=== alu_result_fifo ===
==> alu_result_fifo/layer_met2.png <==
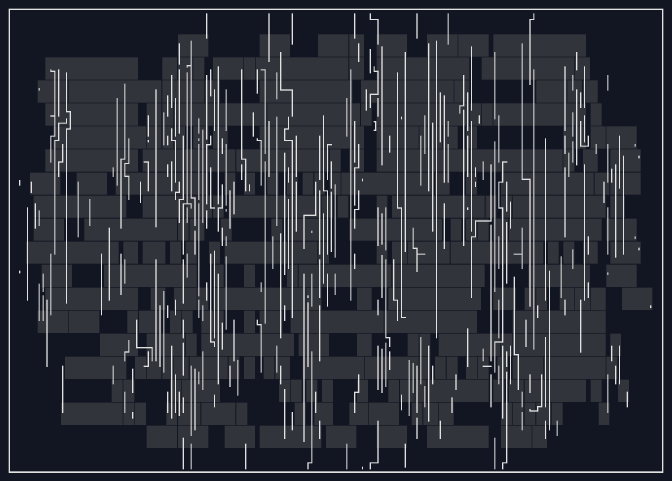

**config.mk**
```make
export PLATFORM = sky130hd
export DESIGN_NAME = alu_result_fifo
export DESIGN_NICKNAME = d
export VERILOG_FILES = /design/src/rtl/alu_result_fifo.sv
export SDC_FILE = /design/constraint.sdc
export NUM_CORES = 1
export LEC_CHECK = 0
export ABC_AREA = 1
export CORE_ASPECT_RATIO = 0.7
export CORE_UTILIZATION = 57
export CTS_CLUSTER_SIZE = 25
export DETAILED_ROUTE_END_ITERATION = 8
export PLACE_DENSITY_LB_ADDON = 0.2
export SLEW_MARGIN = 20
export SYNTH_ARGS = -nofsm -noshare
export SYNTH_HDL_FRONTEND = slang
export SYNTH_SLANG_ARGS = --single-unit
export TNS_END_PERCENT = 100
```
**constraint.sdc**
```tcl
create_clock -name clk -period 4 [get_ports clk]
set_input_delay 0.8 -clock clk [delete_from_list [all_inputs] [get_ports clk]]
set_output_delay 0.8 -clock clk [all_outputs]
set_load 0.02 [all_outputs]
```
**src/rtl/alu_result_fifo.sv**
```systemverilog
// Result stage behind the 4-bit signed ALU: tags each result with zero/neg/logic flags
// and buffers it in a first-word-fall-through FIFO. Define ALU_RES_STATS_EN for push statistics.
module alu_result_fifo #(
  parameter int DEPTH = 4,
  parameter int CW    = $clog2(DEPTH) + 1
) (
  input  logic          clk,
  input  logic          rst,
  input  logic          in_valid,
  output logic          in_ready,
  input  logic [5:0]    in_y,
  input  logic [3:0]    in_sel,
  output logic          out_valid,
  input  logic          out_ready,
  output logic [5:0]    out_y,
  output logic [3:0]    out_sel,
  output logic          out_zero,
  output logic          out_neg,
  output logic          out_logic,
`ifdef ALU_RES_STATS_EN
  output logic [7:0]    logic_cnt,
  output logic [7:0]    arith_cnt,
`endif
  output logic [CW-1:0] count
);

  localparam int AW = $clog2(DEPTH);

  typedef struct packed {
    logic [5:0] y;
    logic [3:0] sel;
    logic       zero;
    logic       neg;
    logic       is_logic;
  } entry_t;

  entry_t        mem [DEPTH];
  entry_t        head;
  logic [AW-1:0] wrptr;
  logic [AW-1:0] rdptr;
  logic          push;
  logic          pop;

  // in_ready looks only at count, so a full FIFO never takes a push even while popping
  assign in_ready  = (count != CW'(DEPTH));
  assign out_valid = (count != '0);
  assign push      = in_valid && in_ready;
  assign pop       = out_valid && out_ready;

  always_ff @(posedge clk) begin
    if (rst) begin
      wrptr <= '0;
      rdptr <= '0;
      count <= '0;
    end else begin
      if (push) wrptr <= wrptr + AW'(1);
      if (pop)  rdptr <= rdptr + AW'(1);
      case ({push, pop})
        2'b10:   count <= count + CW'(1);
        2'b01:   count <= count - CW'(1);
        default: count <= count;
      endcase
    end
  end

  // Storage is deliberately left out of reset; flags are computed once, at push time
  always_ff @(posedge clk) begin
    if (push && !rst) begin
      mem[wrptr] <= {in_y, in_sel, (in_y == 6'd0), in_y[5], in_sel[3]};
    end
  end

  always_comb begin
    head      = mem[rdptr];
    out_y     = 6'd0;
    out_sel   = 4'd0;
    out_zero  = 1'b0;
    out_neg   = 1'b0;
    out_logic = 1'b0;
    if (out_valid) begin
      out_y     = head.y;
      out_sel   = head.sel;
      out_zero  = head.zero;
      out_neg   = head.neg;
      out_logic = head.is_logic;
    end
  end

`ifdef ALU_RES_STATS_EN
  // Saturating tallies of accepted pushes split by operation class
  always_ff @(posedge clk) begin
    if (rst) begin
      logic_cnt <= 8'd0;
      arith_cnt <= 8'd0;
    end else if (push) begin
      if (in_sel[3]) begin
        if (logic_cnt != 8'hFF) logic_cnt <= logic_cnt + 8'd1;
      end else begin
        if (arith_cnt != 8'hFF) arith_cnt <= arith_cnt + 8'd1;
      end
    end
  end
`endif

endmodule
```
=== obstacle_engine_flat ===
<file path="src/rtl/obstacle_engine_if.sv">
// obstacle_engine_if: tick/button/hit inputs and player/wall/status outputs of the game core
interface obstacle_engine_if #(
  parameter int N_WALLS = 2,
  parameter int W       = 11
);
  logic                 tick;
  logic                 btn_up;
  logic                 btn_down;
  logic                 btn_left;
  logic                 btn_right;
  logic                 btn_centre;
  logic                 hit;
  logic [W-1:0]         blk_x;
  logic [W-1:0]         blk_y;
  logic [N_WALLS*W-1:0] wall_x;
  logic [N_WALLS*W-1:0] gap_y;
  logic [W-1:0]         gap_size;
  logic                 stop;
  logic                 score_clr;
  logic [1:0]           state;
  modport master (
    output tick, btn_up, btn_down, btn_left, btn_right, btn_centre, hit,
    input  blk_x, blk_y, wall_x, gap_y, gap_size, stop, score_clr, state
  );
  modport slave (
    input  tick, btn_up, btn_down, btn_left, btn_right, btn_centre, hit,
    output blk_x, blk_y, wall_x, gap_y, gap_size, stop, score_clr, state
  );
endinterface

</file>
<file path="src/rtl/obstacle_engine.sv">
// obstacle_engine: dodge-game core (player, N scrolling walls, hit latch, death/respawn FSM); WALL_SPEEDUP_EN adds wall acceleration
module obstacle_engine #(
  parameter int N_WALLS     = 2,
  parameter int W           = 11,
  parameter int SCREEN_W    = 1440,
  parameter int X_MIN       = 10,
  parameter int X_MAX       = 1396,
  parameter int Y_MIN       = 14,
  parameter int Y_MAX       = 856,
  parameter int X_START     = 704,
  parameter int Y_START     = 435,
  parameter int PLAYER_STEP = 3,
  parameter int WALL_STEP   = 4,
  parameter int GAP_INIT    = 150,
  parameter int GAP_MIN     = 45,
  parameter int GAP_DEC     = 10,
  parameter int GAP_MARGIN  = 64,
  parameter int GAP_MASK    = 511,
  parameter int DEAD_TICKS  = 400
) (
  input logic              clk,
  input logic              reset_n,
  obstacle_engine_if.slave bus_io
);
  typedef enum logic [1:0] {IDLE = 2'd0, PLAY = 2'd1, DEAD = 2'd2} state_t;
  localparam int CW = $clog2(DEAD_TICKS + 1);
  state_t         state_q, state_d;
  logic [W-1:0]   x_q, x_d, y_q, y_d, gs_q, gs_d, px, py, step, new_gap;
  logic [W-1:0]   wx_q [N_WALLS];
  logic [W-1:0]   wx_d [N_WALLS];
  logic [W-1:0]   gy_q [N_WALLS];
  logic [W-1:0]   gy_d [N_WALLS];
  logic [W-1:0]   wx_mv [N_WALLS];
  logic [W-1:0]   gy_mv [N_WALLS];
  logic [W-1:0]   wx_rst [N_WALLS];
  logic [W-1:0]   gy_rst [N_WALLS];
  logic [15:0]    lfsr_q, lfsr_d;
  logic [CW-1:0]  cnt_q, cnt_d;
  logic           hit_q, hit_d, clr_q, clr_d, hit_now, wrap, shrink;
`ifdef WALL_SPEEDUP_EN
  logic [W-1:0]   spd_q, spd_d;
  assign step = spd_q;
`else
  assign step = W'(WALL_STEP);
`endif
  assign hit_now = hit_q | bus_io.hit;
  assign px = (bus_io.btn_right && !bus_io.btn_left && x_q < W'(X_MAX)) ? x_q + W'(PLAYER_STEP) :
              (bus_io.btn_left && !bus_io.btn_right && x_q > W'(X_MIN)) ? x_q - W'(PLAYER_STEP) : x_q;
  assign py = (bus_io.btn_down && !bus_io.btn_up && y_q < W'(Y_MAX)) ? y_q + W'(PLAYER_STEP) :
              (bus_io.btn_up && !bus_io.btn_down && y_q > W'(Y_MIN)) ? y_q - W'(PLAYER_STEP) : y_q;
  // spawn layout: walls evenly spaced across the screen, gaps staggered by 64
  always_comb begin
    for (int i = 0; i < N_WALLS; i++) begin
      wx_rst[i] = W'(i * (SCREEN_W / N_WALLS));
      gy_rst[i] = W'(GAP_MARGIN + i * 64);
    end
  end
  // scroll candidates; a wrapping wall takes a fresh gap from the current lfsr value
  always_comb begin
    new_gap = W'(GAP_MARGIN) + W'(lfsr_q & 16'(GAP_MASK));
    wrap = 1'b0;
    for (int i = 0; i < N_WALLS; i++) begin
      wx_mv[i] = wx_q[i] + step;
      gy_mv[i] = gy_q[i];
      if ({1'b0, wx_q[i]} + {1'b0, step} >= (W+1)'(SCREEN_W)) begin
        wx_mv[i] = '0;
        gy_mv[i] = new_gap;
        wrap = 1'b1;
      end
    end
    shrink = wrap && gs_q > W'(GAP_MIN);
  end
  // next-state: hit latch every cycle, everything else only on tick
  always_comb begin
    state_d = state_q;
    x_d = x_q;
    y_d = y_q;
    wx_d = wx_q;
    gy_d = gy_q;
    gs_d = gs_q;
    cnt_d = cnt_q;
    lfsr_d = lfsr_q;
    clr_d = 1'b0;
    hit_d = hit_now;
`ifdef WALL_SPEEDUP_EN
    spd_d = spd_q;
`endif
    if (bus_io.tick) begin
      hit_d = 1'b0;
      lfsr_d = {lfsr_q[14:0], lfsr_q[15] ^ lfsr_q[13] ^ lfsr_q[12] ^ lfsr_q[10]};
      case (state_q)
        IDLE: if (bus_io.btn_centre) begin
          state_d = PLAY;
          clr_d = 1'b1;
        end
        PLAY: if (hit_now) begin
          state_d = DEAD;
          cnt_d = '0;
          x_d = W'(X_START);
          y_d = W'(Y_START);
          wx_d = wx_rst;
          gy_d = gy_rst;
          gs_d = W'(GAP_INIT);
`ifdef WALL_SPEEDUP_EN
          spd_d = W'(WALL_STEP);
`endif
        end else begin
          x_d = px;
          y_d = py;
          wx_d = wx_mv;
          gy_d = gy_mv;
          gs_d = shrink ? gs_q - W'(GAP_DEC) : gs_q;
`ifdef WALL_SPEEDUP_EN
          spd_d = (shrink && spd_q < W'(2 * WALL_STEP)) ? spd_q + W'(1) : spd_q;
`endif
        end
        DEAD: begin
          cnt_d = cnt_q + CW'(1);
          if (cnt_q == CW'(DEAD_TICKS - 1)) begin
            state_d = PLAY;
            clr_d = 1'b1;
          end
        end
        default: state_d = IDLE;
      endcase
    end
  end
  // state registers with synchronous active-low reset
  always_ff @(posedge clk) begin
    if (!reset_n) begin
      state_q <= IDLE;
      x_q <= W'(X_START);
      y_q <= W'(Y_START);
      wx_q <= wx_rst;
      gy_q <= gy_rst;
      gs_q <= W'(GAP_INIT);
      lfsr_q <= 16'hACE1;
      cnt_q <= '0;
      hit_q <= 1'b0;
      clr_q <= 1'b0;
`ifdef WALL_SPEEDUP_EN
      spd_q <= W'(WALL_STEP);
`endif
    end else begin
      state_q <= state_d;
      x_q <= x_d;
      y_q <= y_d;
      wx_q <= wx_d;
      gy_q <= gy_d;
      gs_q <= gs_d;
      lfsr_q <= lfsr_d;
      cnt_q <= cnt_d;
      hit_q <= hit_d;
      clr_q <= clr_d;
`ifdef WALL_SPEEDUP_EN
      spd_q <= spd_d;
`endif
    end
  end
  for (genvar g = 0; g < N_WALLS; g++) begin : g_pack
    assign bus_io.wall_x[g*W +: W] = wx_q[g];
    assign bus_io.gap_y[g*W +: W] = gy_q[g];
  end
  assign bus_io.blk_x = x_q;
  assign bus_io.blk_y = y_q;
  assign bus_io.gap_size = gs_q;
  assign bus_io.stop = state_q != PLAY;
  assign bus_io.score_clr = clr_q;
  assign bus_io.state = state_q;
endmodule

</file>
<file path="src/flat_wrapper.sv">
// flat-port wrapper written by rule: the top's interface ports become plain ports
module obstacle_engine_flat 
#(
  parameter int N_WALLS     = 2,
  parameter int W           = 11,
  parameter int SCREEN_W    = 1440,
  parameter int X_MIN       = 10,
  parameter int X_MAX       = 1396,
  parameter int Y_MIN       = 14,
  parameter int Y_MAX       = 856,
  parameter int X_START     = 704,
  parameter int Y_START     = 435,
  parameter int PLAYER_STEP = 3,
  parameter int WALL_STEP   = 4,
  parameter int GAP_INIT    = 150,
  parameter int GAP_MIN     = 45,
  parameter int GAP_DEC     = 10,
  parameter int GAP_MARGIN  = 64,
  parameter int GAP_MASK    = 511,
  parameter int DEAD_TICKS  = 400
)
  (clk, reset_n, bus_io_tick, bus_io_btn_up, bus_io_btn_down, bus_io_btn_left, bus_io_btn_right, bus_io_btn_centre, bus_io_hit, bus_io_blk_x, bus_io_blk_y, bus_io_wall_x, bus_io_gap_y, bus_io_gap_size, bus_io_stop, bus_io_score_clr, bus_io_state);
  obstacle_engine_if #(.N_WALLS(N_WALLS), .W(W)) bus_io_i ();
  input logic clk;
  input logic reset_n;
  input wire logic [$bits(bus_io_i.tick)-1:0] bus_io_tick;
  input wire logic [$bits(bus_io_i.btn_up)-1:0] bus_io_btn_up;
  input wire logic [$bits(bus_io_i.btn_down)-1:0] bus_io_btn_down;
  input wire logic [$bits(bus_io_i.btn_left)-1:0] bus_io_btn_left;
  input wire logic [$bits(bus_io_i.btn_right)-1:0] bus_io_btn_right;
  input wire logic [$bits(bus_io_i.btn_centre)-1:0] bus_io_btn_centre;
  input wire logic [$bits(bus_io_i.hit)-1:0] bus_io_hit;
  output wire logic [$bits(bus_io_i.blk_x)-1:0] bus_io_blk_x;
  output wire logic [$bits(bus_io_i.blk_y)-1:0] bus_io_blk_y;
  output wire logic [$bits(bus_io_i.wall_x)-1:0] bus_io_wall_x;
  output wire logic [$bits(bus_io_i.gap_y)-1:0] bus_io_gap_y;
  output wire logic [$bits(bus_io_i.gap_size)-1:0] bus_io_gap_size;
  output wire logic [$bits(bus_io_i.stop)-1:0] bus_io_stop;
  output wire logic [$bits(bus_io_i.score_clr)-1:0] bus_io_score_clr;
  output wire logic [$bits(bus_io_i.state)-1:0] bus_io_state;
  assign bus_io_i.tick = bus_io_tick;
  assign bus_io_i.btn_up = bus_io_btn_up;
  assign bus_io_i.btn_down = bus_io_btn_down;
  assign bus_io_i.btn_left = bus_io_btn_left;
  assign bus_io_i.btn_right = bus_io_btn_right;
  assign bus_io_i.btn_centre = bus_io_btn_centre;
  assign bus_io_i.hit = bus_io_hit;
  assign bus_io_blk_x = bus_io_i.blk_x;
  assign bus_io_blk_y = bus_io_i.blk_y;
  assign bus_io_wall_x = bus_io_i.wall_x;
  assign bus_io_gap_y = bus_io_i.gap_y;
  assign bus_io_gap_size = bus_io_i.gap_size;
  assign bus_io_stop = bus_io_i.stop;
  assign bus_io_score_clr = bus_io_i.score_clr;
  assign bus_io_state = bus_io_i.state;
  obstacle_engine #(.N_WALLS(N_WALLS), .W(W), .SCREEN_W(SCREEN_W), .X_MIN(X_MIN), .X_MAX(X_MAX), .Y_MIN(Y_MIN), .Y_MAX(Y_MAX), .X_START(X_START), .Y_START(Y_START), .PLAYER_STEP(PLAYER_STEP), .WALL_STEP(WALL_STEP), .GAP_INIT(GAP_INIT), .GAP_MIN(GAP_MIN), .GAP_DEC(GAP_DEC), .GAP_MARGIN(GAP_MARGIN), .GAP_MASK(GAP_MASK), .DEAD_TICKS(DEAD_TICKS)) u_core (.clk(clk), .reset_n(reset_n), .bus_io(bus_io_i));
endmodule
</file>
<file path="config.mk">
export PLATFORM = sky130hd
export DESIGN_NAME = obstacle_engine_flat
export DESIGN_NICKNAME = d
export VERILOG_FILES = /design/src/rtl/obstacle_engine_if.sv /design/src/rtl/obstacle_engine.sv /design/src/flat_wrapper.sv
export SDC_FILE = /design/constraint.sdc
export NUM_CORES = 1
export LEC_CHECK = 0
export ABC_AREA = 1
export CAP_MARGIN = 20
export CORE_UTILIZATION = 54
export DETAILED_ROUTE_END_ITERATION = 8
export HOLD_SLACK_MARGIN = 0.05
export PLACE_DENSITY = 0.8
export REMOVE_ABC_BUFFERS = 1
export SLEW_MARGIN = 10
export SYNTH_ARGS = -nofsm -noshare
export SYNTH_HDL_FRONTEND = slang
export SYNTH_SLANG_ARGS = --single-unit
</file>
<file path="constraint.sdc">
create_clock -name clk -period 2.7 [get_ports clk]
set_clock_uncertainty 0.15 [all_clocks]
set_input_delay 0.54 -clock clk [delete_from_list [all_inputs] [get_ports clk]]
set_output_delay 0.54 -clock clk [all_outputs]
set_load 0.01 [all_outputs]
</file>
==> obstacle_engine_flat/clk_routes.png <==
Bar = 20 um.
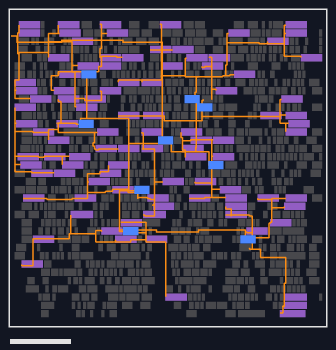
Purple stands for flip-flops, count 99. Blue stands for clock drivers, count 9. Orange stands for clock wires, length 1160 um.
There are 10 routed clock nets.
clk pwr: 1.06 mW
Latency at later pin: 0.38 ns

==> obstacle_engine_flat/placement.png <==
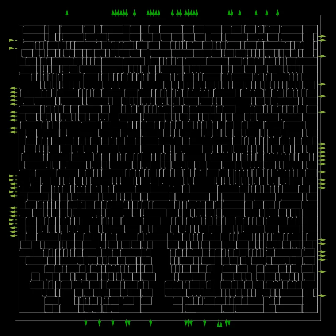
Core Box Area: 0.00995 mm2
row count: 36

==> qor.yml, obstacle_engine_flat <==
outcome:
  status: "finished, final reports clean"
layout:
  design_area_mm2: 0.00726
  logic_gate_count: 610
  final_common_cell: "nand2_1"
  regArea_mm2: 0.00199
  syn_to_final_growth_pct: 28.8
  num_antenna_cells: 0
  flops: 99
  utilization_pct: 72.9
  area_share_nonclk_buffers_pct: 17.6
  largest_class: "multi-input combinational cells"
global_routing:
  grt_usage_pct: 28.0
  grtUsageMet2_pct: 46.8
  antenna_found_initial: 0
logic_synthesis:
  ys_cells: 815
  synth.distinct_cells: 48
  common_cells: "189 x nand2_1, 99 x dfxtp_1, 98 x nor2_1"
  yosys.area_share.simple_pct: 31.8
  async_flop_share_pct: 0
  yosysSeqAreaShare_pct: 35.2
  largest_area_cell: "dfxtp_1"
  synth_area_mm2: 0.00563
route:
  top_layer_used: "met4"
  wl_met3_um: 867
  routedWlPerCell_um: 13.9
  detail_route.vias_per_cell: 5.41
  wl_met1_um: 6930
clocking:
  cts_tree: "built"
sta:
  fin_ws_ns: 0.0989
setup_path:
  cp.arrival_ns: 2.71
placed_design:
  place_area_mm2: 0.00694
power:
  ir_drop_uv: 501
  leakagePower_nw: 3.08
hold_path:
  min_from: "u_core.lfsr_q[14]"
obstacle_engine_flat: report_power, final:
group | switching, mW | internal [mW]
clock | 0.600 | 0.463
sequential | 0.0346 | 1.50
combinational | 0.291 | 0.224
obstacle_engine_flat: registers in the layout, summed over array words and instances, names as in the netlist:
register	flops
u_core.bus_io.gap_y	20
u_core.bus_io.wall_x	18
u_core.lfsr_q	16
u_core.bus_io.blk_x	11
u_core.bus_io.blk_y	11
u_core.bus_io.gap_size	10
u_core.cnt_q	9
u_core.bus_io.state	2
u_core.bus_io.score_clr	1
u_core.hit_q	1
obstacle_engine_flat: path summary, 6_finish.rpt:
check	end	slack, ns	cells past startpoint
max	u_core.bus_io.blk_x[6]	0.1	12
min	u_core.lfsr_q[15]	0.31	2
max reg2reg	u_core.bus_io.blk_x[6]	0.14	12
min reg2reg	u_core.lfsr_q[15]	0.31	2
obstacle_engine_flat: what timing repair did:
action | 4_1_cts | 5_1_grt
gates resized | 1 | 26
pin swaps | 0 | 1
cloned | 0 | 0
setup buffers | 0 | 1
setup endpoints to repair | 1 | 13
==> alu_result_fifo/placement.png <==
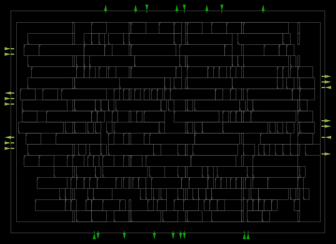
n_taps: 50
sequential cell area share: 56.1%
non-filler instance count after layout: 294
Seq cells: 53

Notes on alu_result_fifo/layer_met2.png above:
The layer carries 1820 um of wire. 198 nets have wire on it.

==> qor.yml, alu_result_fifo <==
global_routing:
  grt_pass1_vias: 1432
  antenna_found_initial: 0
  grtUsageMet2_pct: 36.5
outcome:
  status: "finished, final reports clean"
placed_design:
  place_area_mm2: 0.00259
  io_buffers: 31
logic_synthesis:
  synth_area_mm2: 0.00224
  synth.most_common_cell: "nor2_1"
  synth.distinct_cells: 21
  yosys_area_mm2: 0.00224
flow_run:
  warnings: 29
clocking:
  clock_latency_ns: 0.30
  cts_resized: 0
  clk_pin_slew_ns: 0.09
  hold_buffers: 0
  cts_buffers: 5
  clock-root-buffer: "clkbuf_8"
die:
  chip_area_mm2: 0.00420
  core_util_floorplan_pct: 61.5
setup_path:
  critPathMaxStageDelay_ns: 0.64
  reg2reg_slack_ns: 2.17
  crit_slowest_cell: "clkdlybuf4s50_1"
  cp.required_ns: 3.20
sta:
  tightest_slew_ns: 0.610
  finalSetupViolations: 0
layout:
  mostFrequentLayoutCells: "59 x nor2_1, 44 x edfxtp_1, 31 x clkdlybuf4s50_1"
  design_area_mm2: 0.00268
  drive_gt1_share_pct: 5.74
power:
  ir_drop_uv: 362
  power_density_mw_per_mm2: 630
route:
  wl_met1_um: 2060
-- alu_result_fifo: layout make-up --
cell class | count | area [um2]
inverters | 20 | 75.1
multi-input cells | 127 | 607
flip-flops and latches | 53 | 1500
fillers | 273 | 971
clock buffers | 7 | 76.3
well taps | 50 | 62.6
clock inverters | 1 | 7.51
repair buffers | 36 | 348
-- alu_result_fifo: registers in the layout, indices dropped and copies added (netlist names), named ones only --
register	count
count	3
mem	44
rdptr	2
wrptr	2
-- alu_result_fifo: cell families (layout without fill, tap and decap cells) --
kind of cell	Yosys count	after routing	synth area share (%)
and+or+nand+nor	82	82	14.4
adders and majority gates	6	6	3.68
DFF	53	53	66.9
AOI/OAI and AO/OA	39	39	8.97
buffers and inverters	29	64	6.08
-- alu_result_fifo: critical path, delay by kind of cell, from the launching register on --
family | cells | cell delay [ns]
buffers and inverters | 3 | 1.32
AND-OR/OR-AND | 2 | 0.46
flip-flops | 1 | 0.31
-- alu_result_fifo: report_power, final --
group          total, mW  switching, mW  leakage [nW]  internal [mW]
combinational      0.716          0.426         0.472          0.290
sequential         0.680         0.0337         0.476          0.646
clock              0.290          0.166        0.0385          0.124

==> layout pictures side by side <==
Placed cells, one colour a class.
Bar = 20 um.
Plate I
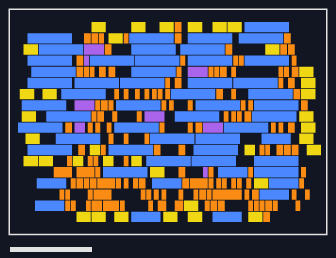
Plate II
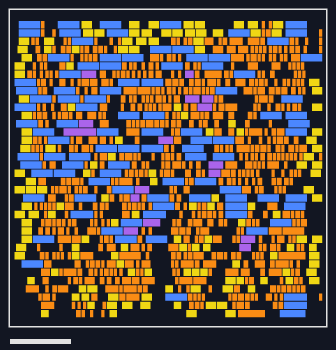
obstacle_engine_flat: Plate II
alu_result_fifo: Plate I


=== shift_seq_ctrl ===
==> shift_seq_ctrl/placement_by_type.png <==
Bar = 10 um.
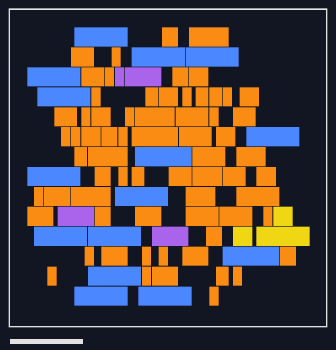

[src/rtl/shift_seq_ctrl.sv]
// shift_seq_ctrl: handshaked controller for a one-bit-per-cycle serial shifter.
// Accepts an operand and amount, shifts once per clock, then holds the result until consumed.
module shift_seq_ctrl #(
    parameter int N  = 4,
    parameter int AW = $clog2(N) + 1
) (
    input  logic          clk,
    input  logic          rst,
    input  logic          in_valid,
    output logic          in_ready,
    input  logic [N-1:0]  in_a,
    input  logic [AW-1:0] in_amt,
    input  logic          in_dir,
    input  logic          in_al,
    output logic          out_valid,
    input  logic          out_ready,
    output logic [N-1:0]  out_y,
    output logic          busy
);
    typedef enum logic [1:0] {IDLE, SHIFT, DONE} state_t;
    localparam logic [AW-1:0] NMAX = AW'(N);
    state_t        state_q, state_d;
    logic [N-1:0]  work_q, work_d, y_q, y_d;
    logic [AW-1:0] cnt_q, cnt_d;
    logic          dir_q, dir_d, al_q, al_d;
    always_ff @(posedge clk) begin
        if (rst) begin
            state_q <= IDLE;
            work_q  <= '0;
            y_q     <= '0;
            cnt_q   <= '0;
            dir_q   <= 1'b0;
            al_q    <= 1'b0;
        end else begin
            state_q <= state_d;
            work_q  <= work_d;
            y_q     <= y_d;
            cnt_q   <= cnt_d;
            dir_q   <= dir_d;
            al_q    <= al_d;
        end
    end
    // y_q is separate from work_q so the last result survives while the next operand shifts
    always_comb begin
        state_d = state_q;
        work_d  = work_q;
        y_d     = y_q;
        cnt_d   = cnt_q;
        dir_d   = dir_q;
        al_d    = al_q;
        case (state_q)
            IDLE: if (in_valid) begin
                state_d = SHIFT;
                work_d  = in_a;
                dir_d   = in_dir;
                al_d    = in_al;
                cnt_d   = (in_amt >= NMAX) ? NMAX : in_amt;
            end
            SHIFT: if (cnt_q == '0) begin
                state_d = DONE;
                y_d     = work_q;
            end else begin
                cnt_d  = cnt_q - AW'(1);
                work_d = dir_q ? {al_q & work_q[N-1], work_q[N-1:1]} : {work_q[N-2:0], 1'b0};
            end
            DONE: if (out_ready) state_d = IDLE;
            default: state_d = IDLE;
        endcase
    end
    assign in_ready  = (state_q == IDLE);
    assign out_valid = (state_q == DONE);
    assign busy      = (state_q != IDLE);
    assign out_y     = y_q;
endmodule

[config.mk]
export PLATFORM = sky130hd
export DESIGN_NAME = shift_seq_ctrl
export DESIGN_NICKNAME = d
export VERILOG_FILES = /design/src/rtl/shift_seq_ctrl.sv
export SDC_FILE = /design/constraint.sdc
export NUM_CORES = 1
export LEC_CHECK = 0
export CAP_MARGIN = 10
export CORE_MARGIN = 2
export CORE_UTILIZATION = 55
export CTS_BUF_LIST = sky130_fd_sc_hd__clkbuf_8
export CTS_CLUSTER_SIZE = 16
export DETAILED_ROUTE_END_ITERATION = 16
export DONT_BUFFER_PORTS = 1
export GPL_ROUTABILITY_DRIVEN = 0
export PLACE_DENSITY = 0.78
export SETUP_SLACK_MARGIN = 0.05
export SLEW_MARGIN = 20
export SYNTH_ARGS = -nofsm -noshare
export SYNTH_HDL_FRONTEND = slang
export SYNTH_SLANG_ARGS = --single-unit
[constraint.sdc]
create_clock -name clk -period 1.75 [get_ports clk]
set_clock_uncertainty 0.05 [all_clocks]
set_input_delay 0.4375 -clock clk [delete_from_list [all_inputs] [get_ports clk]]
set_output_delay 0.4375 -clock clk [all_outputs]
set_load 0.05 [all_outputs]
=== geofence_n ===
## src/rtl/geofence_pkg.sv

```systemverilog
// Shared state encoding, default sizes and width helper for the N-vertex geofence.
package geofence_pkg;

    localparam int unsigned N_VERT_DEF = 6;
    localparam int unsigned CW_DEF     = 10;

    typedef enum logic [2:0] {
        IDLE,
        LOAD,
        SORT,
        CHECK,
        DONE
    } state_t;

    // Width of a full-precision cross product of two (cw+1)-bit signed vectors.
    function automatic int unsigned cross_w(input int unsigned cw);
        return 2 * cw + 3;
    endfunction

endpackage

```

## src/rtl/geofence_cross.sv

```systemverilog
// Combinational signed 2-D cross product (p1-p0) x (q1-q0) on unsigned coordinates.
module geofence_cross
    import geofence_pkg::*;
#(
    parameter int unsigned CW = CW_DEF
) (
    input  logic [CW-1:0]                 p0x,
    input  logic [CW-1:0]                 p0y,
    input  logic [CW-1:0]                 p1x,
    input  logic [CW-1:0]                 p1y,
    input  logic [CW-1:0]                 q0x,
    input  logic [CW-1:0]                 q0y,
    input  logic [CW-1:0]                 q1x,
    input  logic [CW-1:0]                 q1y,
    output logic signed [cross_w(CW)-1:0] cross_c
);

    localparam int unsigned DW = CW + 1;
    localparam int unsigned PW = 2 * CW + 2;
    localparam int unsigned XW = cross_w(CW);

    logic signed [DW-1:0] ax;
    logic signed [DW-1:0] ay;
    logic signed [DW-1:0] bx;
    logic signed [DW-1:0] by;
    logic signed [PW-1:0] m0;
    logic signed [PW-1:0] m1;

    always_comb begin
        ax      = $signed({1'b0, p1x}) - $signed({1'b0, p0x});
        ay      = $signed({1'b0, p1y}) - $signed({1'b0, p0y});
        bx      = $signed({1'b0, q1x}) - $signed({1'b0, q0x});
        by      = $signed({1'b0, q1y}) - $signed({1'b0, q0y});
        m0      = PW'(ax) * PW'(by);
        m1      = PW'(ay) * PW'(bx);
        cross_c = XW'(m0) - XW'(m1);
    end

endmodule

```

## src/rtl/geofence_n.sv

```systemverilog
// Point-in-convex-polygon test: load target and N_VERT vertices, angle-sort, check edges.
// Optional on_edge result and zero-flag logic are built when GEOFENCE_EDGE_EN is defined.
module geofence_n
    import geofence_pkg::*;
#(
    parameter int unsigned N_VERT = N_VERT_DEF,
    parameter int unsigned CW     = CW_DEF
) (
    input  logic          clk,
    input  logic          reset,
    input  logic          in_valid,
    input  logic [CW-1:0] X,
    input  logic [CW-1:0] Y,
    output logic          busy,
    output logic          valid,
    output logic          is_inside
`ifdef GEOFENCE_EDGE_EN
  , output logic          on_edge
`endif
);

    localparam int unsigned IW = $clog2(N_VERT);
    localparam int unsigned XW = cross_w(CW);
    localparam logic signed [XW-1:0] ZERO = '0;

    state_t            state;
    state_t            state_nxt;
    logic [IW-1:0]     idx;
    logic [IW-1:0]     idx_nxt;
    logic [IW-1:0]     idx_wrap;
    logic              swapped;
    logic              swapped_nxt;
    logic              idx_last;
    logic              sort_last;

    logic [CW-1:0]     tx;
    logic [CW-1:0]     ty;
    logic [CW-1:0]     vx [N_VERT];
    logic [CW-1:0]     vy [N_VERT];

    logic [CW-1:0]     p0x;
    logic [CW-1:0]     p0y;
    logic [CW-1:0]     q0x;
    logic [CW-1:0]     q0y;
    logic signed [XW-1:0] cross_c;
    logic              cneg;

    logic [N_VERT-1:0] neg_flags;
    logic [N_VERT-1:0] neg_vec_c;
    logic              inside_c;
    logic              busy_d;
    logic              valid_d;
    logic              inside_d;
`ifdef GEOFENCE_EDGE_EN
    logic [N_VERT-1:0] zero_flags;
    logic [N_VERT-1:0] zero_vec_c;
    logic [N_VERT-1:0] pos_vec_c;
    logic              edge_c;
    logic              edge_d;
`endif

    assign idx_last  = (idx == IW'(N_VERT - 1));
    assign sort_last = (idx == IW'(N_VERT - 2));
    assign idx_wrap  = idx_last ? '0 : idx + IW'(1);

    // SORT compares (v[i]-v0)x(v[i+1]-v0); CHECK evaluates (v[k]-t)x(v[k+1]-v[k]).
    always_comb begin
        p0x = tx;
        p0y = ty;
        q0x = vx[idx];
        q0y = vy[idx];
        if (state == SORT) begin
            p0x = vx[0];
            p0y = vy[0];
            q0x = vx[0];
            q0y = vy[0];
        end
    end

    geofence_cross #(.CW(CW)) u_cross (
        .p0x     (p0x),
        .p0y     (p0y),
        .p1x     (vx[idx]),
        .p1y     (vy[idx]),
        .q0x     (q0x),
        .q0y     (q0y),
        .q1x     (vx[idx_wrap]),
        .q1y     (vy[idx_wrap]),
        .cross_c (cross_c)
    );

    assign cneg = (cross_c < ZERO);

    // Edge flags including the edge being evaluated this cycle.
    always_comb begin
        neg_vec_c      = neg_flags;
        neg_vec_c[idx] = cneg;
`ifdef GEOFENCE_EDGE_EN
        zero_vec_c      = zero_flags;
        zero_vec_c[idx] = (cross_c == ZERO);
        pos_vec_c       = ~neg_vec_c & ~zero_vec_c;
        edge_c          = (|zero_vec_c) & ~((|neg_vec_c) & (|pos_vec_c));
        inside_c        = ((&neg_vec_c) | ~(|neg_vec_c)) & ~edge_c;
`else
        inside_c        = (&neg_vec_c) | ~(|neg_vec_c);
`endif
    end

    always_ff @(posedge clk or negedge reset) begin
        if (!reset) begin
            state     <= IDLE;
            idx       <= '0;
            swapped   <= 1'b0;
            busy      <= 1'b0;
            valid     <= 1'b0;
            is_inside <= 1'b0;
`ifdef GEOFENCE_EDGE_EN
            on_edge   <= 1'b0;
`endif
        end else begin
            state     <= state_nxt;
            idx       <= idx_nxt;
            swapped   <= swapped_nxt;
            busy      <= busy_d;
            valid     <= valid_d;
            is_inside <= inside_d;
`ifdef GEOFENCE_EDGE_EN
            on_edge   <= edge_d;
`endif
        end
    end

    always_comb begin
        state_nxt   = state;
        idx_nxt     = idx;
        swapped_nxt = swapped;
        case (state)
            IDLE: if (in_valid) begin
                state_nxt = LOAD;
                idx_nxt   = '0;
            end
            LOAD: if (in_valid) begin
                if (idx_last) begin
                    state_nxt   = SORT;
                    idx_nxt     = IW'(1);
                    swapped_nxt = 1'b0;
                end else begin
                    idx_nxt = idx + IW'(1);
                end
            end
            SORT: if (sort_last) begin
                if (swapped || !cneg) begin
                    idx_nxt     = IW'(1);
                    swapped_nxt = 1'b0;
                end else begin
                    state_nxt = CHECK;
                    idx_nxt   = '0;
                end
            end else begin
                idx_nxt     = idx + IW'(1);
                swapped_nxt = swapped | ~cneg;
            end
            CHECK: if (idx_last) begin
                state_nxt = DONE;
                idx_nxt   = '0;
            end else begin
                idx_nxt = idx_wrap;
            end
            DONE:    state_nxt = IDLE;
            default: state_nxt = IDLE;
        endcase
    end

    always_comb begin
        busy_d   = busy;
        valid_d  = 1'b0;
        inside_d = is_inside;
`ifdef GEOFENCE_EDGE_EN
        edge_d   = on_edge;
`endif
        case (state)
            IDLE: if (in_valid) busy_d = 1'b1;
            CHECK: if (idx_last) begin
                valid_d  = 1'b1;
                inside_d = inside_c;
`ifdef GEOFENCE_EDGE_EN
                edge_d   = edge_c;
`endif
            end
            DONE:    busy_d = 1'b0;
            default: ;
        endcase
    end

    // Coordinate and flag storage; every entry is rewritten before it is read.
    always_ff @(posedge clk) begin
        if (state == IDLE && in_valid) begin
            tx <= X;
            ty <= Y;
        end
        if (state == LOAD && in_valid) begin
            vx[idx] <= X;
            vy[idx] <= Y;
        end
        if (state == SORT && !cneg) begin
            vx[idx]      <= vx[idx_wrap];
            vy[idx]      <= vy[idx_wrap];
            vx[idx_wrap] <= vx[idx];
            vy[idx_wrap] <= vy[idx];
        end
        if (state == CHECK) begin
            neg_flags  <= neg_vec_c;
`ifdef GEOFENCE_EDGE_EN
            zero_flags <= zero_vec_c;
`endif
        end
    end

endmodule

```

## config.mk

```make
export PLATFORM = sky130hd
export DESIGN_NAME = geofence_n
export DESIGN_NICKNAME = d
export VERILOG_FILES = /design/src/rtl/geofence_pkg.sv /design/src/rtl/geofence_cross.sv /design/src/rtl/geofence_n.sv
export SDC_FILE = /design/constraint.sdc
export NUM_CORES = 1
export LEC_CHECK = 0
export CORE_UTILIZATION = 60
export CTS_CLUSTER_DIAMETER = 30
export CTS_CLUSTER_SIZE = 20
export DETAILED_ROUTE_END_ITERATION = 8
export PLACE_DENSITY = 0.77
export SETUP_SLACK_MARGIN = 0.1
export SLEW_MARGIN = 20
export SYNTH_ARGS = -nofsm -noshare
export SYNTH_HDL_FRONTEND = slang
export SYNTH_SLANG_ARGS = --single-unit
```

## constraint.sdc

```tcl
create_clock -name clk -period 34.9 [get_ports clk]
set_input_delay 8.725 -clock clk [delete_from_list [all_inputs] [get_ports clk]]
set_output_delay 8.725 -clock clk [all_outputs]
set_load 0.02 [all_outputs]
```

=== axil_master_seq ===
`config.mk`:
```
export PLATFORM = sky130hd
export DESIGN_NAME = axil_master_seq
export DESIGN_NICKNAME = d
export VERILOG_FILES = /design/src/rtl/axil_pkg.sv /design/src/rtl/axil_master_seq.sv
export SDC_FILE = /design/constraint.sdc
export NUM_CORES = 1
export LEC_CHECK = 0
export CAP_MARGIN = 20
export CORE_UTILIZATION = 40
export CTS_BUF_LIST = sky130_fd_sc_hd__clkbuf_8
export DETAILED_ROUTE_END_ITERATION = 8
export MAX_ROUTING_LAYER = met4
export PLACE_DENSITY = 0.83
export REMOVE_ABC_BUFFERS = 1
export SETUP_SLACK_MARGIN = 0.2
export SYNTH_ARGS = -nofsm -noshare
export SYNTH_HDL_FRONTEND = slang
export SYNTH_SLANG_ARGS = --single-unit
```
`constraint.sdc`:
```
create_clock -name clk -period 3.16 [get_ports clk]
set_input_delay 0.632 -clock clk [delete_from_list [all_inputs] [get_ports clk]]
set_output_delay 0.632 -clock clk [all_outputs]
set_load 0.02 [all_outputs]
```
`src/rtl/axil_pkg.sv`:
```
// AXI4-Lite initiator shared types: FSM states, response codes, AES register map.
// Latency: n/a (declarations only).
// Backpressure: n/a.
package axil_pkg;

  typedef enum logic [2:0] {
    IDLE    = 3'd0,
    WR_AW_W = 3'd1,
    WR_B    = 3'd2,
    RD_AR   = 3'd3,
    RD_R    = 3'd4,
    RSP     = 3'd5
  } state_e;

  // AXI response codes
  localparam logic [1:0] OKAY   = 2'b00;
  localparam logic [1:0] EXOKAY = 2'b01;
  localparam logic [1:0] SLVERR = 2'b10;
  localparam logic [1:0] DECERR = 2'b11;

  // AES register block byte offsets
  localparam logic [7:0] REG_CTRL   = 8'h00;
  localparam logic [7:0] REG_STATUS = 8'h04;
  localparam logic [7:0] REG_MODE   = 8'h08;
  localparam logic [7:0] REG_KEY0   = 8'h10;
  localparam logic [7:0] REG_KEY1   = 8'h14;
  localparam logic [7:0] REG_KEY2   = 8'h18;
  localparam logic [7:0] REG_KEY3   = 8'h1C;
  localparam logic [7:0] REG_DIN0   = 8'h20;
  localparam logic [7:0] REG_DIN1   = 8'h24;
  localparam logic [7:0] REG_DIN2   = 8'h28;
  localparam logic [7:0] REG_DIN3   = 8'h2C;
  localparam logic [7:0] REG_IV0    = 8'h30;
  localparam logic [7:0] REG_IV1    = 8'h34;
  localparam logic [7:0] REG_IV2    = 8'h38;
  localparam logic [7:0] REG_IV3    = 8'h3C;

endpackage

```
`src/rtl/axil_master_seq.sv`:
```
// AXI4-Lite initiator: runs one register write or read per command, returns data+resp.
// Latency: 4 cycles per command minimum (accept, AW/W or AR, B or R, response) with a 0-wait slave.
// Backpressure: cmd_ready low while a command is in flight; response held until rsp_ready.
//
// Ports: clk/reset (sync, active-high); cmd_* command port (valid/ready);
// rsp_* response port (valid/ready); m_* AXI4-Lite master channels;
// timeout = sticky watchdog flag, cleared only by reset.
module axil_master_seq
  import axil_pkg::*;
#(
  parameter int ADDR_W  = 32,
  parameter int DATA_W  = 32,
  parameter int TIMEOUT = 1024
) (
  input  logic              clk,
  input  logic              reset,
  // command port
  input  logic              cmd_valid,
  output logic              cmd_ready,
  input  logic              cmd_write,
  input  logic [ADDR_W-1:0] cmd_addr,
  input  logic [DATA_W-1:0] cmd_wdata,
  input  logic [3:0]        cmd_wstrb,
  // response port
  output logic              rsp_valid,
  input  logic              rsp_ready,
  output logic [DATA_W-1:0] rsp_rdata,
  output logic [1:0]        rsp_resp,
  output logic              rsp_write,
  // AXI4-Lite write channels
  output logic [ADDR_W-1:0] m_awaddr,
  output logic              m_awvalid,
  input  logic              m_awready,
  output logic [DATA_W-1:0] m_wdata,
  output logic [3:0]        m_wstrb,
  output logic              m_wvalid,
  input  logic              m_wready,
  input  logic [1:0]        m_bresp,
  input  logic              m_bvalid,
  output logic              m_bready,
  // AXI4-Lite read channels
  output logic [ADDR_W-1:0] m_araddr,
  output logic              m_arvalid,
  input  logic              m_arready,
  input  logic [DATA_W-1:0] m_rdata,
  input  logic [1:0]        m_rresp,
  input  logic              m_rvalid,
  output logic              m_rready,
  output logic [2:0]        m_awprot,
  output logic [2:0]        m_arprot,
  output logic              timeout
);

  if (DATA_W != 32) begin : g_data_w_check
    $error("axil_master_seq: DATA_W must be 32");
  end

  localparam logic [ADDR_W-1:0] ADDR_MASK = ~ADDR_W'(3);

  state_e            state_q;
  logic              cmd_ready_q;
  logic              rsp_valid_q;
  logic [DATA_W-1:0] rsp_rdata_q;
  logic [1:0]        rsp_resp_q;
  logic              rsp_write_q;
  logic [ADDR_W-1:0] awaddr_q;
  logic              awvalid_q;
  logic [DATA_W-1:0] wdata_q;
  logic [3:0]        wstrb_q;
  logic              wvalid_q;
  logic              bready_q;
  logic [ADDR_W-1:0] araddr_q;
  logic              arvalid_q;
  logic              rready_q;
  logic              aw_done_q;
  logic              w_done_q;
  logic [15:0]       wd_cnt_q;
  logic [15:0]       wd_cnt_d;
  logic              timeout_q;

  // Handshakes, qualified by our own registered valid/ready so they only
  // fire in the state that owns the channel.
  logic cmd_hs, aw_hs, w_hs, b_hs, ar_hs, r_hs, rsp_hs, wr_both_done;
  logic state_chg;

  always_comb begin
    cmd_hs       = cmd_valid & cmd_ready_q;
    aw_hs        = m_awvalid & m_awready;
    w_hs         = m_wvalid & m_wready;
    b_hs         = m_bvalid & bready_q;
    ar_hs        = arvalid_q & m_arready;
    r_hs         = m_rvalid & rready_q;
    rsp_hs       = rsp_valid_q & rsp_ready;
    wr_both_done = (aw_done_q | aw_hs) & (w_done_q | w_hs);

    state_chg = 1'b0;
    case (state_q)
      IDLE:    state_chg = cmd_hs;
      WR_AW_W: state_chg = wr_both_done;
      WR_B:    state_chg = b_hs;
      RD_AR:   state_chg = ar_hs;
      RD_R:    state_chg = r_hs;
      RSP:     state_chg = rsp_hs;
      default: state_chg = 1'b1;
    endcase

    // Watchdog counts dwell time in the current transaction state; idle
    // waiting for a command is not a stall, so IDLE holds it at zero.
    wd_cnt_d = wd_cnt_q;
    if (state_q == IDLE || state_chg) begin
      wd_cnt_d = '0;
    end else if (wd_cnt_q != 16'hFFFF) begin
      wd_cnt_d = wd_cnt_q + 16'd1;
    end
  end

  always_ff @(posedge clk) begin
    if (reset) begin
      state_q     <= IDLE;
      cmd_ready_q <= 1'b1;
      rsp_valid_q <= 1'b0;
      rsp_rdata_q <= '0;
      rsp_resp_q  <= OKAY;
      rsp_write_q <= 1'b0;
      awaddr_q    <= '0;
      awvalid_q   <= 1'b0;
      wdata_q     <= '0;
      wstrb_q     <= '0;
      wvalid_q    <= 1'b0;
      bready_q    <= 1'b0;
      araddr_q    <= '0;
      arvalid_q   <= 1'b0;
      rready_q    <= 1'b0;
      aw_done_q   <= 1'b0;
      w_done_q    <= 1'b0;
      wd_cnt_q    <= '0;
      timeout_q   <= 1'b0;
    end else begin
      wd_cnt_q <= wd_cnt_d;
      // Flag only; the transaction keeps waiting so the bus stays compliant.
      if (32'(wd_cnt_d) >= 32'(TIMEOUT)) begin
        timeout_q <= 1'b1;
      end

      case (state_q)
        IDLE: begin
          if (cmd_hs) begin
            cmd_ready_q <= 1'b0;
            if (cmd_write) begin
              awaddr_q  <= cmd_addr & ADDR_MASK;
              wdata_q   <= cmd_wdata;
              wstrb_q   <= cmd_wstrb;
              awvalid_q <= 1'b1;
              wvalid_q  <= 1'b1;
              aw_done_q <= 1'b0;
              w_done_q  <= 1'b0;
              state_q   <= WR_AW_W;
            end else begin
              araddr_q  <= cmd_addr & ADDR_MASK;
              arvalid_q <= 1'b1;
              state_q   <= RD_AR;
            end
          end
        end

        WR_AW_W: begin
          // AW and W complete independently, possibly in the same cycle.
          if (aw_hs) begin
            awvalid_q <= 1'b0;
            aw_done_q <= 1'b1;
          end
          if (w_hs) begin
            wvalid_q <= 1'b0;
            w_done_q <= 1'b1;
          end
          if (wr_both_done) begin
            bready_q <= 1'b1;
            state_q  <= WR_B;
          end
        end

        WR_B: begin
          if (b_hs) begin
            bready_q    <= 1'b0;
            rsp_resp_q  <= m_bresp;
            rsp_rdata_q <= '0;
            rsp_write_q <= 1'b1;
            rsp_valid_q <= 1'b1;
            state_q     <= RSP;
          end
        end

        RD_AR: begin
          if (ar_hs) begin
            arvalid_q <= 1'b0;
            rready_q  <= 1'b1;
            state_q   <= RD_R;
          end
        end

        RD_R: begin
          if (r_hs) begin
            rready_q    <= 1'b0;
            rsp_rdata_q <= m_rdata;
            rsp_resp_q  <= m_rresp;
            rsp_write_q <= 1'b0;
            rsp_valid_q <= 1'b1;
            state_q     <= RSP;
          end
        end

        RSP: begin
          if (rsp_hs) begin
            rsp_valid_q <= 1'b0;
            cmd_ready_q <= 1'b1;
            state_q     <= IDLE;
          end
        end

        default: begin
          state_q     <= IDLE;
          cmd_ready_q <= 1'b1;
        end
      endcase
    end
  end

  assign cmd_ready = cmd_ready_q;
  assign rsp_valid = rsp_valid_q;
  assign rsp_rdata = rsp_rdata_q;
  assign rsp_resp  = rsp_resp_q;
  assign rsp_write = rsp_write_q;
  assign m_awaddr  = awaddr_q;
  assign m_awvalid = awvalid_q;
  assign m_wdata   = wdata_q;
  assign m_wstrb   = wstrb_q;
  assign m_wvalid  = wvalid_q;
  assign m_bready  = bready_q;
  assign m_araddr  = araddr_q;
  assign m_arvalid = arvalid_q;
  assign m_rready  = rready_q;
  assign m_awprot  = 3'b000;
  assign m_arprot  = 3'b000;
  assign timeout   = timeout_q;

endmodule

```
==> shift_seq_ctrl/placement.png <==
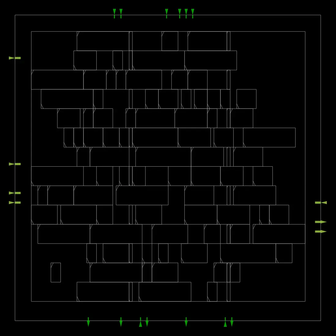
row count: 14
n_taps: 16
post-layout util: 61.9%
fillers: 133
non-filler instance count after layout: 105

==> shift_seq_ctrl/layer_met2.png <==
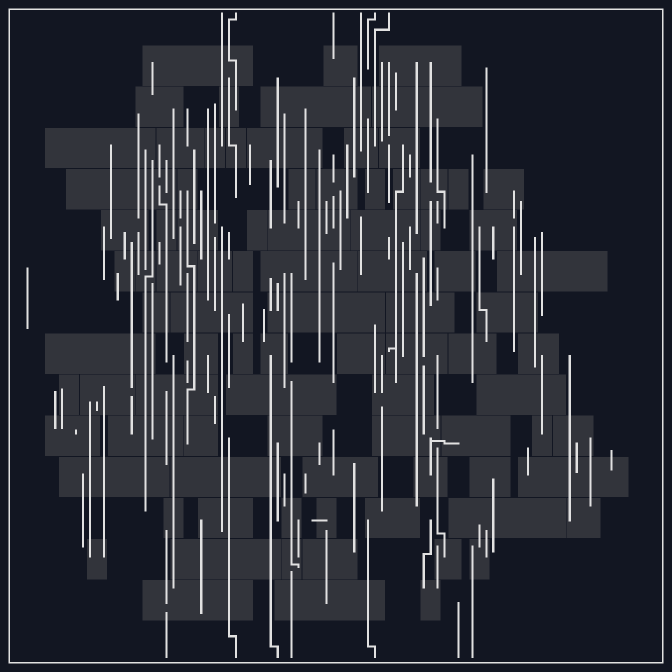
The wires run mostly vertical. The layer holds 48% of the routed length. The layer carries 770 um of wire.
detailed-route via count: 640
met2 Track Usage GR: 31.6%
final wirelength: 1600 um

About shift_seq_ctrl/placement_by_type.png:
Orange stands for combinational and other logic, cells 67. Blue stands for sequential cells, cells 15. Yellow stands for remaining buffers and delay cells, cells 3. Purple stands for clock drivers and dummy loads, cells 4.
Core Box Area: 0.00147 mm2
sequential cell area share: 33.2%

==> qor.yml, shift_seq_ctrl <==
global_routing:
  grt_first_pass_wirelength_um: 2750
  grt_max_degree: 13
placed_design:
  place_area_um2: 863
  placed_cells: 101
layout:
  logic_gate_count: 61
  area_share_nonclk_buffers_pct: 3.85
  num_antenna_cells: 0
  drive_gt1_share_pct: 23.6
  comb_share_pct: 53.3
  mostFrequentLayoutCells: "13 x dfxtp_1, 10 x nor2_1, 6 x mux2i_1"
flow_run:
  warnings: 27
setup_path:
  worstSetupEndpointType: "output port"
  cp.required_ns: 1.26
  crit_start: "state_q[1]"
sta:
  final_hold_viol_count: 0
  fin_crit_ns: 1.63
  slew_headroom_pct: 65.7
route:
  drtIter0Drc: 10
logic_synthesis:
  yosys-top-cells-area: "dfxtp_1 36%, mux2i_1 7.1%, a311oi_2 5.3%"
  postSynthNetCount: 101
  ys_top_logic_family: "simple AND/OR/NAND/NOR gates"
  largest_area_cell: "dfxtp_1"
die:
  chip_area_mm2: 0.00186
  die_h_um: 43.1
  ios: 20
hold_path:
  hold_depth: 1
clocking:
  cts_sinks: 15
  hold_buffers: 0
outcome:
  status: "finished, final reports clean"
==> shift_seq_ctrl: state kept, by name (all words and copies together) (netlist names) <==
register  flops
out_y         4
al_q          1
work_q        4
state_q       2
cnt_q         3
dir_q         1
==> shift_seq_ctrl: cell usage after synthesis <==
cell type,number
dfxtp_1,15
nor2_1,10
mux2i_1,6
a21oi_1,5
inv_1,5
nand2_1,5
nor2b_1,5
a311oi_2,3
o32ai_1,3
a211oi_1,2
and4bb_1,2
buf_6,2
ha_1,2
a221oi_2,1
and3b_1,1
buf_4,1
clkbuf_1,1
clkinv_1,1
nand2b_1,1
nand3_1,1
nand3_4,1
nand3b_1,1
nand3b_2,1
nor2_4,1
nor2b_2,1
nor3b_1,1
nor3b_2,1
o211ai_1,1
o21ba_4,1
o21bai_1,1
o311ai_1,1
o31ai_1,1
or2_2,1
or2b_4,1
==> shift_seq_ctrl: critical path, cell delays in order, from the launching register on <==
cell and delay (ns):
dfxtp_2 0.37, or2_2 0.33, inv_2 0.07, buf_12 0.13
==> shift_seq_ctrl: routing by layer <==
metal	vias to the layer above	share of wire (%)	global-route usage (%)
li1	316	-	-
met1	310	45	24.3
met2	10	48	31.6
met3	4	3.9	6.38
met4	0	2.6	13.3
met5	-	0	0
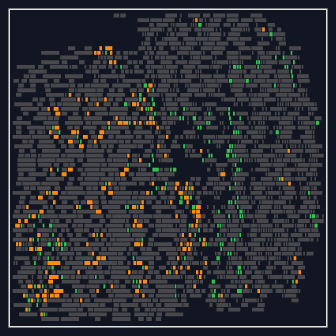
(geofence_n/logic_types.png)
Orange stands for aoi and oai cells, cells 179. Green stands for nand cells, cells 188, where all over the die.

==> geofence_n/placement.png <==
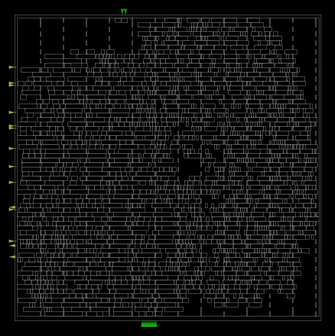
n_taps: 442
non-filler instance count after layout: 2374
fillers: 2575
row count: 66
Core Box Area: 0.0326 mm2

==> qor.yml, geofence_n <==
layout:
  logic_gate_count: 1336
  regArea_mm2: 0.00464
  area_share_nonclk_buffers_pct: 2.28
  num_antenna_cells: 0
  final_common_cell: "inv_1"
  inv_count: 353
  largest_class: "multi-input combinational cells"
  clk_share_pct: 2.66
die:
  die_w_um: 184
  chip_area_mm2: 0.0339
clocking:
  cts_resized: 0
  cts_buffers: 17
  cts_tree: "built"
  clock_latency_ns: 0.44
sta:
  rsz0062_at_grt: "no"
  fmax_mhz: 76.3
  finalSetupViolations: 0
  clock_skew_ns: 0.0140
  fin_crit_ns: 13.10
  min_period_over_period_pct: 37.5
setup_path:
  worst-path-buf-inv: 8
  critical-path-top-delay-family: "adder cells"
  critPathMaxStageDelay_ns: 0.90
  endpoint: "vx[2][9]"
  setup.worst_path.class: "reg2reg"
  cp.arrival_ns: 13.21
  r2r-end: "vx[2][9]"
  crit_slowest_cell: "nor2_4"
  path_depth: 38
logic_synthesis:
  yosysWarningCount: 0
  ys_sh_xor_pct: 2.53
  synth-edff-count: 146
  synth_area_mm2: 0.0199
  ys_sh_mux_pct: 13.4
  ys_ff: 156
  ff_type: "edfxtp_1"
outcome:
  status: "finished, final reports clean"
placed_design:
  place_area_mm2: 0.0206
  dp_hpwl_um: 40300
  place_congestion: 1.00
  io_buffers: 25
route:
  dr_total_vias: 14300
  drt-total-wl_um: 51600
  detail_route.vias_per_cell: 6.02
  drc: 0
  top_layer_used: "met4"
flow_run:
  maxCapViolCount: 0
global_routing:
  grt.overflow.total: 0
  antenna_found_initial: 0
  grt_first_pass_wirelength_um: 83000
-- geofence_n: synthesized netlist by cell type, types with 8 or more instances --
cell	number	area share (%)
nor2_1	149	2.8
and2_1	21	0.66
edfxtp_1	146	22
xnor2_1	34	1.5
ha_1	121	7.6
buf_1	12	0.23
fa_1	279	28
inv_1	353	6.7
mux4_2	20	2.3
nor3_1	11	0.28
buf_2	15	0.38
nand2_1	152	2.9
nor2b_1	17	0.53
o21ai_1	22	0.55
clkbuf_1	53	1.0
o221ai_1	19	0.84
xor2_1	21	0.92
mux2i_1	218	11
nand2b_1	21	0.66
dfrtp_1	10	1.3
a222oi_1	8	0.40
nand3_1	10	0.25
and3_1	18	0.57
o21ai_0	32	0.80
a21oi_1	60	1.5
or2_2	13	0.41
a21o_1	16	0.60
-- geofence_n: per-layer routing --
metal  vias up  global-route usage, %
met5         -                      0
met2       662                   55.6
met1      7169                   41.8
li1       6310                      -
met3       146                   4.66
met4         0                   12.9
==> axil_master_seq/clk_routes.png <==
Bar = 20 um.
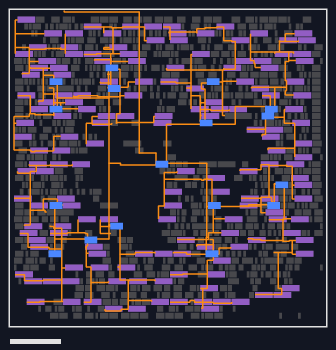
Orange stands for clock wires, length 1930 um. Purple stands for flip-flops, count 160. Blue stands for clock drivers, count 17.
There are 18 routed clock nets. Position of the flops: all over the die.

==> qor.yml, axil_master_seq <==
outcome:
  status: "finished, violations left"
  failed_checks: "DRC"
global_routing:
  grt_max_degree: 144
clocking:
  cts_sinks: 160
  hold_buffers: 0
logic_synthesis:
  async_flop_share_pct: 0
  ys_sh_xor_pct: 1.16
  ys_ff: 160
die:
  chip_area_mm2: 0.0156
  die_w_um: 125
  ios: 263
  core-area_mm2: 0.0146
layout:
  area_share_nonclk_buffers_pct: 28.8
  flops: 160
  clk_share_pct: 5.03
  syn_to_final_growth_pct: 50.3
  clkbuf_count: 20
sta:
  slew_headroom_pct: 55.7
  slew_violations: 0
  rsz0062_at_grt: "no"
route:
  drc: 24
  ant_nets: 0
## axil_master_seq: state kept, by name, indices dropped and copies added (netlist names)
signal     count
m_araddr      30
rsp_write      1
rsp_rdata     32
m_arvalid      1
m_wvalid       1
timeout        1
rsp_resp       2
w_done_q       1
m_wstrb        4
m_awaddr      30
aw_done_q      1
m_rready       1
m_bready       1
rsp_valid      1
state_q        3
wd_cnt_q      16
m_awvalid      1
m_wdata       32
cmd_ready      1
## axil_master_seq: synth_stat cells (3+ instances only)
library cell and count:
a211oi_1 6, a21oi_1 111, a22oi_1 32, and3_1 4, and4_1 4, buf_2 12
buf_4 13, clkbuf_1 35, dfxtp_1 160, inv_1 6, nand2_1 210, nand3_1 9
nand4_2 3, nor2_1 63, nor2b_1 4, nor3_1 4, o211ai_1 3, o21ai_0 6
xor2_1 6
## axil_master_seq: layer usage
layer | up-vias | track usage (%)
met5 | - | -
met1 | 2672 | 26.3
li1 | 2889 | -
met2 | 179 | 36.4
met4 | 0 | 9.97
met3 | 32 | 4.51
## axil_master_seq: tightest hold or removal path, cell delays in order, from the launching register on
cell and delay (ns):
dfxtp_1 0.31, nand2_1 0.05, a21oi_1 0.05

=== breg_wb_ctrl ===
File: src/rtl/breg_wb_ctrl.sv
// Register-bank write-back controller: sequences each write, stalls the processor
// while memory or the external button is pending, and captures the switch word.
module breg_wb_ctrl #(
  parameter int MEM_TIMEOUT = 15,
  parameter int LARG_CONT   = 4
) (
  input  logic        clk,
  input  logic        rst_n,
  input  logic        inicio,
  input  logic [2:0]  fonte,
  input  logic [4:0]  reg_destino,
  input  logic        mem_pronto,
  input  logic        botao,
  input  logic [31:0] chaves,
  output logic [2:0]  controle,
  output logic        escreve_breg,
  output logic [4:0]  reg_escrita,
  output logic [31:0] entrada_ext,
  output logic        parada,
  output logic        ocupado,
  output logic        erro,
  output logic [1:0]  estado
);

  typedef enum logic [1:0] {
    OCIOSO       = 2'd0,
    ESPERA_MEM   = 2'd1,
    ESPERA_BOTAO = 2'd2,
    ESCREVE      = 2'd3
  } estado_t;

  localparam logic [LARG_CONT-1:0] LIMITE = LARG_CONT'(MEM_TIMEOUT - 1);

  estado_t              st;
  logic [LARG_CONT-1:0] cont;
  logic                 sinc_a;
  logic                 sinc_b;
  logic                 sinc_ant;
  logic                 borda;

  // Rising edge of the synchronized button; only acted upon in ESPERA_BOTAO.
  assign borda  = sinc_b & ~sinc_ant;
  assign estado = st;

  always_ff @(posedge clk) begin
    if (!rst_n) begin
      st           <= OCIOSO;
      cont         <= '0;
      sinc_a       <= 1'b0;
      sinc_b       <= 1'b0;
      sinc_ant     <= 1'b0;
      controle     <= 3'd0;
      reg_escrita  <= 5'd0;
      entrada_ext  <= 32'd0;
      escreve_breg <= 1'b0;
      parada       <= 1'b0;
      ocupado      <= 1'b0;
      erro         <= 1'b0;
    end else begin
      sinc_a       <= botao;
      sinc_b       <= sinc_a;
      sinc_ant     <= sinc_b;
      escreve_breg <= 1'b0;
      case (st)
        OCIOSO: begin
          if (inicio) begin
            case (fonte)
              3'd0, 3'd2, 3'd4: begin
                controle     <= fonte;
                reg_escrita  <= reg_destino;
                st           <= ESCREVE;
                escreve_breg <= 1'b1;
                ocupado      <= 1'b1;
              end
              3'd1: begin
                controle    <= fonte;
                reg_escrita <= reg_destino;
                st          <= ESPERA_MEM;
                cont        <= '0;
                parada      <= 1'b1;
                ocupado     <= 1'b1;
              end
              3'd3: begin
                controle    <= fonte;
                reg_escrita <= reg_destino;
                st          <= ESPERA_BOTAO;
                parada      <= 1'b1;
                ocupado     <= 1'b1;
              end
              default: erro <= 1'b1;
            endcase
          end
        end
        ESPERA_MEM: begin
          if (inicio) erro <= 1'b1;
          // A ready memory wins over the timeout in the same cycle.
          if (mem_pronto) begin
            st           <= ESCREVE;
            escreve_breg <= 1'b1;
            parada       <= 1'b0;
          end else if (cont == LIMITE) begin
            st      <= OCIOSO;
            erro    <= 1'b1;
            parada  <= 1'b0;
            ocupado <= 1'b0;
          end else begin
            cont <= cont + LARG_CONT'(1);
          end
        end
        ESPERA_BOTAO: begin
          if (inicio) erro <= 1'b1;
          if (borda) begin
            entrada_ext  <= chaves;
            st           <= ESCREVE;
            escreve_breg <= 1'b1;
            parada       <= 1'b0;
          end
        end
        ESCREVE: begin
          if (inicio) erro <= 1'b1;
          st      <= OCIOSO;
          ocupado <= 1'b0;
        end
        default: st <= OCIOSO;
      endcase
    end
  end

endmodule

File: config.mk
export PLATFORM = sky130hd
export DESIGN_NAME = breg_wb_ctrl
export DESIGN_NICKNAME = d
export VERILOG_FILES = /design/src/rtl/breg_wb_ctrl.sv
export SDC_FILE = /design/constraint.sdc
export NUM_CORES = 1
export LEC_CHECK = 0
export CAP_MARGIN = 40
export CORE_UTILIZATION = 47
export CTS_BUF_LIST = sky130_fd_sc_hd__clkbuf_4 sky130_fd_sc_hd__clkbuf_8
export DETAILED_ROUTE_END_ITERATION = 8
export PLACE_DENSITY = 0.88
export SYNTH_ARGS = -nofsm -noshare
export SYNTH_HDL_FRONTEND = slang
export SYNTH_SLANG_ARGS = --single-unit
File: constraint.sdc
create_clock -name clk -period 3.6 [get_ports clk]
set_input_delay 0.36 -clock clk [delete_from_list [all_inputs] [get_ports clk]]
set_output_delay 0.36 -clock clk [all_outputs]
set_load 0.02 [all_outputs]
=== mux4_rr_arbiter ===
===== src/rtl/mux4_rr_arbiter.sv =====
// Round-robin arbiter for a 4:1 mux: bounded-hold grants, select drive and registered output.
// Grant 1 cycle after request, data 1 cycle after grant; handover between owners has no idle cycle.
module mux4_rr_arbiter #(
  parameter int DW       = 1,
  parameter int MAX_HOLD = 4
) (
  input  logic          clk,
  input  logic          rst_n,
  input  logic [3:0]    req,
  input  logic [DW-1:0] i0,
  input  logic [DW-1:0] i1,
  input  logic [DW-1:0] i2,
  input  logic [DW-1:0] i3,
  output logic [1:0]    sel,
  output logic [3:0]    gnt,
  output logic          busy,
  output logic [DW-1:0] y,
  output logic          y_valid
);

  localparam logic [7:0] HOLD_MAX = 8'(MAX_HOLD);

  typedef enum logic {IDLE, GRANT} state_t;

  state_t        state_q, state_d;
  logic [1:0]    ptr_q, ptr_d;
  logic [7:0]    hold_q, hold_d;
  logic [1:0]    sel_q, sel_d;
  logic [3:0]    gnt_q, gnt_d;
  logic [DW-1:0] y_q, y_d;
  logic          y_valid_q, y_valid_d;

  logic [1:0]    arb_ptr;
  logic [1:0]    winner;
  logic          release_c;
  logic          grant_ok;
  logic [DW-1:0] mux_dat;

  // Lowest offset from the pointer wins, so scan offsets high-to-low and let later hits override.
  function automatic logic [1:0] rr_pick(input logic [3:0] r, input logic [1:0] p);
    logic [1:0] idx;
    rr_pick = p;
    for (int k = 3; k >= 0; k--) begin
      idx = p + 2'(k);
      if (r[idx]) rr_pick = idx;
    end
  endfunction

  // On a release the pointer moves past the owner on the same edge, so arbitrate from there.
  assign arb_ptr   = (state_q == GRANT) ? sel_q + 2'd1 : ptr_q;
  assign winner    = rr_pick(req, arb_ptr);
  assign release_c = !req[sel_q] || (hold_q == HOLD_MAX);

  always_comb begin
    state_d = state_q;
    ptr_d   = ptr_q;
    hold_d  = hold_q;
    sel_d   = sel_q;
    gnt_d   = gnt_q;
    case (state_q)
      IDLE: begin
        if (|req) begin
          state_d = GRANT;
          gnt_d   = 4'b0001 << winner;
          sel_d   = winner;
          hold_d  = 8'd1;
        end
      end
      GRANT: begin
        if (release_c) begin
          ptr_d = sel_q + 2'd1;
          if (|req) begin
            gnt_d  = 4'b0001 << winner;
            sel_d  = winner;
            hold_d = 8'd1;
          end else begin
            state_d = IDLE;
            gnt_d   = 4'b0000;
            hold_d  = 8'd0;
          end
        end else begin
          hold_d = hold_q + 8'd1;
        end
      end
      default: begin
        state_d = IDLE;
        gnt_d   = 4'b0000;
      end
    endcase
  end

  always_comb begin
    mux_dat = i0;
    case (sel_q)
      2'd0: mux_dat = i0;
      2'd1: mux_dat = i1;
      2'd2: mux_dat = i2;
      2'd3: mux_dat = i3;
      default: mux_dat = i0;
    endcase
  end

  assign grant_ok  = gnt_q[sel_q] & req[sel_q];
  assign y_d       = grant_ok ? mux_dat : y_q;
  assign y_valid_d = grant_ok;

  always_ff @(posedge clk or negedge rst_n) begin
    if (!rst_n) begin
      state_q   <= IDLE;
      ptr_q     <= 2'd0;
      hold_q    <= 8'd0;
      sel_q     <= 2'd0;
      gnt_q     <= 4'b0000;
      y_q       <= '0;
      y_valid_q <= 1'b0;
    end else begin
      state_q   <= state_d;
      ptr_q     <= ptr_d;
      hold_q    <= hold_d;
      sel_q     <= sel_d;
      gnt_q     <= gnt_d;
      y_q       <= y_d;
      y_valid_q <= y_valid_d;
    end
  end

  assign sel     = sel_q;
  assign gnt     = gnt_q;
  assign busy    = (state_q == GRANT);
  assign y       = y_q;
  assign y_valid = y_valid_q;

endmodule


===== config.mk =====
export PLATFORM = sky130hd
export DESIGN_NAME = mux4_rr_arbiter
export DESIGN_NICKNAME = d
export VERILOG_FILES = /design/src/rtl/mux4_rr_arbiter.sv
export SDC_FILE = /design/constraint.sdc
export NUM_CORES = 1
export LEC_CHECK = 0
export CAP_MARGIN = 20
export CORE_AREA = 2 2 66 68
export DETAILED_ROUTE_END_ITERATION = 6
export DIE_AREA = 0 0 68 70
export DONT_BUFFER_PORTS = 1
export GPL_TIMING_DRIVEN = 1
export PLACE_DENSITY = 0.41
export SLEW_MARGIN = 20
export SYNTH_ARGS = -nofsm -noshare
export SYNTH_HDL_FRONTEND = slang
export SYNTH_SLANG_ARGS = --single-unit
export TNS_END_PERCENT = 50

===== constraint.sdc =====
create_clock -name clk -period 2.1 [get_ports clk]
set_input_delay 0.525 -clock clk [delete_from_list [all_inputs] [get_ports clk]]
set_output_delay 0.525 -clock clk [all_outputs]
set_load 0.005 [all_outputs]

=== stepper_phase_seq ===
**src/rtl/stepper_phase_seq_pkg.sv**
```systemverilog
// Shared types and helpers for the N-phase stepper sequencer.
// The phase pattern is returned 8 bits wide so one function serves every PHASES value (3..8).
package stepper_pkg;

  typedef enum logic [0:0] {
    IDLE = 1'b0,
    RUN  = 1'b1
  } state_e;

  localparam logic [1:0] MODE_SINGLE = 2'd0;
  localparam logic [1:0] MODE_DOUBLE = 2'd1;
  localparam logic [1:0] MODE_HALF   = 2'd2;

  // Even index 2k energises phase k; odd index 2k+1 energises k and (k+1) mod phases.
  function automatic logic [7:0] phase_pattern(input logic [3:0] idx, input logic [3:0] phases);
    logic [3:0] k;
    logic [3:0] k_next;
    logic [7:0] pat;
    k      = {1'b0, idx[3:1]};
    k_next = ((k + 4'd1) == phases) ? 4'd0 : (k + 4'd1);
    pat    = 8'd1 << k;
    if (idx[0]) begin
      pat = pat | (8'd1 << k_next);
    end else begin
      pat = pat;
    end
    return pat;
  endfunction

endpackage

```
**src/rtl/stepper_phase_seq_prescaler.sv**
```systemverilog
// Step-rate prescaler: emits one tick every div+1 enabled cycles.
// A count left above a newly lowered divide value wraps to zero without ticking.
module step_prescaler #(
  parameter int DIV_W = 16
) (
  input  logic             clk,
  input  logic             rst_n,
  input  logic             en_i,
  input  logic [DIV_W-1:0] div_i,
  input  logic             clr_i,
  output logic             tick_o
);

  logic [DIV_W-1:0] cnt_q, cnt_d;

  // Prescaler count register
  always_ff @(posedge clk or negedge rst_n) begin
    if (!rst_n) begin
      cnt_q <= '0;
    end else begin
      cnt_q <= cnt_d;
    end
  end

  // Compare, wrap and tick generation
  always_comb begin
    cnt_d  = cnt_q;
    tick_o = 1'b0;
    if (clr_i) begin
      cnt_d = '0;
    end else if (en_i) begin
      if (cnt_q == div_i) begin
        tick_o = 1'b1;
        cnt_d  = '0;
      end else if (cnt_q > div_i) begin
        cnt_d = '0;
      end else begin
        cnt_d = cnt_q + {{(DIV_W-1){1'b0}}, 1'b1};
      end
    end else begin
      cnt_d = cnt_q;
    end
  end

endmodule

```
**src/rtl/stepper_phase_seq.sv**
```systemverilog
// N-phase stepper phase sequencer: single/two-phase/half-step drive, counted or continuous moves.
// All outputs come straight from registers; busy is the decoded state register.
module stepper_phase_seq
  import stepper_pkg::*;
#(
  parameter int PHASES = 3,
  parameter int DIV_W  = 16,
  parameter int CNT_W  = 16,
  parameter bit HOLD   = 1'b1
) (
  input  logic              CP,
  input  logic              nCR,
  input  logic              en,
  input  logic              dir,
  input  logic [1:0]        mode,
  input  logic [DIV_W-1:0]  div,
  input  logic [CNT_W-1:0]  steps,
  input  logic              start,
  input  logic              stop,
  output logic              busy,
  output logic              done,
  output logic              step_pulse,
  output logic [3:0]        pos,
  output logic [PHASES-1:0] phase_out
);

  localparam logic [4:0] N2 = 5'(2 * PHASES);

  state_e            state_q, state_d;
  logic [3:0]        idx_q, idx_d;
  logic [CNT_W-1:0]  rem_q, rem_d;
  logic              energised_q, energised_d;
  logic              done_q, done_d;
  logic              pulse_q, pulse_d;
  logic [PHASES-1:0] phase_q, phase_d;

  logic       tick_s, run_tick_s, accept_s, last_s;
  logic [4:0] stride_s, sum_s;
  logic [3:0] adv_s;

  step_prescaler #(.DIV_W(DIV_W)) u_prescaler (
    .clk    (CP),
    .rst_n  (nCR),
    .en_i   (en && (state_q == RUN)),
    .div_i  (div),
    .clr_i  (state_q == IDLE),
    .tick_o (tick_s)
  );

  assign accept_s   = (state_q == IDLE) && start && !stop;
  assign run_tick_s = (state_q == RUN) && tick_s && !stop;
  assign last_s     = (rem_q == {{(CNT_W-1){1'b0}}, 1'b1});

  // State register
  always_ff @(posedge CP or negedge nCR) begin
    if (!nCR) begin
      state_q <= IDLE;
    end else begin
      state_q <= state_d;
    end
  end

  // Next-state logic; stop outranks a same-cycle tick
  always_comb begin
    state_d = state_q;
    case (state_q)
      IDLE: begin
        if (accept_s) state_d = RUN;
        else          state_d = IDLE;
      end
      RUN: begin
        if (stop)                     state_d = IDLE;
        else if (run_tick_s && last_s) state_d = IDLE;
        else                          state_d = RUN;
      end
      default: state_d = IDLE;
    endcase
  end

  // Index advance: stride chosen so single/two-phase land on the right parity
  always_comb begin
    stride_s = 5'd1;
    case (mode)
      MODE_SINGLE: stride_s = idx_q[0] ? 5'd1 : 5'd2;
      MODE_DOUBLE: stride_s = idx_q[0] ? 5'd2 : 5'd1;
      default:     stride_s = 5'd1;
    endcase
    if (dir) begin
      sum_s = {1'b0, idx_q} + stride_s;
      if (sum_s >= N2) sum_s = sum_s - N2;
      else             sum_s = sum_s;
    end else begin
      if ({1'b0, idx_q} >= stride_s) sum_s = {1'b0, idx_q} - stride_s;
      else                           sum_s = {1'b0, idx_q} + N2 - stride_s;
    end
    adv_s = 4'(sum_s);
  end

  // Datapath and registered-output next values
  always_comb begin
    idx_d       = idx_q;
    rem_d       = rem_q;
    energised_d = energised_q;
    done_d      = 1'b0;
    pulse_d     = 1'b0;
    if ({1'b0, idx_q} >= N2) begin
      idx_d = 4'd0;
    end else if (run_tick_s) begin
      idx_d = adv_s;
    end else begin
      idx_d = idx_q;
    end
    if (accept_s) begin
      rem_d       = steps;
      energised_d = 1'b1;
    end else if (run_tick_s && (rem_q != '0)) begin
      rem_d = rem_q - {{(CNT_W-1){1'b0}}, 1'b1};
    end else begin
      rem_d = rem_q;
    end
    if (run_tick_s) begin
      pulse_d = 1'b1;
      done_d  = last_s;
    end else begin
      pulse_d = 1'b0;
      done_d  = 1'b0;
    end
    if (energised_d && (HOLD || (state_d == RUN))) begin
      phase_d = PHASES'(phase_pattern(idx_d, 4'(PHASES)));
    end else begin
      phase_d = '0;
    end
  end

  // Datapath and output registers
  always_ff @(posedge CP or negedge nCR) begin
    if (!nCR) begin
      idx_q       <= 4'd0;
      rem_q       <= '0;
      energised_q <= 1'b0;
      done_q      <= 1'b0;
      pulse_q     <= 1'b0;
      phase_q     <= '0;
    end else begin
      idx_q       <= idx_d;
      rem_q       <= rem_d;
      energised_q <= energised_d;
      done_q      <= done_d;
      pulse_q     <= pulse_d;
      phase_q     <= phase_d;
    end
  end

  assign busy       = (state_q == RUN);
  assign done       = done_q;
  assign step_pulse = pulse_q;
  assign pos        = idx_q;
  assign phase_out  = phase_q;

endmodule
```
**config.mk**
```make
export PLATFORM = sky130hd
export DESIGN_NAME = stepper_phase_seq
export DESIGN_NICKNAME = d
export VERILOG_FILES = /design/src/rtl/stepper_phase_seq_pkg.sv /design/src/rtl/stepper_phase_seq_prescaler.sv /design/src/rtl/stepper_phase_seq.sv
export SDC_FILE = /design/constraint.sdc
export NUM_CORES = 1
export LEC_CHECK = 0
export ABC_CLOCK_PERIOD_IN_PS = 4019
export CAP_MARGIN = 0
export CORE_ASPECT_RATIO = 1.2
export CORE_MARGIN = 8
export CORE_UTILIZATION = 50
export CTS_BUF_LIST = sky130_fd_sc_hd__clkbuf_4
export DETAILED_ROUTE_END_ITERATION = 6
export PLACE_DENSITY = 0.74
export REMOVE_ABC_BUFFERS = 1
export SYNTH_ARGS = -nofsm -noshare
export SYNTH_HDL_FRONTEND = slang
export SYNTH_HIERARCHICAL = 1
export SYNTH_SLANG_ARGS = --single-unit
export TNS_END_PERCENT = 30
```
**constraint.sdc**
```tcl
create_clock -name CP -period 4.02 [get_ports CP]
set_clock_uncertainty 0.2 [all_clocks]
set_input_delay 1.005 -clock CP [delete_from_list [all_inputs] [get_ports CP]]
set_output_delay 1.005 -clock CP [all_outputs]
set_load 0.005 [all_outputs]
```
=== reg_bank ===
**src/rtl/reg_bank.sv**
```systemverilog
// reg_bank: general-purpose register file with dedicated PC/SP/SR ports, constant
// generator on R2/R3, post-increment and prioritised same-cycle update arbitration.
module reg_bank #(
  parameter int          DW     = 16,
  parameter int          NREG   = 16,
  parameter logic [15:0] PC_RST = 16'h0000,
  parameter logic [15:0] SP_RST = 16'h0400,
  parameter bit          CG_EN  = 1'b1,
  localparam int         AW     = $clog2(NREG)
) (
  input  logic          clk,
  input  logic          rst,
  input  logic [AW-1:0] SA,
  input  logic [AW-1:0] DA,
  input  logic [1:0]    As,
  input  logic [DW-1:0] Din,
  input  logic          RW,
  input  logic          inc_en,
  input  logic          inc_byte,
  input  logic [DW-1:0] reg_PC_in,
  input  logic [DW-1:0] reg_SP_in,
  input  logic [DW-1:0] reg_SR_in,
  input  logic          reg_PC_ld,
  input  logic          reg_SP_ld,
  input  logic          reg_SR_ld,
  output logic [DW-1:0] Sout,
  output logic [DW-1:0] Dout,
  output logic [DW-1:0] reg_PC_out,
  output logic [DW-1:0] reg_SP_out,
  output logic [DW-1:0] reg_SR_out,
  output logic          wr_conflict
);
  logic [DW-1:0]   r_regs [NREG];
  logic            r_cf;
  logic [DW-1:0]   w_sa_reg, w_da_reg, w_inc_val, w_step;
  logic            w_cg2, w_cg3, w_inc, w_cf;
  logic [NREG-1:0] w_wr, w_in, w_ld, w_upd;
  logic [DW-1:0]   w_next [NREG];
  // Address decode by match loop: out-of-range addresses simply match nothing and read 0.
  always_comb begin
    w_sa_reg = '0;
    w_da_reg = '0;
    for (int i = 0; i < NREG; i++) begin
      if (SA == AW'(i) && i != 3) w_sa_reg = r_regs[i];
      if (DA == AW'(i) && i != 3) w_da_reg = r_regs[i];
    end
  end
  assign w_cg2 = CG_EN && SA == AW'(2) && As != 2'b00;
  assign w_cg3 = CG_EN && SA == AW'(3);
  always_comb begin
    Sout = w_sa_reg;
    if (w_cg3)
      Sout = As == 2'b11 ? '1 : DW'(As);
    else if (w_cg2)
      Sout = As == 2'b01 ? DW'(0) : As == 2'b10 ? DW'(4) : DW'(8);
  end
  assign Dout       = w_da_reg;
  assign reg_PC_out = r_regs[0];
  assign reg_SP_out = r_regs[1];
  assign reg_SR_out = r_regs[2];
  assign wr_conflict = r_cf;
  assign w_inc     = inc_en && As == 2'b11 && !(w_cg2 || w_cg3);
  assign w_step    = (SA == AW'(0) || SA == AW'(1) || !inc_byte) ? DW'(2) : DW'(1);
  assign w_inc_val = w_sa_reg + w_step;
  // Per-register arbitration: write > increment > dedicated load; R3 never updates.
  always_comb begin
    w_cf = 1'b0;
    for (int i = 0; i < NREG; i++) begin
      w_wr[i]   = RW && DA == AW'(i) && i != 3;
      w_in[i]   = w_inc && SA == AW'(i) && i != 3;
      w_ld[i]   = i == 0 ? reg_PC_ld : i == 1 ? reg_SP_ld : i == 2 ? reg_SR_ld : 1'b0;
      w_upd[i]  = w_wr[i] || w_in[i] || w_ld[i];
      w_next[i] = w_wr[i] ? Din : w_in[i] ? w_inc_val :
                  i == 0 ? reg_PC_in : i == 1 ? reg_SP_in : reg_SR_in;
      if (i < 2) w_next[i][0] = 1'b0;
      if ((w_wr[i] && (w_in[i] || w_ld[i])) || (w_in[i] && w_ld[i])) w_cf = 1'b1;
    end
  end
  always_ff @(posedge clk) begin
    if (rst) begin
      for (int i = 0; i < NREG; i++)
        r_regs[i] <= i == 0 ? DW'(PC_RST) : i == 1 ? DW'(SP_RST) : '0;
      r_cf <= 1'b0;
    end else begin
      for (int i = 0; i < NREG; i++)
        if (w_upd[i]) r_regs[i] <= w_next[i];
      r_cf <= w_cf;
    end
  end
endmodule

```
**config.mk**
```make
export PLATFORM = sky130hd
export DESIGN_NAME = reg_bank
export DESIGN_NICKNAME = d
export VERILOG_FILES = /design/src/rtl/reg_bank.sv
export SDC_FILE = /design/constraint.sdc
export NUM_CORES = 1
export LEC_CHECK = 0
export CORE_ASPECT_RATIO = 0.7
export CORE_MARGIN = 10
export CORE_UTILIZATION = 25
export DETAILED_ROUTE_END_ITERATION = 10
export PLACE_DENSITY_LB_ADDON = 0.12
export SYNTH_ARGS = -nofsm -noshare
export SYNTH_HDL_FRONTEND = slang
export SYNTH_SLANG_ARGS = --single-unit
```
**constraint.sdc**
```tcl
create_clock -name clk -period 9.5 [get_ports clk]
set_input_delay 1.9 -clock clk [delete_from_list [all_inputs] [get_ports clk]]
set_output_delay 1.9 -clock clk [all_outputs]
set_load 0.02 [all_outputs]
```
=== alu_cmd_issuer ===
--- src/rtl/alu_cmd_issuer.sv ---
// Issues one ALU command at a time: latch the request, strobe the ALU, wait out its
// latency, then hold the captured result until the consumer takes it.
module alu_cmd_issuer #(
   parameter int unsigned WIDTH         = 8,
   parameter logic [3:0]  CMD_MUL_INC   = 4'd9,
   parameter logic [3:0]  CMD_MUL_SHIFT = 4'd10
) (
   input  logic               CLK,
   input  logic               RST,
   input  logic               req_valid,
   output logic               req_ready,
   input  logic [WIDTH-1:0]   req_opa,
   input  logic [WIDTH-1:0]   req_opb,
   input  logic               req_cin,
   input  logic               req_mode,
   input  logic [1:0]         req_inp_valid,
   input  logic [3:0]         req_cmd,
   output logic [WIDTH-1:0]   alu_opa,
   output logic [WIDTH-1:0]   alu_opb,
   output logic               alu_cin,
   output logic               alu_mode,
   output logic [3:0]         alu_cmd,
   output logic [1:0]         alu_inp_valid,
   output logic               alu_ce,
   input  logic [2*WIDTH-1:0] alu_res,
   input  logic               alu_oflow,
   input  logic               alu_cout,
   input  logic               alu_g,
   input  logic               alu_l,
   input  logic               alu_e,
   input  logic               alu_err,
   output logic               rsp_valid,
   input  logic               rsp_ready,
   output logic [2*WIDTH-1:0] rsp_res,
   output logic [5:0]         rsp_flags,
   output logic [3:0]         rsp_cmd,
   output logic               rsp_mode,
   output logic [7:0]         err_count
);

   typedef enum logic [1:0] {StIdle, StIssue, StWait, StResp} state_e;

   state_e             state_q, state_d;
   logic [WIDTH-1:0]   opa_q, opb_q;
   logic               cin_q, mode_q;
   logic [1:0]         iv_q;
   logic [3:0]         cmd_q;
   logic [1:0]         cnt_q;
   logic [2*WIDTH-1:0] rsp_res_q;
   logic [5:0]         rsp_flags_q;
   logic [3:0]         rsp_cmd_q;
   logic               rsp_mode_q;
   logic [7:0]         err_q;
   logic               is_mul, is_null;

   assign is_null = (iv_q == 2'b00);
   assign is_mul  = mode_q && (iv_q == 2'b11) &&
                    ((cmd_q == CMD_MUL_INC) || (cmd_q == CMD_MUL_SHIFT));

   always_ff @(posedge CLK or posedge RST) begin
      if (RST) state_q <= StIdle;
      else     state_q <= state_d;
   end

   // A null request spends one dead cycle in ISSUE with the ALU strobe suppressed,
   // so its response appears two cycles after acceptance.
   always_comb begin
      state_d = state_q;
      unique case (state_q)
         StIdle:  if (req_valid) state_d = StIssue;
         StIssue: state_d = is_null ? StResp : StWait;
         StWait:  if (cnt_q == 2'd0) state_d = StResp;
         StResp:  if (rsp_ready) state_d = StIdle;
         default: state_d = StIdle;
      endcase
   end

   always_comb begin
      req_ready     = (state_q == StIdle) && !RST;
      alu_ce        = ((state_q == StIssue) && !is_null) || (state_q == StWait);
      alu_inp_valid = (state_q == StIssue) ? iv_q : 2'b00;
      rsp_valid     = (state_q == StResp);
   end

   always_ff @(posedge CLK or posedge RST) begin
      if (RST) begin
         opa_q       <= '0;
         opb_q       <= '0;
         cin_q       <= 1'b0;
         mode_q      <= 1'b0;
         iv_q        <= 2'b00;
         cmd_q       <= 4'd0;
         cnt_q       <= 2'd0;
         rsp_res_q   <= '0;
         rsp_flags_q <= 6'd0;
         rsp_cmd_q   <= 4'd0;
         rsp_mode_q  <= 1'b0;
         err_q       <= 8'd0;
      end else begin
         if ((state_q == StIdle) && req_valid) begin
            opa_q  <= req_opa;
            opb_q  <= req_opb;
            cin_q  <= req_cin;
            mode_q <= req_mode;
            iv_q   <= req_inp_valid;
            cmd_q  <= req_cmd;
         end
         if (state_q == StIssue) begin
            cnt_q <= is_mul ? 2'd2 : 2'd0;
         end else if ((state_q == StWait) && (cnt_q != 2'd0)) begin
            cnt_q <= cnt_q - 2'd1;
         end
         if ((state_q == StIssue) && is_null) begin
            rsp_res_q   <= '0;
            rsp_flags_q <= 6'b100000;
            rsp_cmd_q   <= cmd_q;
            rsp_mode_q  <= mode_q;
         end else if ((state_q == StWait) && (cnt_q == 2'd0)) begin
            rsp_res_q   <= alu_res;
            rsp_flags_q <= {alu_err, alu_oflow, alu_cout, alu_g, alu_l, alu_e};
            rsp_cmd_q   <= cmd_q;
            rsp_mode_q  <= mode_q;
         end
         if ((state_q == StResp) && rsp_ready && rsp_flags_q[5] && (err_q != 8'hFF)) begin
            err_q <= err_q + 8'd1;
         end
      end
   end

   assign alu_opa   = opa_q;
   assign alu_opb   = opb_q;
   assign alu_cin   = cin_q;
   assign alu_mode  = mode_q;
   assign alu_cmd   = cmd_q;
   assign rsp_res   = rsp_res_q;
   assign rsp_flags = rsp_flags_q;
   assign rsp_cmd   = rsp_cmd_q;
   assign rsp_mode  = rsp_mode_q;
   assign err_count = err_q;

endmodule

--- config.mk ---
export PLATFORM = sky130hd
export DESIGN_NAME = alu_cmd_issuer
export DESIGN_NICKNAME = d
export VERILOG_FILES = /design/src/rtl/alu_cmd_issuer.sv
export SDC_FILE = /design/constraint.sdc
export NUM_CORES = 1
export LEC_CHECK = 0
export CAP_MARGIN = 20
export CORE_MARGIN = 5
export CORE_UTILIZATION = 43
export DETAILED_ROUTE_END_ITERATION = 16
export PLACE_DENSITY = 0.84
export SETUP_SLACK_MARGIN = 0.1
export SLEW_MARGIN = 20
export SYNTH_ARGS = -nofsm -noshare
export SYNTH_HDL_FRONTEND = slang
export SYNTH_SLANG_ARGS = --single-unit
--- constraint.sdc ---
create_clock -name CLK -period 2.15 [get_ports CLK]
set_input_delay 0.43 -clock CLK [delete_from_list [all_inputs] [get_ports CLK]]
set_output_delay 0.43 -clock CLK [all_outputs]
set_load 0.01 [all_outputs]

==> gallery <==
Placed cells, one colour a class.
picture 1
Bar = 20 um.
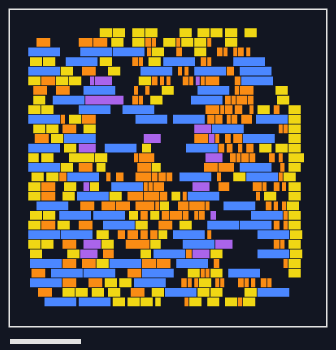
picture 2
Bar = 100 um.
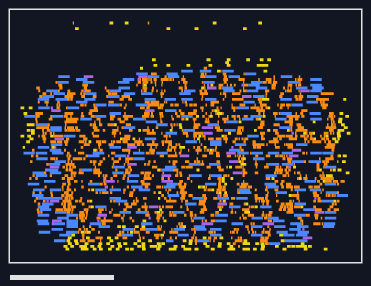
picture 3
Bar = 20 um.
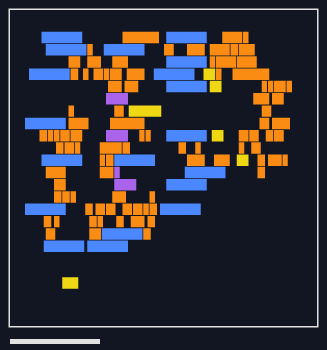
picture 4
Bar = 20 um.
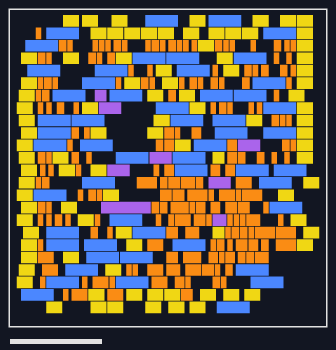
picture 5
Bar = 20 um.
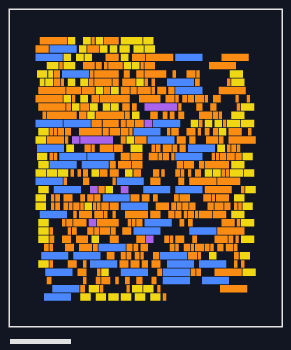
- breg_wb_ctrl = picture 4
- alu_cmd_issuer = picture 1
- stepper_phase_seq = picture 5
- mux4_rr_arbiter = picture 3
- reg_bank = picture 2
The one with the fewest cells is picture 3.

==> stepper_phase_seq/layer_met2.png <==
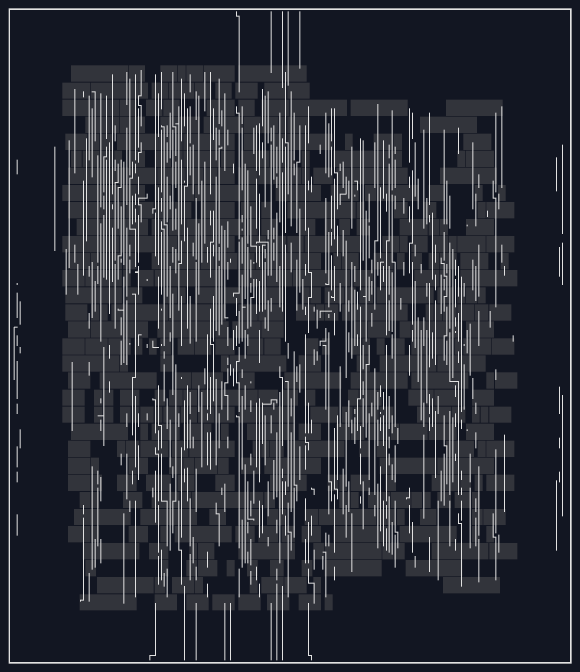
The layer carries 4460 um of wire. The layer holds 53% of the routed length. The wires run mostly vertical.

==> stepper_phase_seq/clk_routes.png <==
Bar = 20 um.
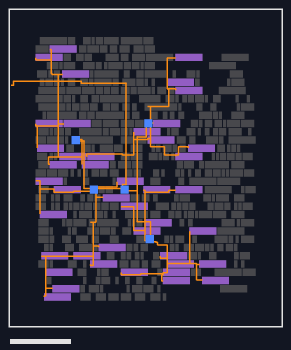
Purple stands for flip-flops, count 43. Blue stands for clock drivers, count 5. Orange stands for clock wires, length 554 um.
There are 6 routed clock nets.
clk pwr: 0.345 mW
Latency at later pin: 0.36 ns

==> qor.yml, stepper_phase_seq <==
outcome:
  status: "finished, violations left"
  failed_checks: "setup timing"
setup_path:
  cp.arrival_ns: 4.10
  cp_common_cell: "buf_4"
  endpoint: "phase_out[0]"
sta:
  fin_ws_ns: -0.0345
  fmax_mhz: 247
  slew_headroom_pct: 36.5
  final_hold_viol_count: 0
  finalSetupViolations: 2
logic_synthesis:
  syn_avg_cell_area_um2: 8.98
  ys_sh_mux_pct: 1.28
  netlist_instances: 359
  ff_type: "dfrtp_1"
layout:
  regArea_mm2: 0.00108
  num_antenna_cells: 0
  combGateArea_mm2: 0.00226
die:
  die_h_um: 104
  core-area_mm2: 0.00633
  core_util_floorplan_pct: 51.0
  die_w_um: 89.3
global_routing:
  antenna_found_initial: 0
  grt.overflow.total: 0
  grt_max_degree: 44
placed_design:
  place_congestion: 0.852
  io_buffers: 49
  dp_hpwl_um: 5860
hold_path:
  holdPathEnd: "phase_out[2]"
power:
  p_seq_mw: 0.491
  comb_power_share_pct: 19.0
route:
  detail_route.vias_per_cell: 5.58
  drtIter0Drc: 86
clocking:
  cts_max_level: 2
  clock-root-buffer: "clkbuf_4"
==> stepper_phase_seq: area by class of cell <==
class | count | share of cell area [%]
Inverter | 37 | 3.20
Sequential cell | 43 | 23.6
Timing Repair Buffer | 94 | 19.0
Clock buffer | 6 | 0.986
Tap cell | 85 | 2.33
Multi-Input combinational cell | 270 | 49.6
Clock inverter | 2 | 1.31
==> stepper_phase_seq: per-layer routing <==
| metal | GRT usage [%] | wire length, um | share of wire (%) | vias up |
|---|---|---|---|---|
| met5 | 0 | 0 | 0 | - |
| met4 | 5.24 | 139 | 1.6 | 0 |
| met3 | 3.00 | 369 | 4.4 | 15 |
| met2 | 30.4 | 4460 | 53 | 80 |
| met1 | 22.0 | 3490 | 41 | 1434 |
| li1 | - | - | - | 1469 |
==> stepper_phase_seq: repair_timing <==
action	in CTS	in global routing
pin swaps	16	33
hold buffers	0	0
endpoints found under the hold margin	0	0
gates resized	28	52
setup endpoints to repair	13	9
setup buffers	5	3
==> stepper_phase_seq: registers in the layout, indices dropped and copies added, names as in the netlist <==
name / cells
busy: 1
done: 1
energised_q: 1
phase_out: 3
pos: 4
rem_q: 16
step_pulse: 1
u_prescaler/cnt_q: 16
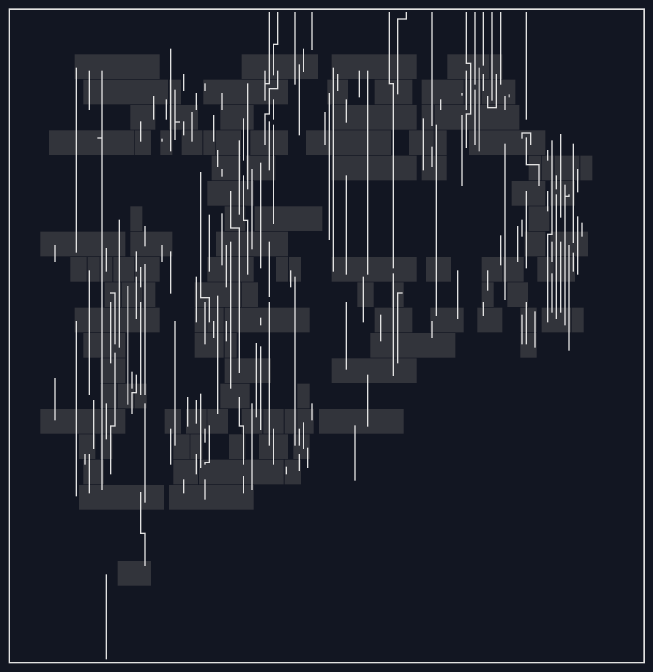
(mux4_rr_arbiter/layer_met2.png)
The layer holds 47% of the routed length. The layer carries 1100 um of wire.

==> qor.yml, mux4_rr_arbiter <==
sta:
  finalSetupViolations: 0
  min_period_over_period_pct: 94.3
  fin_crit_ns: 1.98
  rsz0062_at_grt: "no"
logic_synthesis:
  syn_avg_cell_area_um2: 10.1
  synth-edff-count: 0
  yosys_area_mm2: 0.00113
  yosysSeqAreaShare_pct: 41.9
hold_path:
  holdPathEnd: "ptr_q[1]"
setup_path:
  crit_slowest_cell: "or4b_4"
  rr_worst_depth: 6
  cp.required_ns: 2.24
  critPathMaxStageDelay_ns: 0.47
  path_depth: 6
  rr_startpoint: "hold_q[0]"
  endpoint: "sel[0]"
  cp.arrival_ns: 2.12
layout:
  nNonClkBuffers: 6
  nNetsFinal: 137
  fillCellCount: 440
  top_register: "hold_q"
  flops: 19
  drive_gt1_share_pct: 16.7
  mostFrequentLayoutCells: "19 x dfrtp_1, 11 x nand2_1, 8 x nor2_1, 8 x o21ai_0, 7 x o21ai_1"
  design_area_mm2: 0.00128
  inv_count: 5
global_routing:
  grt_usage_pct: 11.2
  grt_max_degree: 20
  grt.overflow.total: 0
die:
  core_util_floorplan_pct: 27.4
  rows: 24
placed_design:
  dp_hpwl_um: 1790
clocking:
  clock-root-buffer: "clkbuf_8"
flow_run:
  maxCapViolCount: 0
outcome:
  status: "finished, final reports clean"
==> mux4_rr_arbiter: repair_timing <==
action | CTS | global route
gates resized | 0 | 1
buffers inserted | 0 | 0
hold endpoints to repair | 19 | 0
hold buffers | 1 | 0
endpoints found under the setup margin | 0 | 1
==> mux4_rr_arbiter: layer usage <==
layer,share of wire (%),track usage (%),up-vias
li1,-,-,422
met1,50,15.9,399
met2,47,17.6,10
met3,2.8,1.45,2
met4,0.51,3.33,0
met5,0,0,-
==> mux4_rr_arbiter: synthesized netlist by cell type (all sizes together) (2+ instances only) <==
cell type  number  area (um2)
dfrtp          19         475
o21ai          16        83.8
nand2          12        47.6
nor2            9        33.8
ha              6        75.1
and3            5        31.3
inv             5        18.8
nand2b          5        31.3
and2            3        21.3
mux2            3        33.8
nand3           3        15.0
o31ai           3        22.5
a21o            2        15.0
buf             2        22.5
mux4            2        45.0
o211ai          2        28.8
==> mux4_rr_arbiter: power breakdown <==
part           internal (mW)  leakage (nW)  switching, mW
registers              0.486         0.243         0.0951
logic                  0.452         0.303          0.466
clock network          0.135        0.0228          0.117
==> alu_cmd_issuer/clk_routes.png <==
Bar = 20 um.
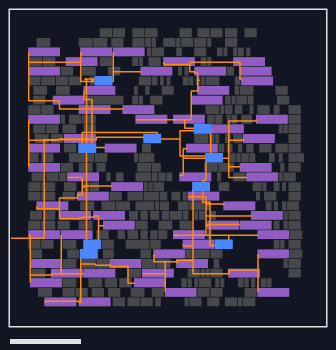
Purple stands for flip-flops, count 63. Blue stands for clock drivers, count 9. Orange stands for clock wires, length 804 um.
There are 10 routed clock nets.
clk pwr: 0.991 mW
clock power share: 17.0%
skew final: 0.0108 ns

==> alu_cmd_issuer/logic_types.png <==
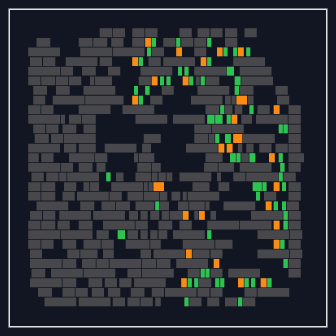
Orange stands for aoi and oai cells, cells 28. Green stands for nand cells, cells 61.

==> qor.yml, alu_cmd_issuer <==
outcome:
  status: "finished, final reports clean"
setup_path:
  rr_startpoint: "state_q[0]"
  r2r-end: "err_count[7]"
  worst-path-buf-inv: 1
  crit_start: "state_q[0]"
route:
  dr_total_vias: 2182
  drtIter0Drc: 70
layout:
  final_cells: 442
  nNetsFinal: 417
die:
  die_h_um: 89.4
logic_synthesis:
  postSynthNetCount: 293
  synth.distinct_cells: 30
global_routing:
  grt_max_degree: 64
sta:
  setup_tns_ns: 0
  fmax_mhz: 497
  holdWs_ns: 0.504
  slew_violations: 0
power:
  total_power_mw: 5.83
clocking:
  cts_buffers: 9
-- alu_cmd_issuer: cell type report --
class                      instances  area (um2)
fill                             498        2090
tap                               77        96.3
timing repair buffer             121        1190
multi-input combinational        159        1080
inverter                           6        22.5
sequential                        63        1580
clock inverter                     4        45.0
clock buffer                      12         145
-- alu_cmd_issuer: cell families (layout without fill, tap and decap cells) --
group,Yosys count,in the layout,share of synthesized area [%]
adder cells (fa/ha/maj),7,7,3.23
multiplexers,35,35,14.5
AND-OR/OR-AND,29,29,5.91
XOR/XNOR,3,3,0.970
flip-flops,63,63,58.2
buffers and inverters,14,143,2.22
AND/OR/NAND/NOR,85,85,15.0
-- alu_cmd_issuer: where the power goes --
group | leakage, nW | total, mW | internal, mW | switching, mW
combinational | 0.921 | 2.78 | 1.62 | 1.16
sequential | 0.779 | 2.06 | 1.71 | 0.348
clock | 0.100 | 0.991 | 0.562 | 0.429
total | 1.80 | 5.83 | 3.90 | 1.94
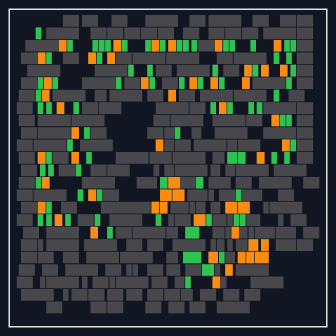
(breg_wb_ctrl/logic_types.png)
Green stands for nand cells, cells 78. Orange stands for aoi and oai cells, cells 50, where all over the die.

==> qor.yml, breg_wb_ctrl <==
setup_path:
  reg2reg_slack_ns: 1.62
  critPathLaunchType: "flip-flop"
  r2r-end: "cont[3]"
  setup.worst_path.class: "reg2reg"
hold_path:
  hold_path_class: "reg2reg"
flow_run:
  warnings: 30
global_routing:
  grt_max_degree: 33
route:
  drtPass1Iterations: 5
layout:
  mostFrequentLayoutCells: "90 x clkdlybuf4s50_1, 71 x nand2_1, 53 x dfxtp_1"
  inv_count: 8
logic_synthesis:
  common_cells: "71 x nand2_1, 53 x dfxtp_1, 36 x a21oi_1"
  synth.distinct_cells: 37
  yosysSeqAreaShare_pct: 50.3
die:
  chip_area_mm2: 0.00476
clocking:
  cts_sinks: 53
outcome:
  status: "finished, final reports clean"
sta:
  rsz0062_at_grt: "no"
  setup_tns_ns: 0
-- breg_wb_ctrl: through the flow --
stage	power (mW)	util (%)	hold WS, ns
floorplan	0.944	-	0.412
global placement	1.12	70.4	0.416
detailed placement	1.13	70.4	0.423
CTS	1.54	73.1	0.446
global route	1.61	73.1	0.478
finish	1.53	73.1	0.445
-- breg_wb_ctrl: cell families after synthesis --
logic type      synth area share (%)
compound gates                  16.7
fa+ha+maj                       3.56
buf+inv                         3.73
flops                           50.3
mux                             3.79
simple gates                    21.9
-- breg_wb_ctrl: metal layers --
metal	wire length (um)	track usage, %
met2	2440	35.4
met4	93	7.94
met3	377	6.58
met5	0	0
met1	2080	25.0
-- breg_wb_ctrl: power by group through the flow --
| stage | sequential, mW | combinational (mW) | clock [mW] |
|---|---|---|---|
| after floorplan | 0.738 | 0.206 | 0 |
| after global placement | 0.682 | 0.442 | 0 |
| after detailed placement | 0.684 | 0.451 | 0 |
| after CTS | 0.670 | 0.456 | 0.413 |
| after global routing | 0.676 | 0.492 | 0.440 |
| final | 0.670 | 0.457 | 0.406 |
-- breg_wb_ctrl: registers in the layout, indices dropped and copies added (netlist names), 2 cells and up --
name and flops:
entrada_ext 32, reg_escrita 5, estado 2, controle 3, cont 4
==> reg_bank/layer_met2.png <==
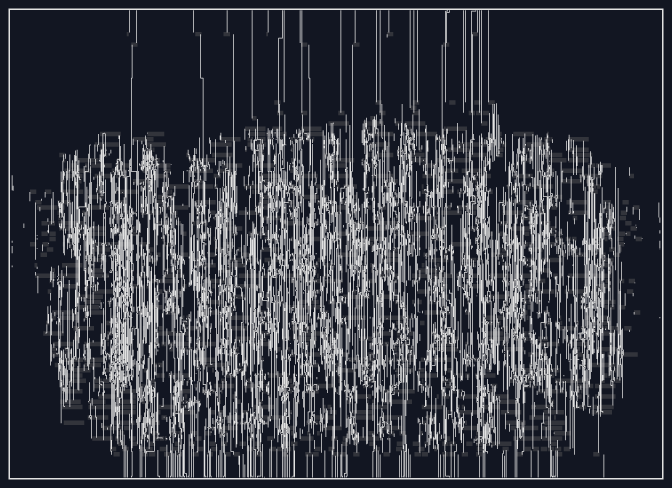
The longest straight run is 84.3 um. The layer holds 41% of the routed length.

==> reg_bank/placement.png <==
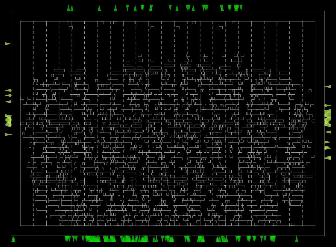
Seq cells: 239
Core Box Area: 0.0699 mm2
non-filler instance count after layout: 2907
fillers: 7369

==> qor.yml, reg_bank <==
outcome:
  status: "finished, final reports clean"
placed_design:
  placed_cells: 2853
setup_path:
  cp_common_cell: "a21oi_1"
  reg2reg_slack_ns: 4.47
  rr_worst_depth: 13
  path_depth: 11
  worst-path-max-fanout: 16
clocking:
  cts_sinks: 239
  cts_buffers: 28
  hold_buffers: 0
global_routing:
  use_met1_pct: 34.5
route:
  ant_nets: 0
  drtIter0Drc: 2702
  detail_route.vias_per_cell: 6.19
flow_run:
  maxCapViolCount: 0
  warnings: 30
layout:
  design_area_mm2: 0.0207
  utilization_pct: 29.6
power:
  leakagePower_nw: 6.89
  internal-power_mw: 2.13
sta:
  finalSetupViolations: 0
  slew_violations: 0
  final_hold_viol_count: 0
  fmax_mhz: 124
logic_synthesis:
  syn_avg_cell_area_um2: 9.11
  ys_cells: 1937
hold_path:
  hold_path_class: "reg2reg"
==> reg_bank: logic make-up (layout without fill, tap and decap cells) <==
group | count (synthesis) | in the layout | synth area share, %
buf+inv | 260 | 314 | 7.55
simple gates | 704 | 704 | 18.2
xor+xnor | 15 | 15 | 0.999
fa+ha+maj | 6 | 6 | 0.468
mux | 93 | 93 | 7.22
flops | 239 | 239 | 40.6
compound gates | 619 | 619 | 25.0
other cells | 1 | 4 | 0.0212
==> reg_bank: final timing paths <==
path / startpoint / end
worst min-delay path: r_regs[0][205] / r_regs[0][189]
worst max-delay path: DA[2] / Dout[1]
worst min register to register: r_regs[0][205] / r_regs[0][189]
worst max register to register: r_regs[0][112] / r_regs[0][42]
==> reg_bank: power groups by stage <==
stage	Sequential, mW	Combinational, mW	Clock, mW
final	1.31	0.808	1.11
after global routing	1.32	0.838	1.16
after CTS	1.31	0.792	1.12
after detailed placement	1.34	0.788	0
after global placement	1.34	0.787	0
after floorplan	1.30	0.456	0
==> reg_bank: sequential cells by signal, summed over array words and instances (netlist names) <==
register	cells
r_regs	238
wr_conflict	1

=== tlb_assoc ===
==> tlb_assoc/clk_routes.png <==
Bar = 20 um.
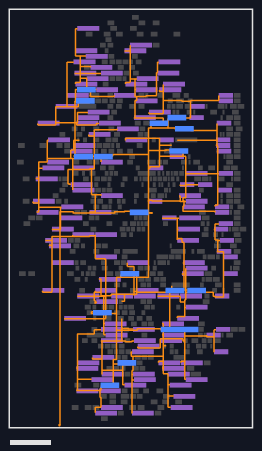

--- src/rtl/tlb_assoc_pkg.sv ---
// Shared defaults and types for the fully-associative TLB.
// The address-width defaults are the values the old header macros provided.
package tlb_assoc_pkg;

    localparam int VIRT_ADDR_WIDTH = 32;
    localparam int PHY_ADDR_WIDTH  = 20;
    localparam int PAGE_SIZE       = 12;
    localparam int TLB_NUM_ENTRIES = 4;

    // Which rule picked the fill target.
    typedef enum logic [1:0] {
        VICTIM_MATCH   = 2'd0,
        VICTIM_INVALID = 2'd1,
        VICTIM_RR      = 2'd2
    } victim_src_e;

endpackage

--- src/rtl/tlb_victim_sel.sv ---
// Fill target selection.
// Order of preference: existing tag match, then the lowest free slot, then the round-robin pointer.
module tlb_victim_sel
    import tlb_assoc_pkg::*;
#(
    parameter int NUM_ENTRIES = TLB_NUM_ENTRIES,
    localparam int IDX_W      = $clog2(NUM_ENTRIES)
) (
    input  logic [NUM_ENTRIES-1:0] valid_vec,
    input  logic [NUM_ENTRIES-1:0] match_vec,
    input  logic [IDX_W-1:0]       rr_ptr,
    output logic [IDX_W-1:0]       fill_idx,
    output logic                   advance_rr
);

    logic [IDX_W-1:0] match_idx;
    logic [IDX_W-1:0] free_idx;
    logic             match_any;
    logic             free_any;
    victim_src_e      victim_src;

    // Descending scan so the lowest qualifying index is the one left standing.
    always_comb begin
        match_idx = '0;
        free_idx  = '0;
        match_any = 1'b0;
        free_any  = 1'b0;
        for (int i = NUM_ENTRIES - 1; i >= 0; i--) begin
            if (match_vec[i]) begin
                match_any = 1'b1;
                match_idx = IDX_W'(i);
            end
            if (!valid_vec[i]) begin
                free_any = 1'b1;
                free_idx = IDX_W'(i);
            end
        end
    end

    always_comb begin
        if (match_any) begin
            victim_src = VICTIM_MATCH;
        end else if (free_any) begin
            victim_src = VICTIM_INVALID;
        end else begin
            victim_src = VICTIM_RR;
        end
    end

    always_comb begin
        fill_idx   = rr_ptr;
        advance_rr = 1'b0;
        case (victim_src)
            VICTIM_MATCH:   fill_idx = match_idx;
            VICTIM_INVALID: fill_idx = free_idx;
            default: begin
                fill_idx   = rr_ptr;
                advance_rr = 1'b1;
            end
        endcase
    end

endmodule

--- src/rtl/tlb_assoc.sv ---
// Parametrised fully-associative TLB.
// Registered lookup with hit/miss flags, deduplicating fill, global flush, and identity bypass.
module tlb_assoc
    import tlb_assoc_pkg::*;
#(
    parameter int VA_W        = VIRT_ADDR_WIDTH,
    parameter int PA_W        = PHY_ADDR_WIDTH,
    parameter int PAGE_BITS   = PAGE_SIZE,
    parameter int NUM_ENTRIES = TLB_NUM_ENTRIES
) (
    input  logic                      clk,
    input  logic                      reset,
    input  logic                      lookup_valid,
    input  logic [VA_W-1:0]           virt_addr,
    input  logic                      trans_en,
    input  logic                      fill_valid,
    input  logic [VA_W-PAGE_BITS-1:0] fill_vpn,
    input  logic [PA_W-PAGE_BITS-1:0] fill_ppn,
    input  logic                      flush,
    output logic                      resp_valid,
    output logic [PA_W-1:0]           phys_addr,
    output logic                      tlb_hit,
    output logic                      tlb_miss
);

    localparam int VPN_W = VA_W - PAGE_BITS;
    localparam int PPN_W = PA_W - PAGE_BITS;
    localparam int IDX_W = $clog2(NUM_ENTRIES);

    logic [VPN_W-1:0]       tag_reg [NUM_ENTRIES];
    logic [PPN_W-1:0]       ppn_reg [NUM_ENTRIES];
    logic [NUM_ENTRIES-1:0] valid_reg;
    logic [IDX_W-1:0]       rr_ptr_reg;

    logic                   resp_valid_reg;
    logic [PA_W-1:0]        phys_addr_reg;
    logic                   tlb_hit_reg;
    logic                   tlb_miss_reg;

    logic [VPN_W-1:0]       lookup_vpn;
    logic [NUM_ENTRIES-1:0] lookup_match;
    logic [NUM_ENTRIES-1:0] fill_match;
    logic                   lookup_any;
    logic [IDX_W-1:0]       lookup_idx;
    logic [IDX_W-1:0]       fill_idx;
    logic                   advance_rr;
    logic                   fill_we;

    assign lookup_vpn = virt_addr[VA_W-1:PAGE_BITS];

    // One lookup and one fill comparator per entry, both against pre-update state.
    for (genvar gi = 0; gi < NUM_ENTRIES; gi++) begin : g_cmp
        assign lookup_match[gi] = valid_reg[gi] && (tag_reg[gi] == lookup_vpn);
        assign fill_match[gi]   = valid_reg[gi] && (tag_reg[gi] == fill_vpn);
    end

    always_comb begin
        lookup_any = 1'b0;
        lookup_idx = '0;
        for (int i = NUM_ENTRIES - 1; i >= 0; i--) begin
            if (lookup_match[i]) begin
                lookup_any = 1'b1;
                lookup_idx = IDX_W'(i);
            end
        end
    end

    tlb_victim_sel #(
        .NUM_ENTRIES (NUM_ENTRIES)
    ) u_victim_sel (
        .valid_vec  (valid_reg),
        .match_vec  (fill_match),
        .rr_ptr     (rr_ptr_reg),
        .fill_idx   (fill_idx),
        .advance_rr (advance_rr)
    );

    // Flush takes priority over a fill in the same cycle.
    assign fill_we = fill_valid && !flush && !reset;

    always_ff @(posedge clk) begin
        if (reset) begin
            valid_reg  <= '0;
            rr_ptr_reg <= '0;
        end else if (flush) begin
            valid_reg  <= '0;
            rr_ptr_reg <= '0;
        end else if (fill_valid) begin
            valid_reg[fill_idx] <= 1'b1;
            if (advance_rr) begin
                rr_ptr_reg <= rr_ptr_reg + 1'b1;
            end
        end
    end

    // Tag and translation storage carries no reset; valid_reg alone qualifies it.
    always_ff @(posedge clk) begin
        if (fill_we) begin
            tag_reg[fill_idx] <= fill_vpn;
            ppn_reg[fill_idx] <= fill_ppn;
        end
    end

    always_ff @(posedge clk) begin
        if (reset) begin
            resp_valid_reg <= 1'b0;
            phys_addr_reg  <= '0;
            tlb_hit_reg    <= 1'b0;
            tlb_miss_reg   <= 1'b0;
        end else begin
            resp_valid_reg <= lookup_valid;
            tlb_hit_reg    <= 1'b0;
            tlb_miss_reg   <= 1'b0;
            if (lookup_valid) begin
                if (!trans_en) begin
                    tlb_hit_reg   <= 1'b1;
                    phys_addr_reg <= virt_addr[PA_W-1:0];
                end else if (lookup_any) begin
                    tlb_hit_reg   <= 1'b1;
                    phys_addr_reg <= {ppn_reg[lookup_idx], virt_addr[PAGE_BITS-1:0]};
                end else begin
                    tlb_miss_reg  <= 1'b1;
                end
            end
        end
    end

    assign resp_valid = resp_valid_reg;
    assign phys_addr  = phys_addr_reg;
    assign tlb_hit    = tlb_hit_reg;
    assign tlb_miss   = tlb_miss_reg;

endmodule

--- config.mk ---
export PLATFORM = sky130hd
export DESIGN_NAME = tlb_assoc
export DESIGN_NICKNAME = d
export VERILOG_FILES = /design/src/rtl/tlb_assoc_pkg.sv /design/src/rtl/tlb_victim_sel.sv /design/src/rtl/tlb_assoc.sv
export SDC_FILE = /design/constraint.sdc
export NUM_CORES = 1
export LEC_CHECK = 0
export CORE_ASPECT_RATIO = 1.75
export CORE_MARGIN = 2
export CORE_UTILIZATION = 30
export CTS_CLUSTER_SIZE = 10
export DETAILED_ROUTE_END_ITERATION = 10
export SLEW_MARGIN = 40
export SYNTH_ARGS = -nofsm -noshare
export SYNTH_HDL_FRONTEND = slang
export SYNTH_SLANG_ARGS = --single-unit
--- constraint.sdc ---
create_clock -name clk -period 7.9 [get_ports clk]
set_clock_uncertainty 0.1 [all_clocks]
set_input_delay 1.58 -clock clk [delete_from_list [all_inputs] [get_ports clk]]
set_output_delay 1.58 -clock clk [all_outputs]
set_load 0.01 [all_outputs]
=== updown_sweep_ctrl ===
===== config.mk =====
export PLATFORM = sky130hd
export DESIGN_NAME = updown_sweep_ctrl
export DESIGN_NICKNAME = d
export VERILOG_FILES = /design/src/rtl/updown_sweep_ctrl.sv
export SDC_FILE = /design/constraint.sdc
export NUM_CORES = 1
export LEC_CHECK = 0
export CORE_MARGIN = 10
export CORE_UTILIZATION = 50
export DETAILED_ROUTE_END_ITERATION = 8
export MAX_ROUTING_LAYER = met4
export PLACE_DENSITY = 0.86
export SYNTH_ARGS = -nofsm -noshare
export SYNTH_HDL_FRONTEND = slang
export SYNTH_SLANG_ARGS = --single-unit

===== constraint.sdc =====
create_clock -name clk -period 4.6 [get_ports clk]
set_clock_uncertainty 0.05 [all_clocks]
set_input_delay 0.46 -clock clk [delete_from_list [all_inputs] [get_ports clk]]
set_output_delay 0.46 -clock clk [all_outputs]
set_load 0.02 [all_outputs]

===== src/rtl/updown_sweep_ctrl.sv =====
// ---------------------------------------------------------------------------
// updown_sweep_ctrl
//   Sequencer for an external synchronous up/down counter. Runs a programmed
//   number of sweeps, either up-only (0->hi, clear, repeat) or ping-pong
//   (0->hi->0), watching the counter value and driving clear/enable/direction.
//
// Ports
//   clk        clock, all logic on posedge
//   rst        asynchronous active-low reset
//   start      begin a run (sampled only in IDLE)
//   abort      synchronous abort of a run in progress
//   pause      freeze counting while high
//   mode       0 = up-only, 1 = ping-pong (latched on start)
//   hi         upper sweep bound (latched on start, 0 treated as 1)
//   n_sweeps   sweeps per run (latched on start, 0 treated as 1)
//   cnt_val    current counter value
//   cnt_clr    counter synchronous clear
//   cnt_en     counter enable
//   updown     counter direction, 1 = up
//   busy       run in progress (CLEAR/UP/DOWN)
//   done       one-cycle pulse at the end of a completed run
//   sweep_cnt  sweeps completed in the current/last run
// ---------------------------------------------------------------------------
module updown_sweep_ctrl #(
    parameter int WIDTH   = 3,
    parameter int SWEEP_W = 4
) (
    input  logic               clk,
    input  logic               rst,
    input  logic               start,
    input  logic               abort,
    input  logic               pause,
    input  logic               mode,
    input  logic [WIDTH-1:0]   hi,
    input  logic [SWEEP_W-1:0] n_sweeps,
    input  logic [WIDTH-1:0]   cnt_val,
    output logic               cnt_clr,
    output logic               cnt_en,
    output logic               updown,
    output logic               busy,
    output logic               done,
    output logic [SWEEP_W-1:0] sweep_cnt
);

    typedef enum logic [2:0] {
        S_IDLE  = 3'd0,
        S_CLEAR = 3'd1,
        S_UP    = 3'd2,
        S_DOWN  = 3'd3,
        S_DONE  = 3'd4
    } state_t;

    state_t             state_q, state_d;
    logic               mode_q, mode_d;
    logic [WIDTH-1:0]   hi_q, hi_d;
    logic [SWEEP_W-1:0] n_q, n_d;
    logic [SWEEP_W-1:0] sweep_q, sweep_d;

    logic [WIDTH-1:0]   hi_m1;
    logic [SWEEP_W-1:0] sweep_inc;
    logic               last_sweep;

    // Compares look one step ahead: the counter lands on the bound on the
    // same edge that the state changes, so hi_q = 2^WIDTH-1 never wraps.
    assign hi_m1      = hi_q - WIDTH'(1);
    assign sweep_inc  = sweep_q + SWEEP_W'(1);
    assign last_sweep = (sweep_inc == n_q);

    always_comb begin
        state_d = state_q;
        mode_d  = mode_q;
        hi_d    = hi_q;
        n_d     = n_q;
        sweep_d = sweep_q;
        case (state_q)
            S_IDLE: begin
                if (start) begin
                    mode_d  = mode;
                    hi_d    = (hi == '0) ? WIDTH'(1) : hi;
                    n_d     = (n_sweeps == '0) ? SWEEP_W'(1) : n_sweeps;
                    sweep_d = '0;
                    state_d = S_CLEAR;
                end
            end
            S_CLEAR: begin
                state_d = abort ? S_IDLE : S_UP;
            end
            S_UP: begin
                if (abort) begin
                    state_d = S_IDLE;
                end else if (!pause && cnt_val == hi_m1) begin
                    if (mode_q) begin
                        state_d = S_DOWN;
                    end else begin
                        sweep_d = sweep_inc;
                        state_d = last_sweep ? S_DONE : S_CLEAR;
                    end
                end
            end
            S_DOWN: begin
                if (abort) begin
                    state_d = S_IDLE;
                end else if (!pause && cnt_val == WIDTH'(1)) begin
                    // Counter is at 0 after this edge, so the next sweep
                    // can go straight up without a clear.
                    sweep_d = sweep_inc;
                    state_d = last_sweep ? S_DONE : S_UP;
                end
            end
            S_DONE: begin
                state_d = S_IDLE;
            end
            default: begin
                state_d = S_IDLE;
            end
        endcase
    end

    always_ff @(posedge clk or negedge rst) begin
        if (!rst) begin
            state_q <= S_IDLE;
            mode_q  <= 1'b0;
            hi_q    <= '0;
            n_q     <= '0;
            sweep_q <= '0;
        end else begin
            state_q <= state_d;
            mode_q  <= mode_d;
            hi_q    <= hi_d;
            n_q     <= n_d;
            sweep_q <= sweep_d;
        end
    end

    assign cnt_clr   = (state_q == S_CLEAR);
    assign cnt_en    = ((state_q == S_UP) || (state_q == S_DOWN)) && !pause;
    assign updown    = (state_q != S_DOWN);
    assign busy      = (state_q == S_CLEAR) || (state_q == S_UP) || (state_q == S_DOWN);
    assign done      = (state_q == S_DONE);
    assign sweep_cnt = sweep_q;

endmodule


==> updown_sweep_ctrl/placement.png <==
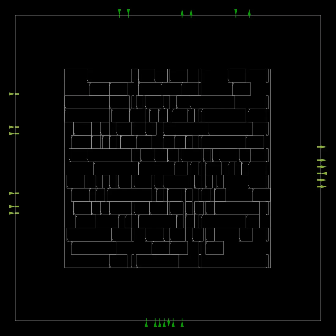
n_taps: 25
sequential cell area share: 31.5%
non-filler instance count after layout: 141
fillers: 159
row count: 15

==> qor.yml, updown_sweep_ctrl <==
outcome:
  status: "finished, final reports clean"
global_routing:
  antenna_found_initial: 0
layout:
  comb_share_pct: 42.0
  clkbuf_count: 4
route:
  detail_route.vias_per_cell: 5.23
  drtIter0Drc: 12
logic_synthesis:
  yosys_area_um2: 913
  syn_avg_cell_area_um2: 9.93
  async_flop_share_pct: 100
  yosys-top-cells-area: "dfrtp_1 41%, mux2_2 6.2%, nor2_1 4.9%"
setup_path:
  crit_slowest_cell: "clkdlybuf4s50_1"
  worst-path-buf-inv: 1
die:
  core_util_floorplan_pct: 52.9
  die_h_um: 62.7
flow_run:
  maxCapViolCount: 0
hold_path:
  holdPathEnd: "n_q[1]"
sta:
  setup_tns_ns: 0
  tightest_slew_ns: 0.784
  fin_ws_ns: 2.26
updown_sweep_ctrl: routing by layer:
layer / vias to the layer above / share of wire, % / wire (um) / GRT usage (%)
li1: 369 / - / - / -
met1: 351 / 45 / 885 / 11.4
met2: 14 / 49 / 966 / 17.9
met3: 4 / 3.8 / 75 / 2.87
met4: 0 / 1.4 / 27 / 4.19
met5: - / 0 / 0 / -
updown_sweep_ctrl: cells by family after synthesis:
family,count (synthesis),synth area share (%)
AND/OR/NAND/NOR,35,21.8
AND-OR/OR-AND,15,11.4
flip-flops,15,41.1
XOR/XNOR,9,10.3
buffers and inverters,9,4.11
multiplexers,7,8.63
adder cells (fa/ha/maj),2,2.74
updown_sweep_ctrl: power by group through the flow:
stage                     registers, mW  logic [mW]  clock network [mW]
after floorplan                   0.236       0.282                   0
after global placement            0.244       0.368                   0
after detailed placement          0.250       0.379                   0
after CTS                         0.247       0.380              0.0771
after global routing              0.256       0.412              0.0821
final                             0.248       0.376              0.0749
updown_sweep_ctrl: per-stage QoR:
stage	area, um2	hold WS (ns)	util [%]
floorplan	913	0.114	-
global placement	1170	0.462	67.5
detailed placement	1170	0.473	67.5
CTS	1190	0.492	69.1
global route	1190	0.512	69.1
finish	1190	0.490	69.1
==> tlb_assoc/logic_types.png <==
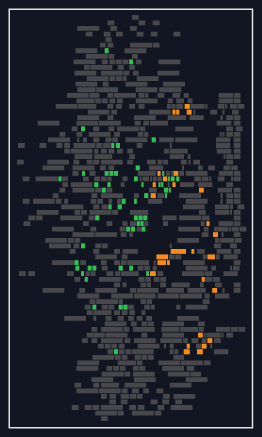
Green stands for nand cells, cells 54, where middle. Orange stands for aoi and oai cells, cells 28.
combinational share of cell area: 32.0%
non-filler instance count after layout: 926
Top cell excl fill/tap: xnor2_1

==> tlb_assoc/layer_met2.png <==
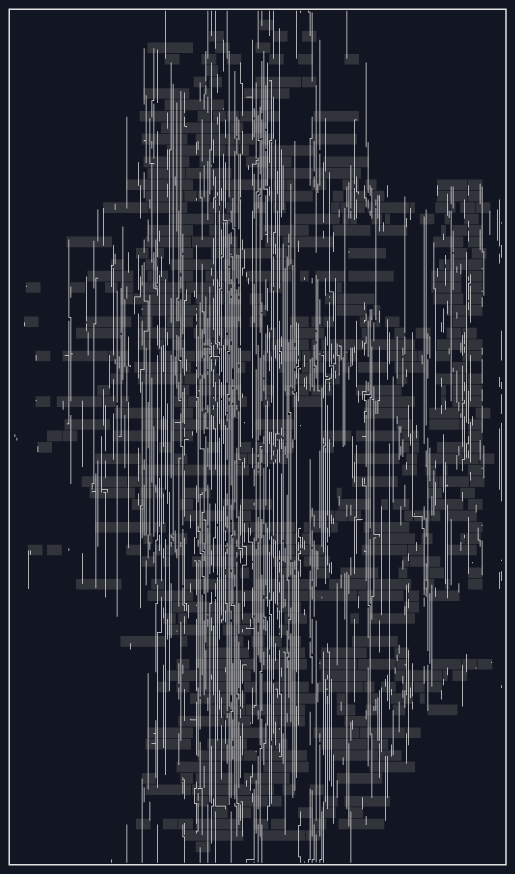
The layer carries 11000 um of wire. The layer holds 54% of the routed length. 605 nets have wire on it. The longest straight run is 107 um.
met2 Track Usage GR: 31.8%
detailed-route via count: 4435
final wirelength: 20500 um

About tlb_assoc/clk_routes.png:
Orange stands for clock wires, length 2020 um. Blue stands for clock drivers, count 17. Purple stands for flip-flops, count 141.
Position of the flops: all over the die.

==> qor.yml, tlb_assoc <==
outcome:
  status: "finished, final reports clean"
global_routing:
  use_met1_pct: 16.8
layout:
  logic_gate_count: 351
  utilization_pct: 38.4
  nNonClkBuffers: 96
  flops: 141
  design_area_mm2: 0.00865
  syn_to_final_growth_pct: 26.8
route:
  top_layer_used: "met4"
  drtPass1Iterations: 4
power:
  leakagePower_nw: 2.83
  p_comb_mw: 0.173
  clk-power_mw: 0.814
  internal-power_mw: 1.39
  p_seq_mw: 0.821
  seq_power_share_pct: 45.4
logic_synthesis:
  ys_cells: 531
  yosys-top-cells-area: "edfxtp_1 49%, xnor2_1 16%, dfxtp_1 8.5%"
  async_flop_share_pct: 0
  largest_area_cell: "edfxtp_1"
sta:
  min_period_over_period_pct: 61.5
  setup_tns_ns: 0
clocking:
  clockBufferDepth: 2
  cts_resized: 0
  clk_pin_slew_ns: 0.06
setup_path:
  critPathMaxStageDelay_ns: 0.61
  worstSetupEndpointType: "flip-flop"
  cp.arrival_ns: 4.85
  crit_slowest_cell: "clkdlybuf4s50_1"
  cp.required_ns: 7.89
  critPathLaunchType: "primary input"
die:
  ios: 89
  die_h_um: 203
  core-area_mm2: 0.0226
  chip_area_mm2: 0.0240
placed_design:
  io_buffers: 88
## tlb_assoc: logic make-up (layout without fill, tap and decap cells)
| group | count (synthesis) | in the layout | share of synthesized area (%) |
|---|---|---|---|
| XOR/XNOR | 161 | 161 | 20.7 |
| multiplexers | 28 | 28 | 4.37 |
| AND/OR/NAND/NOR | 121 | 121 | 10.3 |
| buffers and inverters | 39 | 134 | 2.48 |
| flip-flops | 141 | 141 | 57.8 |
| AND-OR/OR-AND | 41 | 41 | 4.42 |
## tlb_assoc: worst min-delay path, stage by stage, from the launching register on
cell and delay, ns:
dfxtp_1 0.32, mux2i_1 0.06, nor2_1 0.07
## tlb_assoc: worst min path at each step
stage / start / endpoint / slack (ns) / cells after the start
4_1_cts: phys_addr[10] / phys_addr[10] / 0.40 / 2
3_3_place_gp: phys_addr[0] / phys_addr[0] / 0.37 / 2
6_report: phys_addr[2] / phys_addr[2] / 0.39 / 2
2_1_floorplan: valid_reg[0] / valid_reg[0] / 0.39 / 2
5_1_grt: phys_addr[12] / phys_addr[12] / 0.42 / 2
3_5_place_dp: phys_addr[10] / phys_addr[10] / 0.38 / 2

==> gallery <==
Placed cells, one colour a class.
Bar = 20 um.
shot_01.png
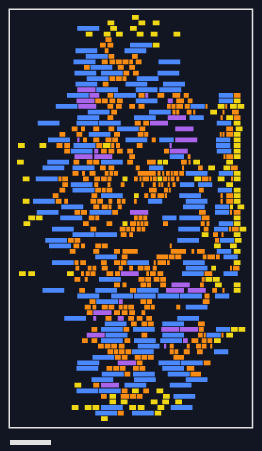
shot_02.png
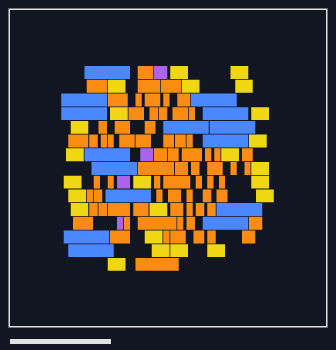
For tlb_assoc, see shot_01.png.
For updown_sweep_ctrl, see shot_02.png.



==> screenshots <==
Signal wires on met2.
image #1
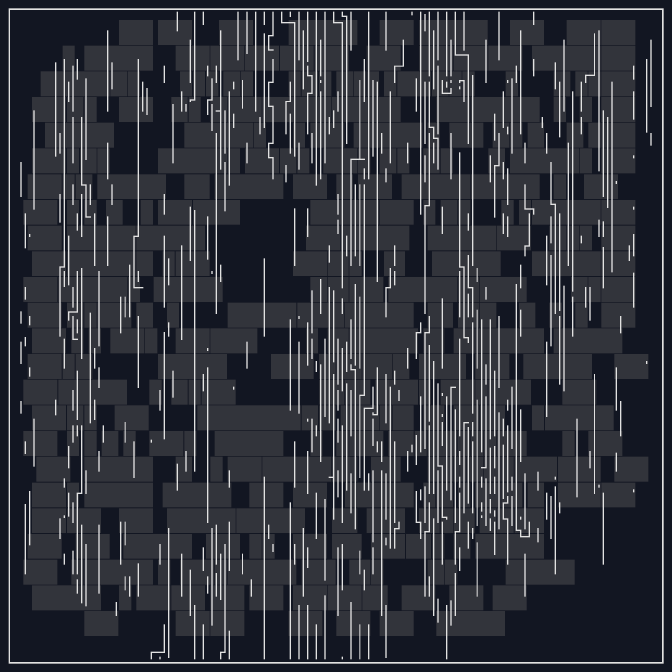
image #2
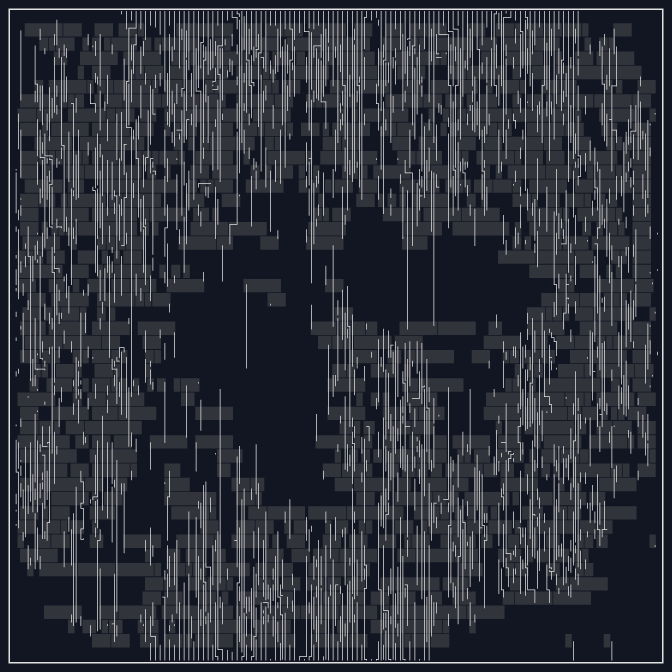
image #3
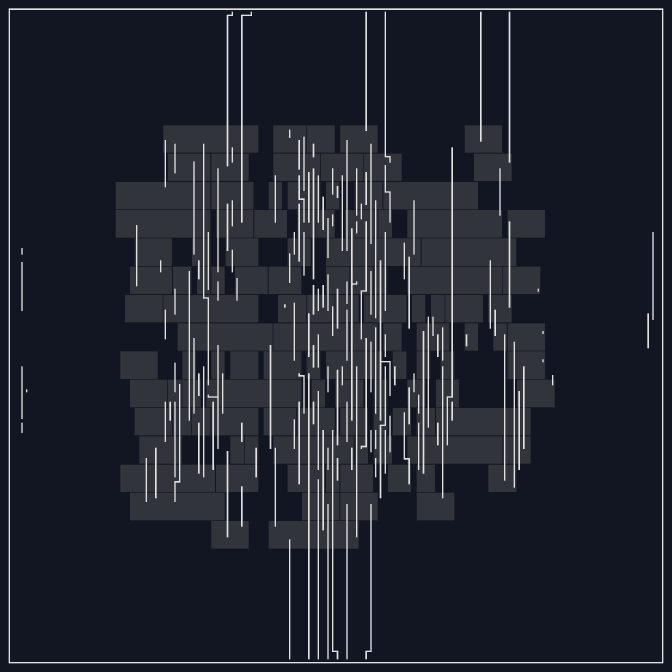
image #4
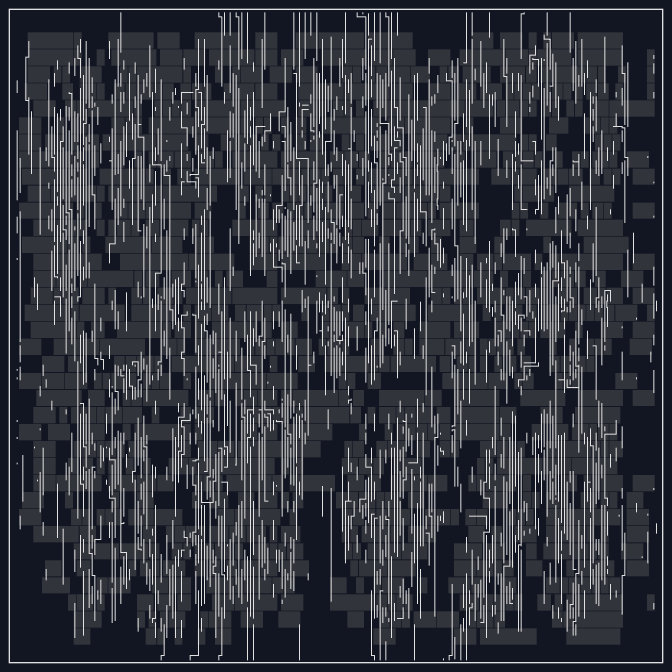
image #5
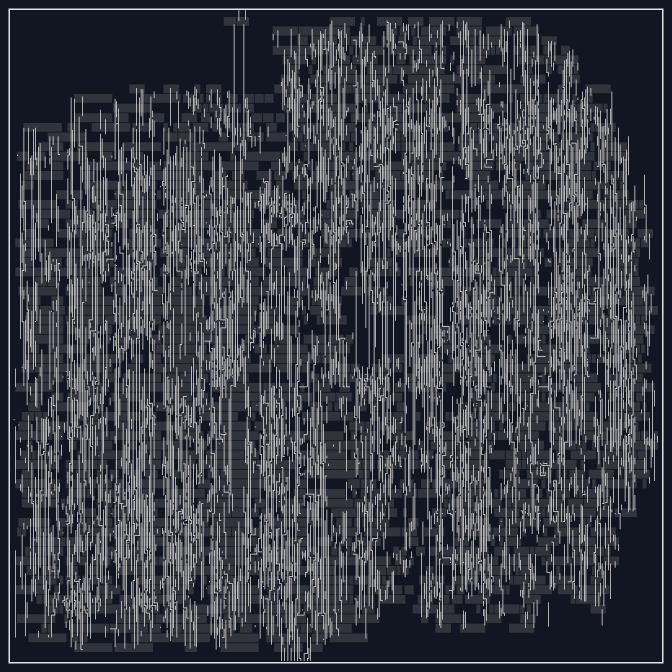
image #6
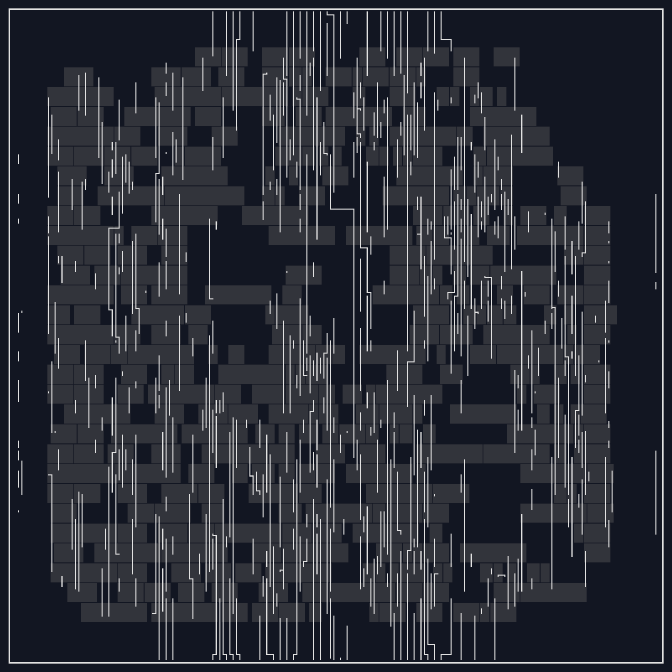
image #5: geofence_n
image #3: updown_sweep_ctrl
image #2: axil_master_seq
image #1: breg_wb_ctrl
image #4: obstacle_engine_flat
image #6: alu_cmd_issuer

Key to image #6:
The longest straight run is 34.0 um. The layer carries 3200 um of wire. The layer holds 49% of the routed length. 365 nets have wire on it. The wires run mostly vertical.


==> notes/layouts.md <==
Pictures saved along the way, in no particular order.

Gate-type map.
(a)
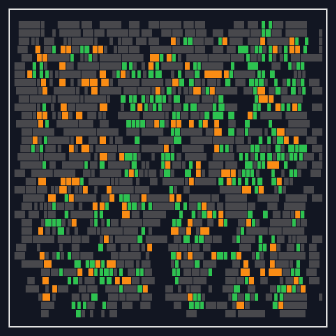
(b)
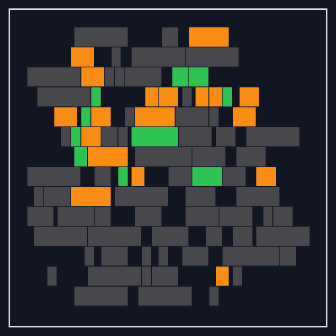
(c)
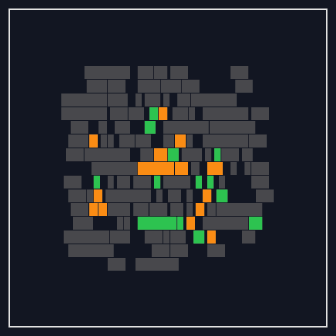
(d)
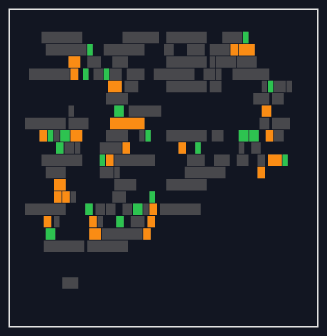
(e)
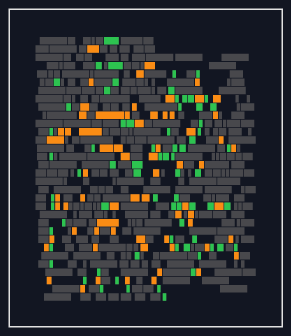
(f)
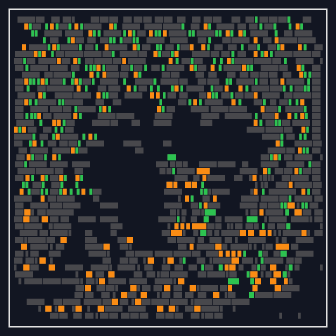
(c) comes from updown_sweep_ctrl.
(b) comes from shift_seq_ctrl.
(d) comes from mux4_rr_arbiter.
(a) comes from obstacle_engine_flat.
(e) comes from stepper_phase_seq.
(f) comes from axil_master_seq.
The one with the fewest cells is (b).

Power is estimated from default activity; no workload was simulated.
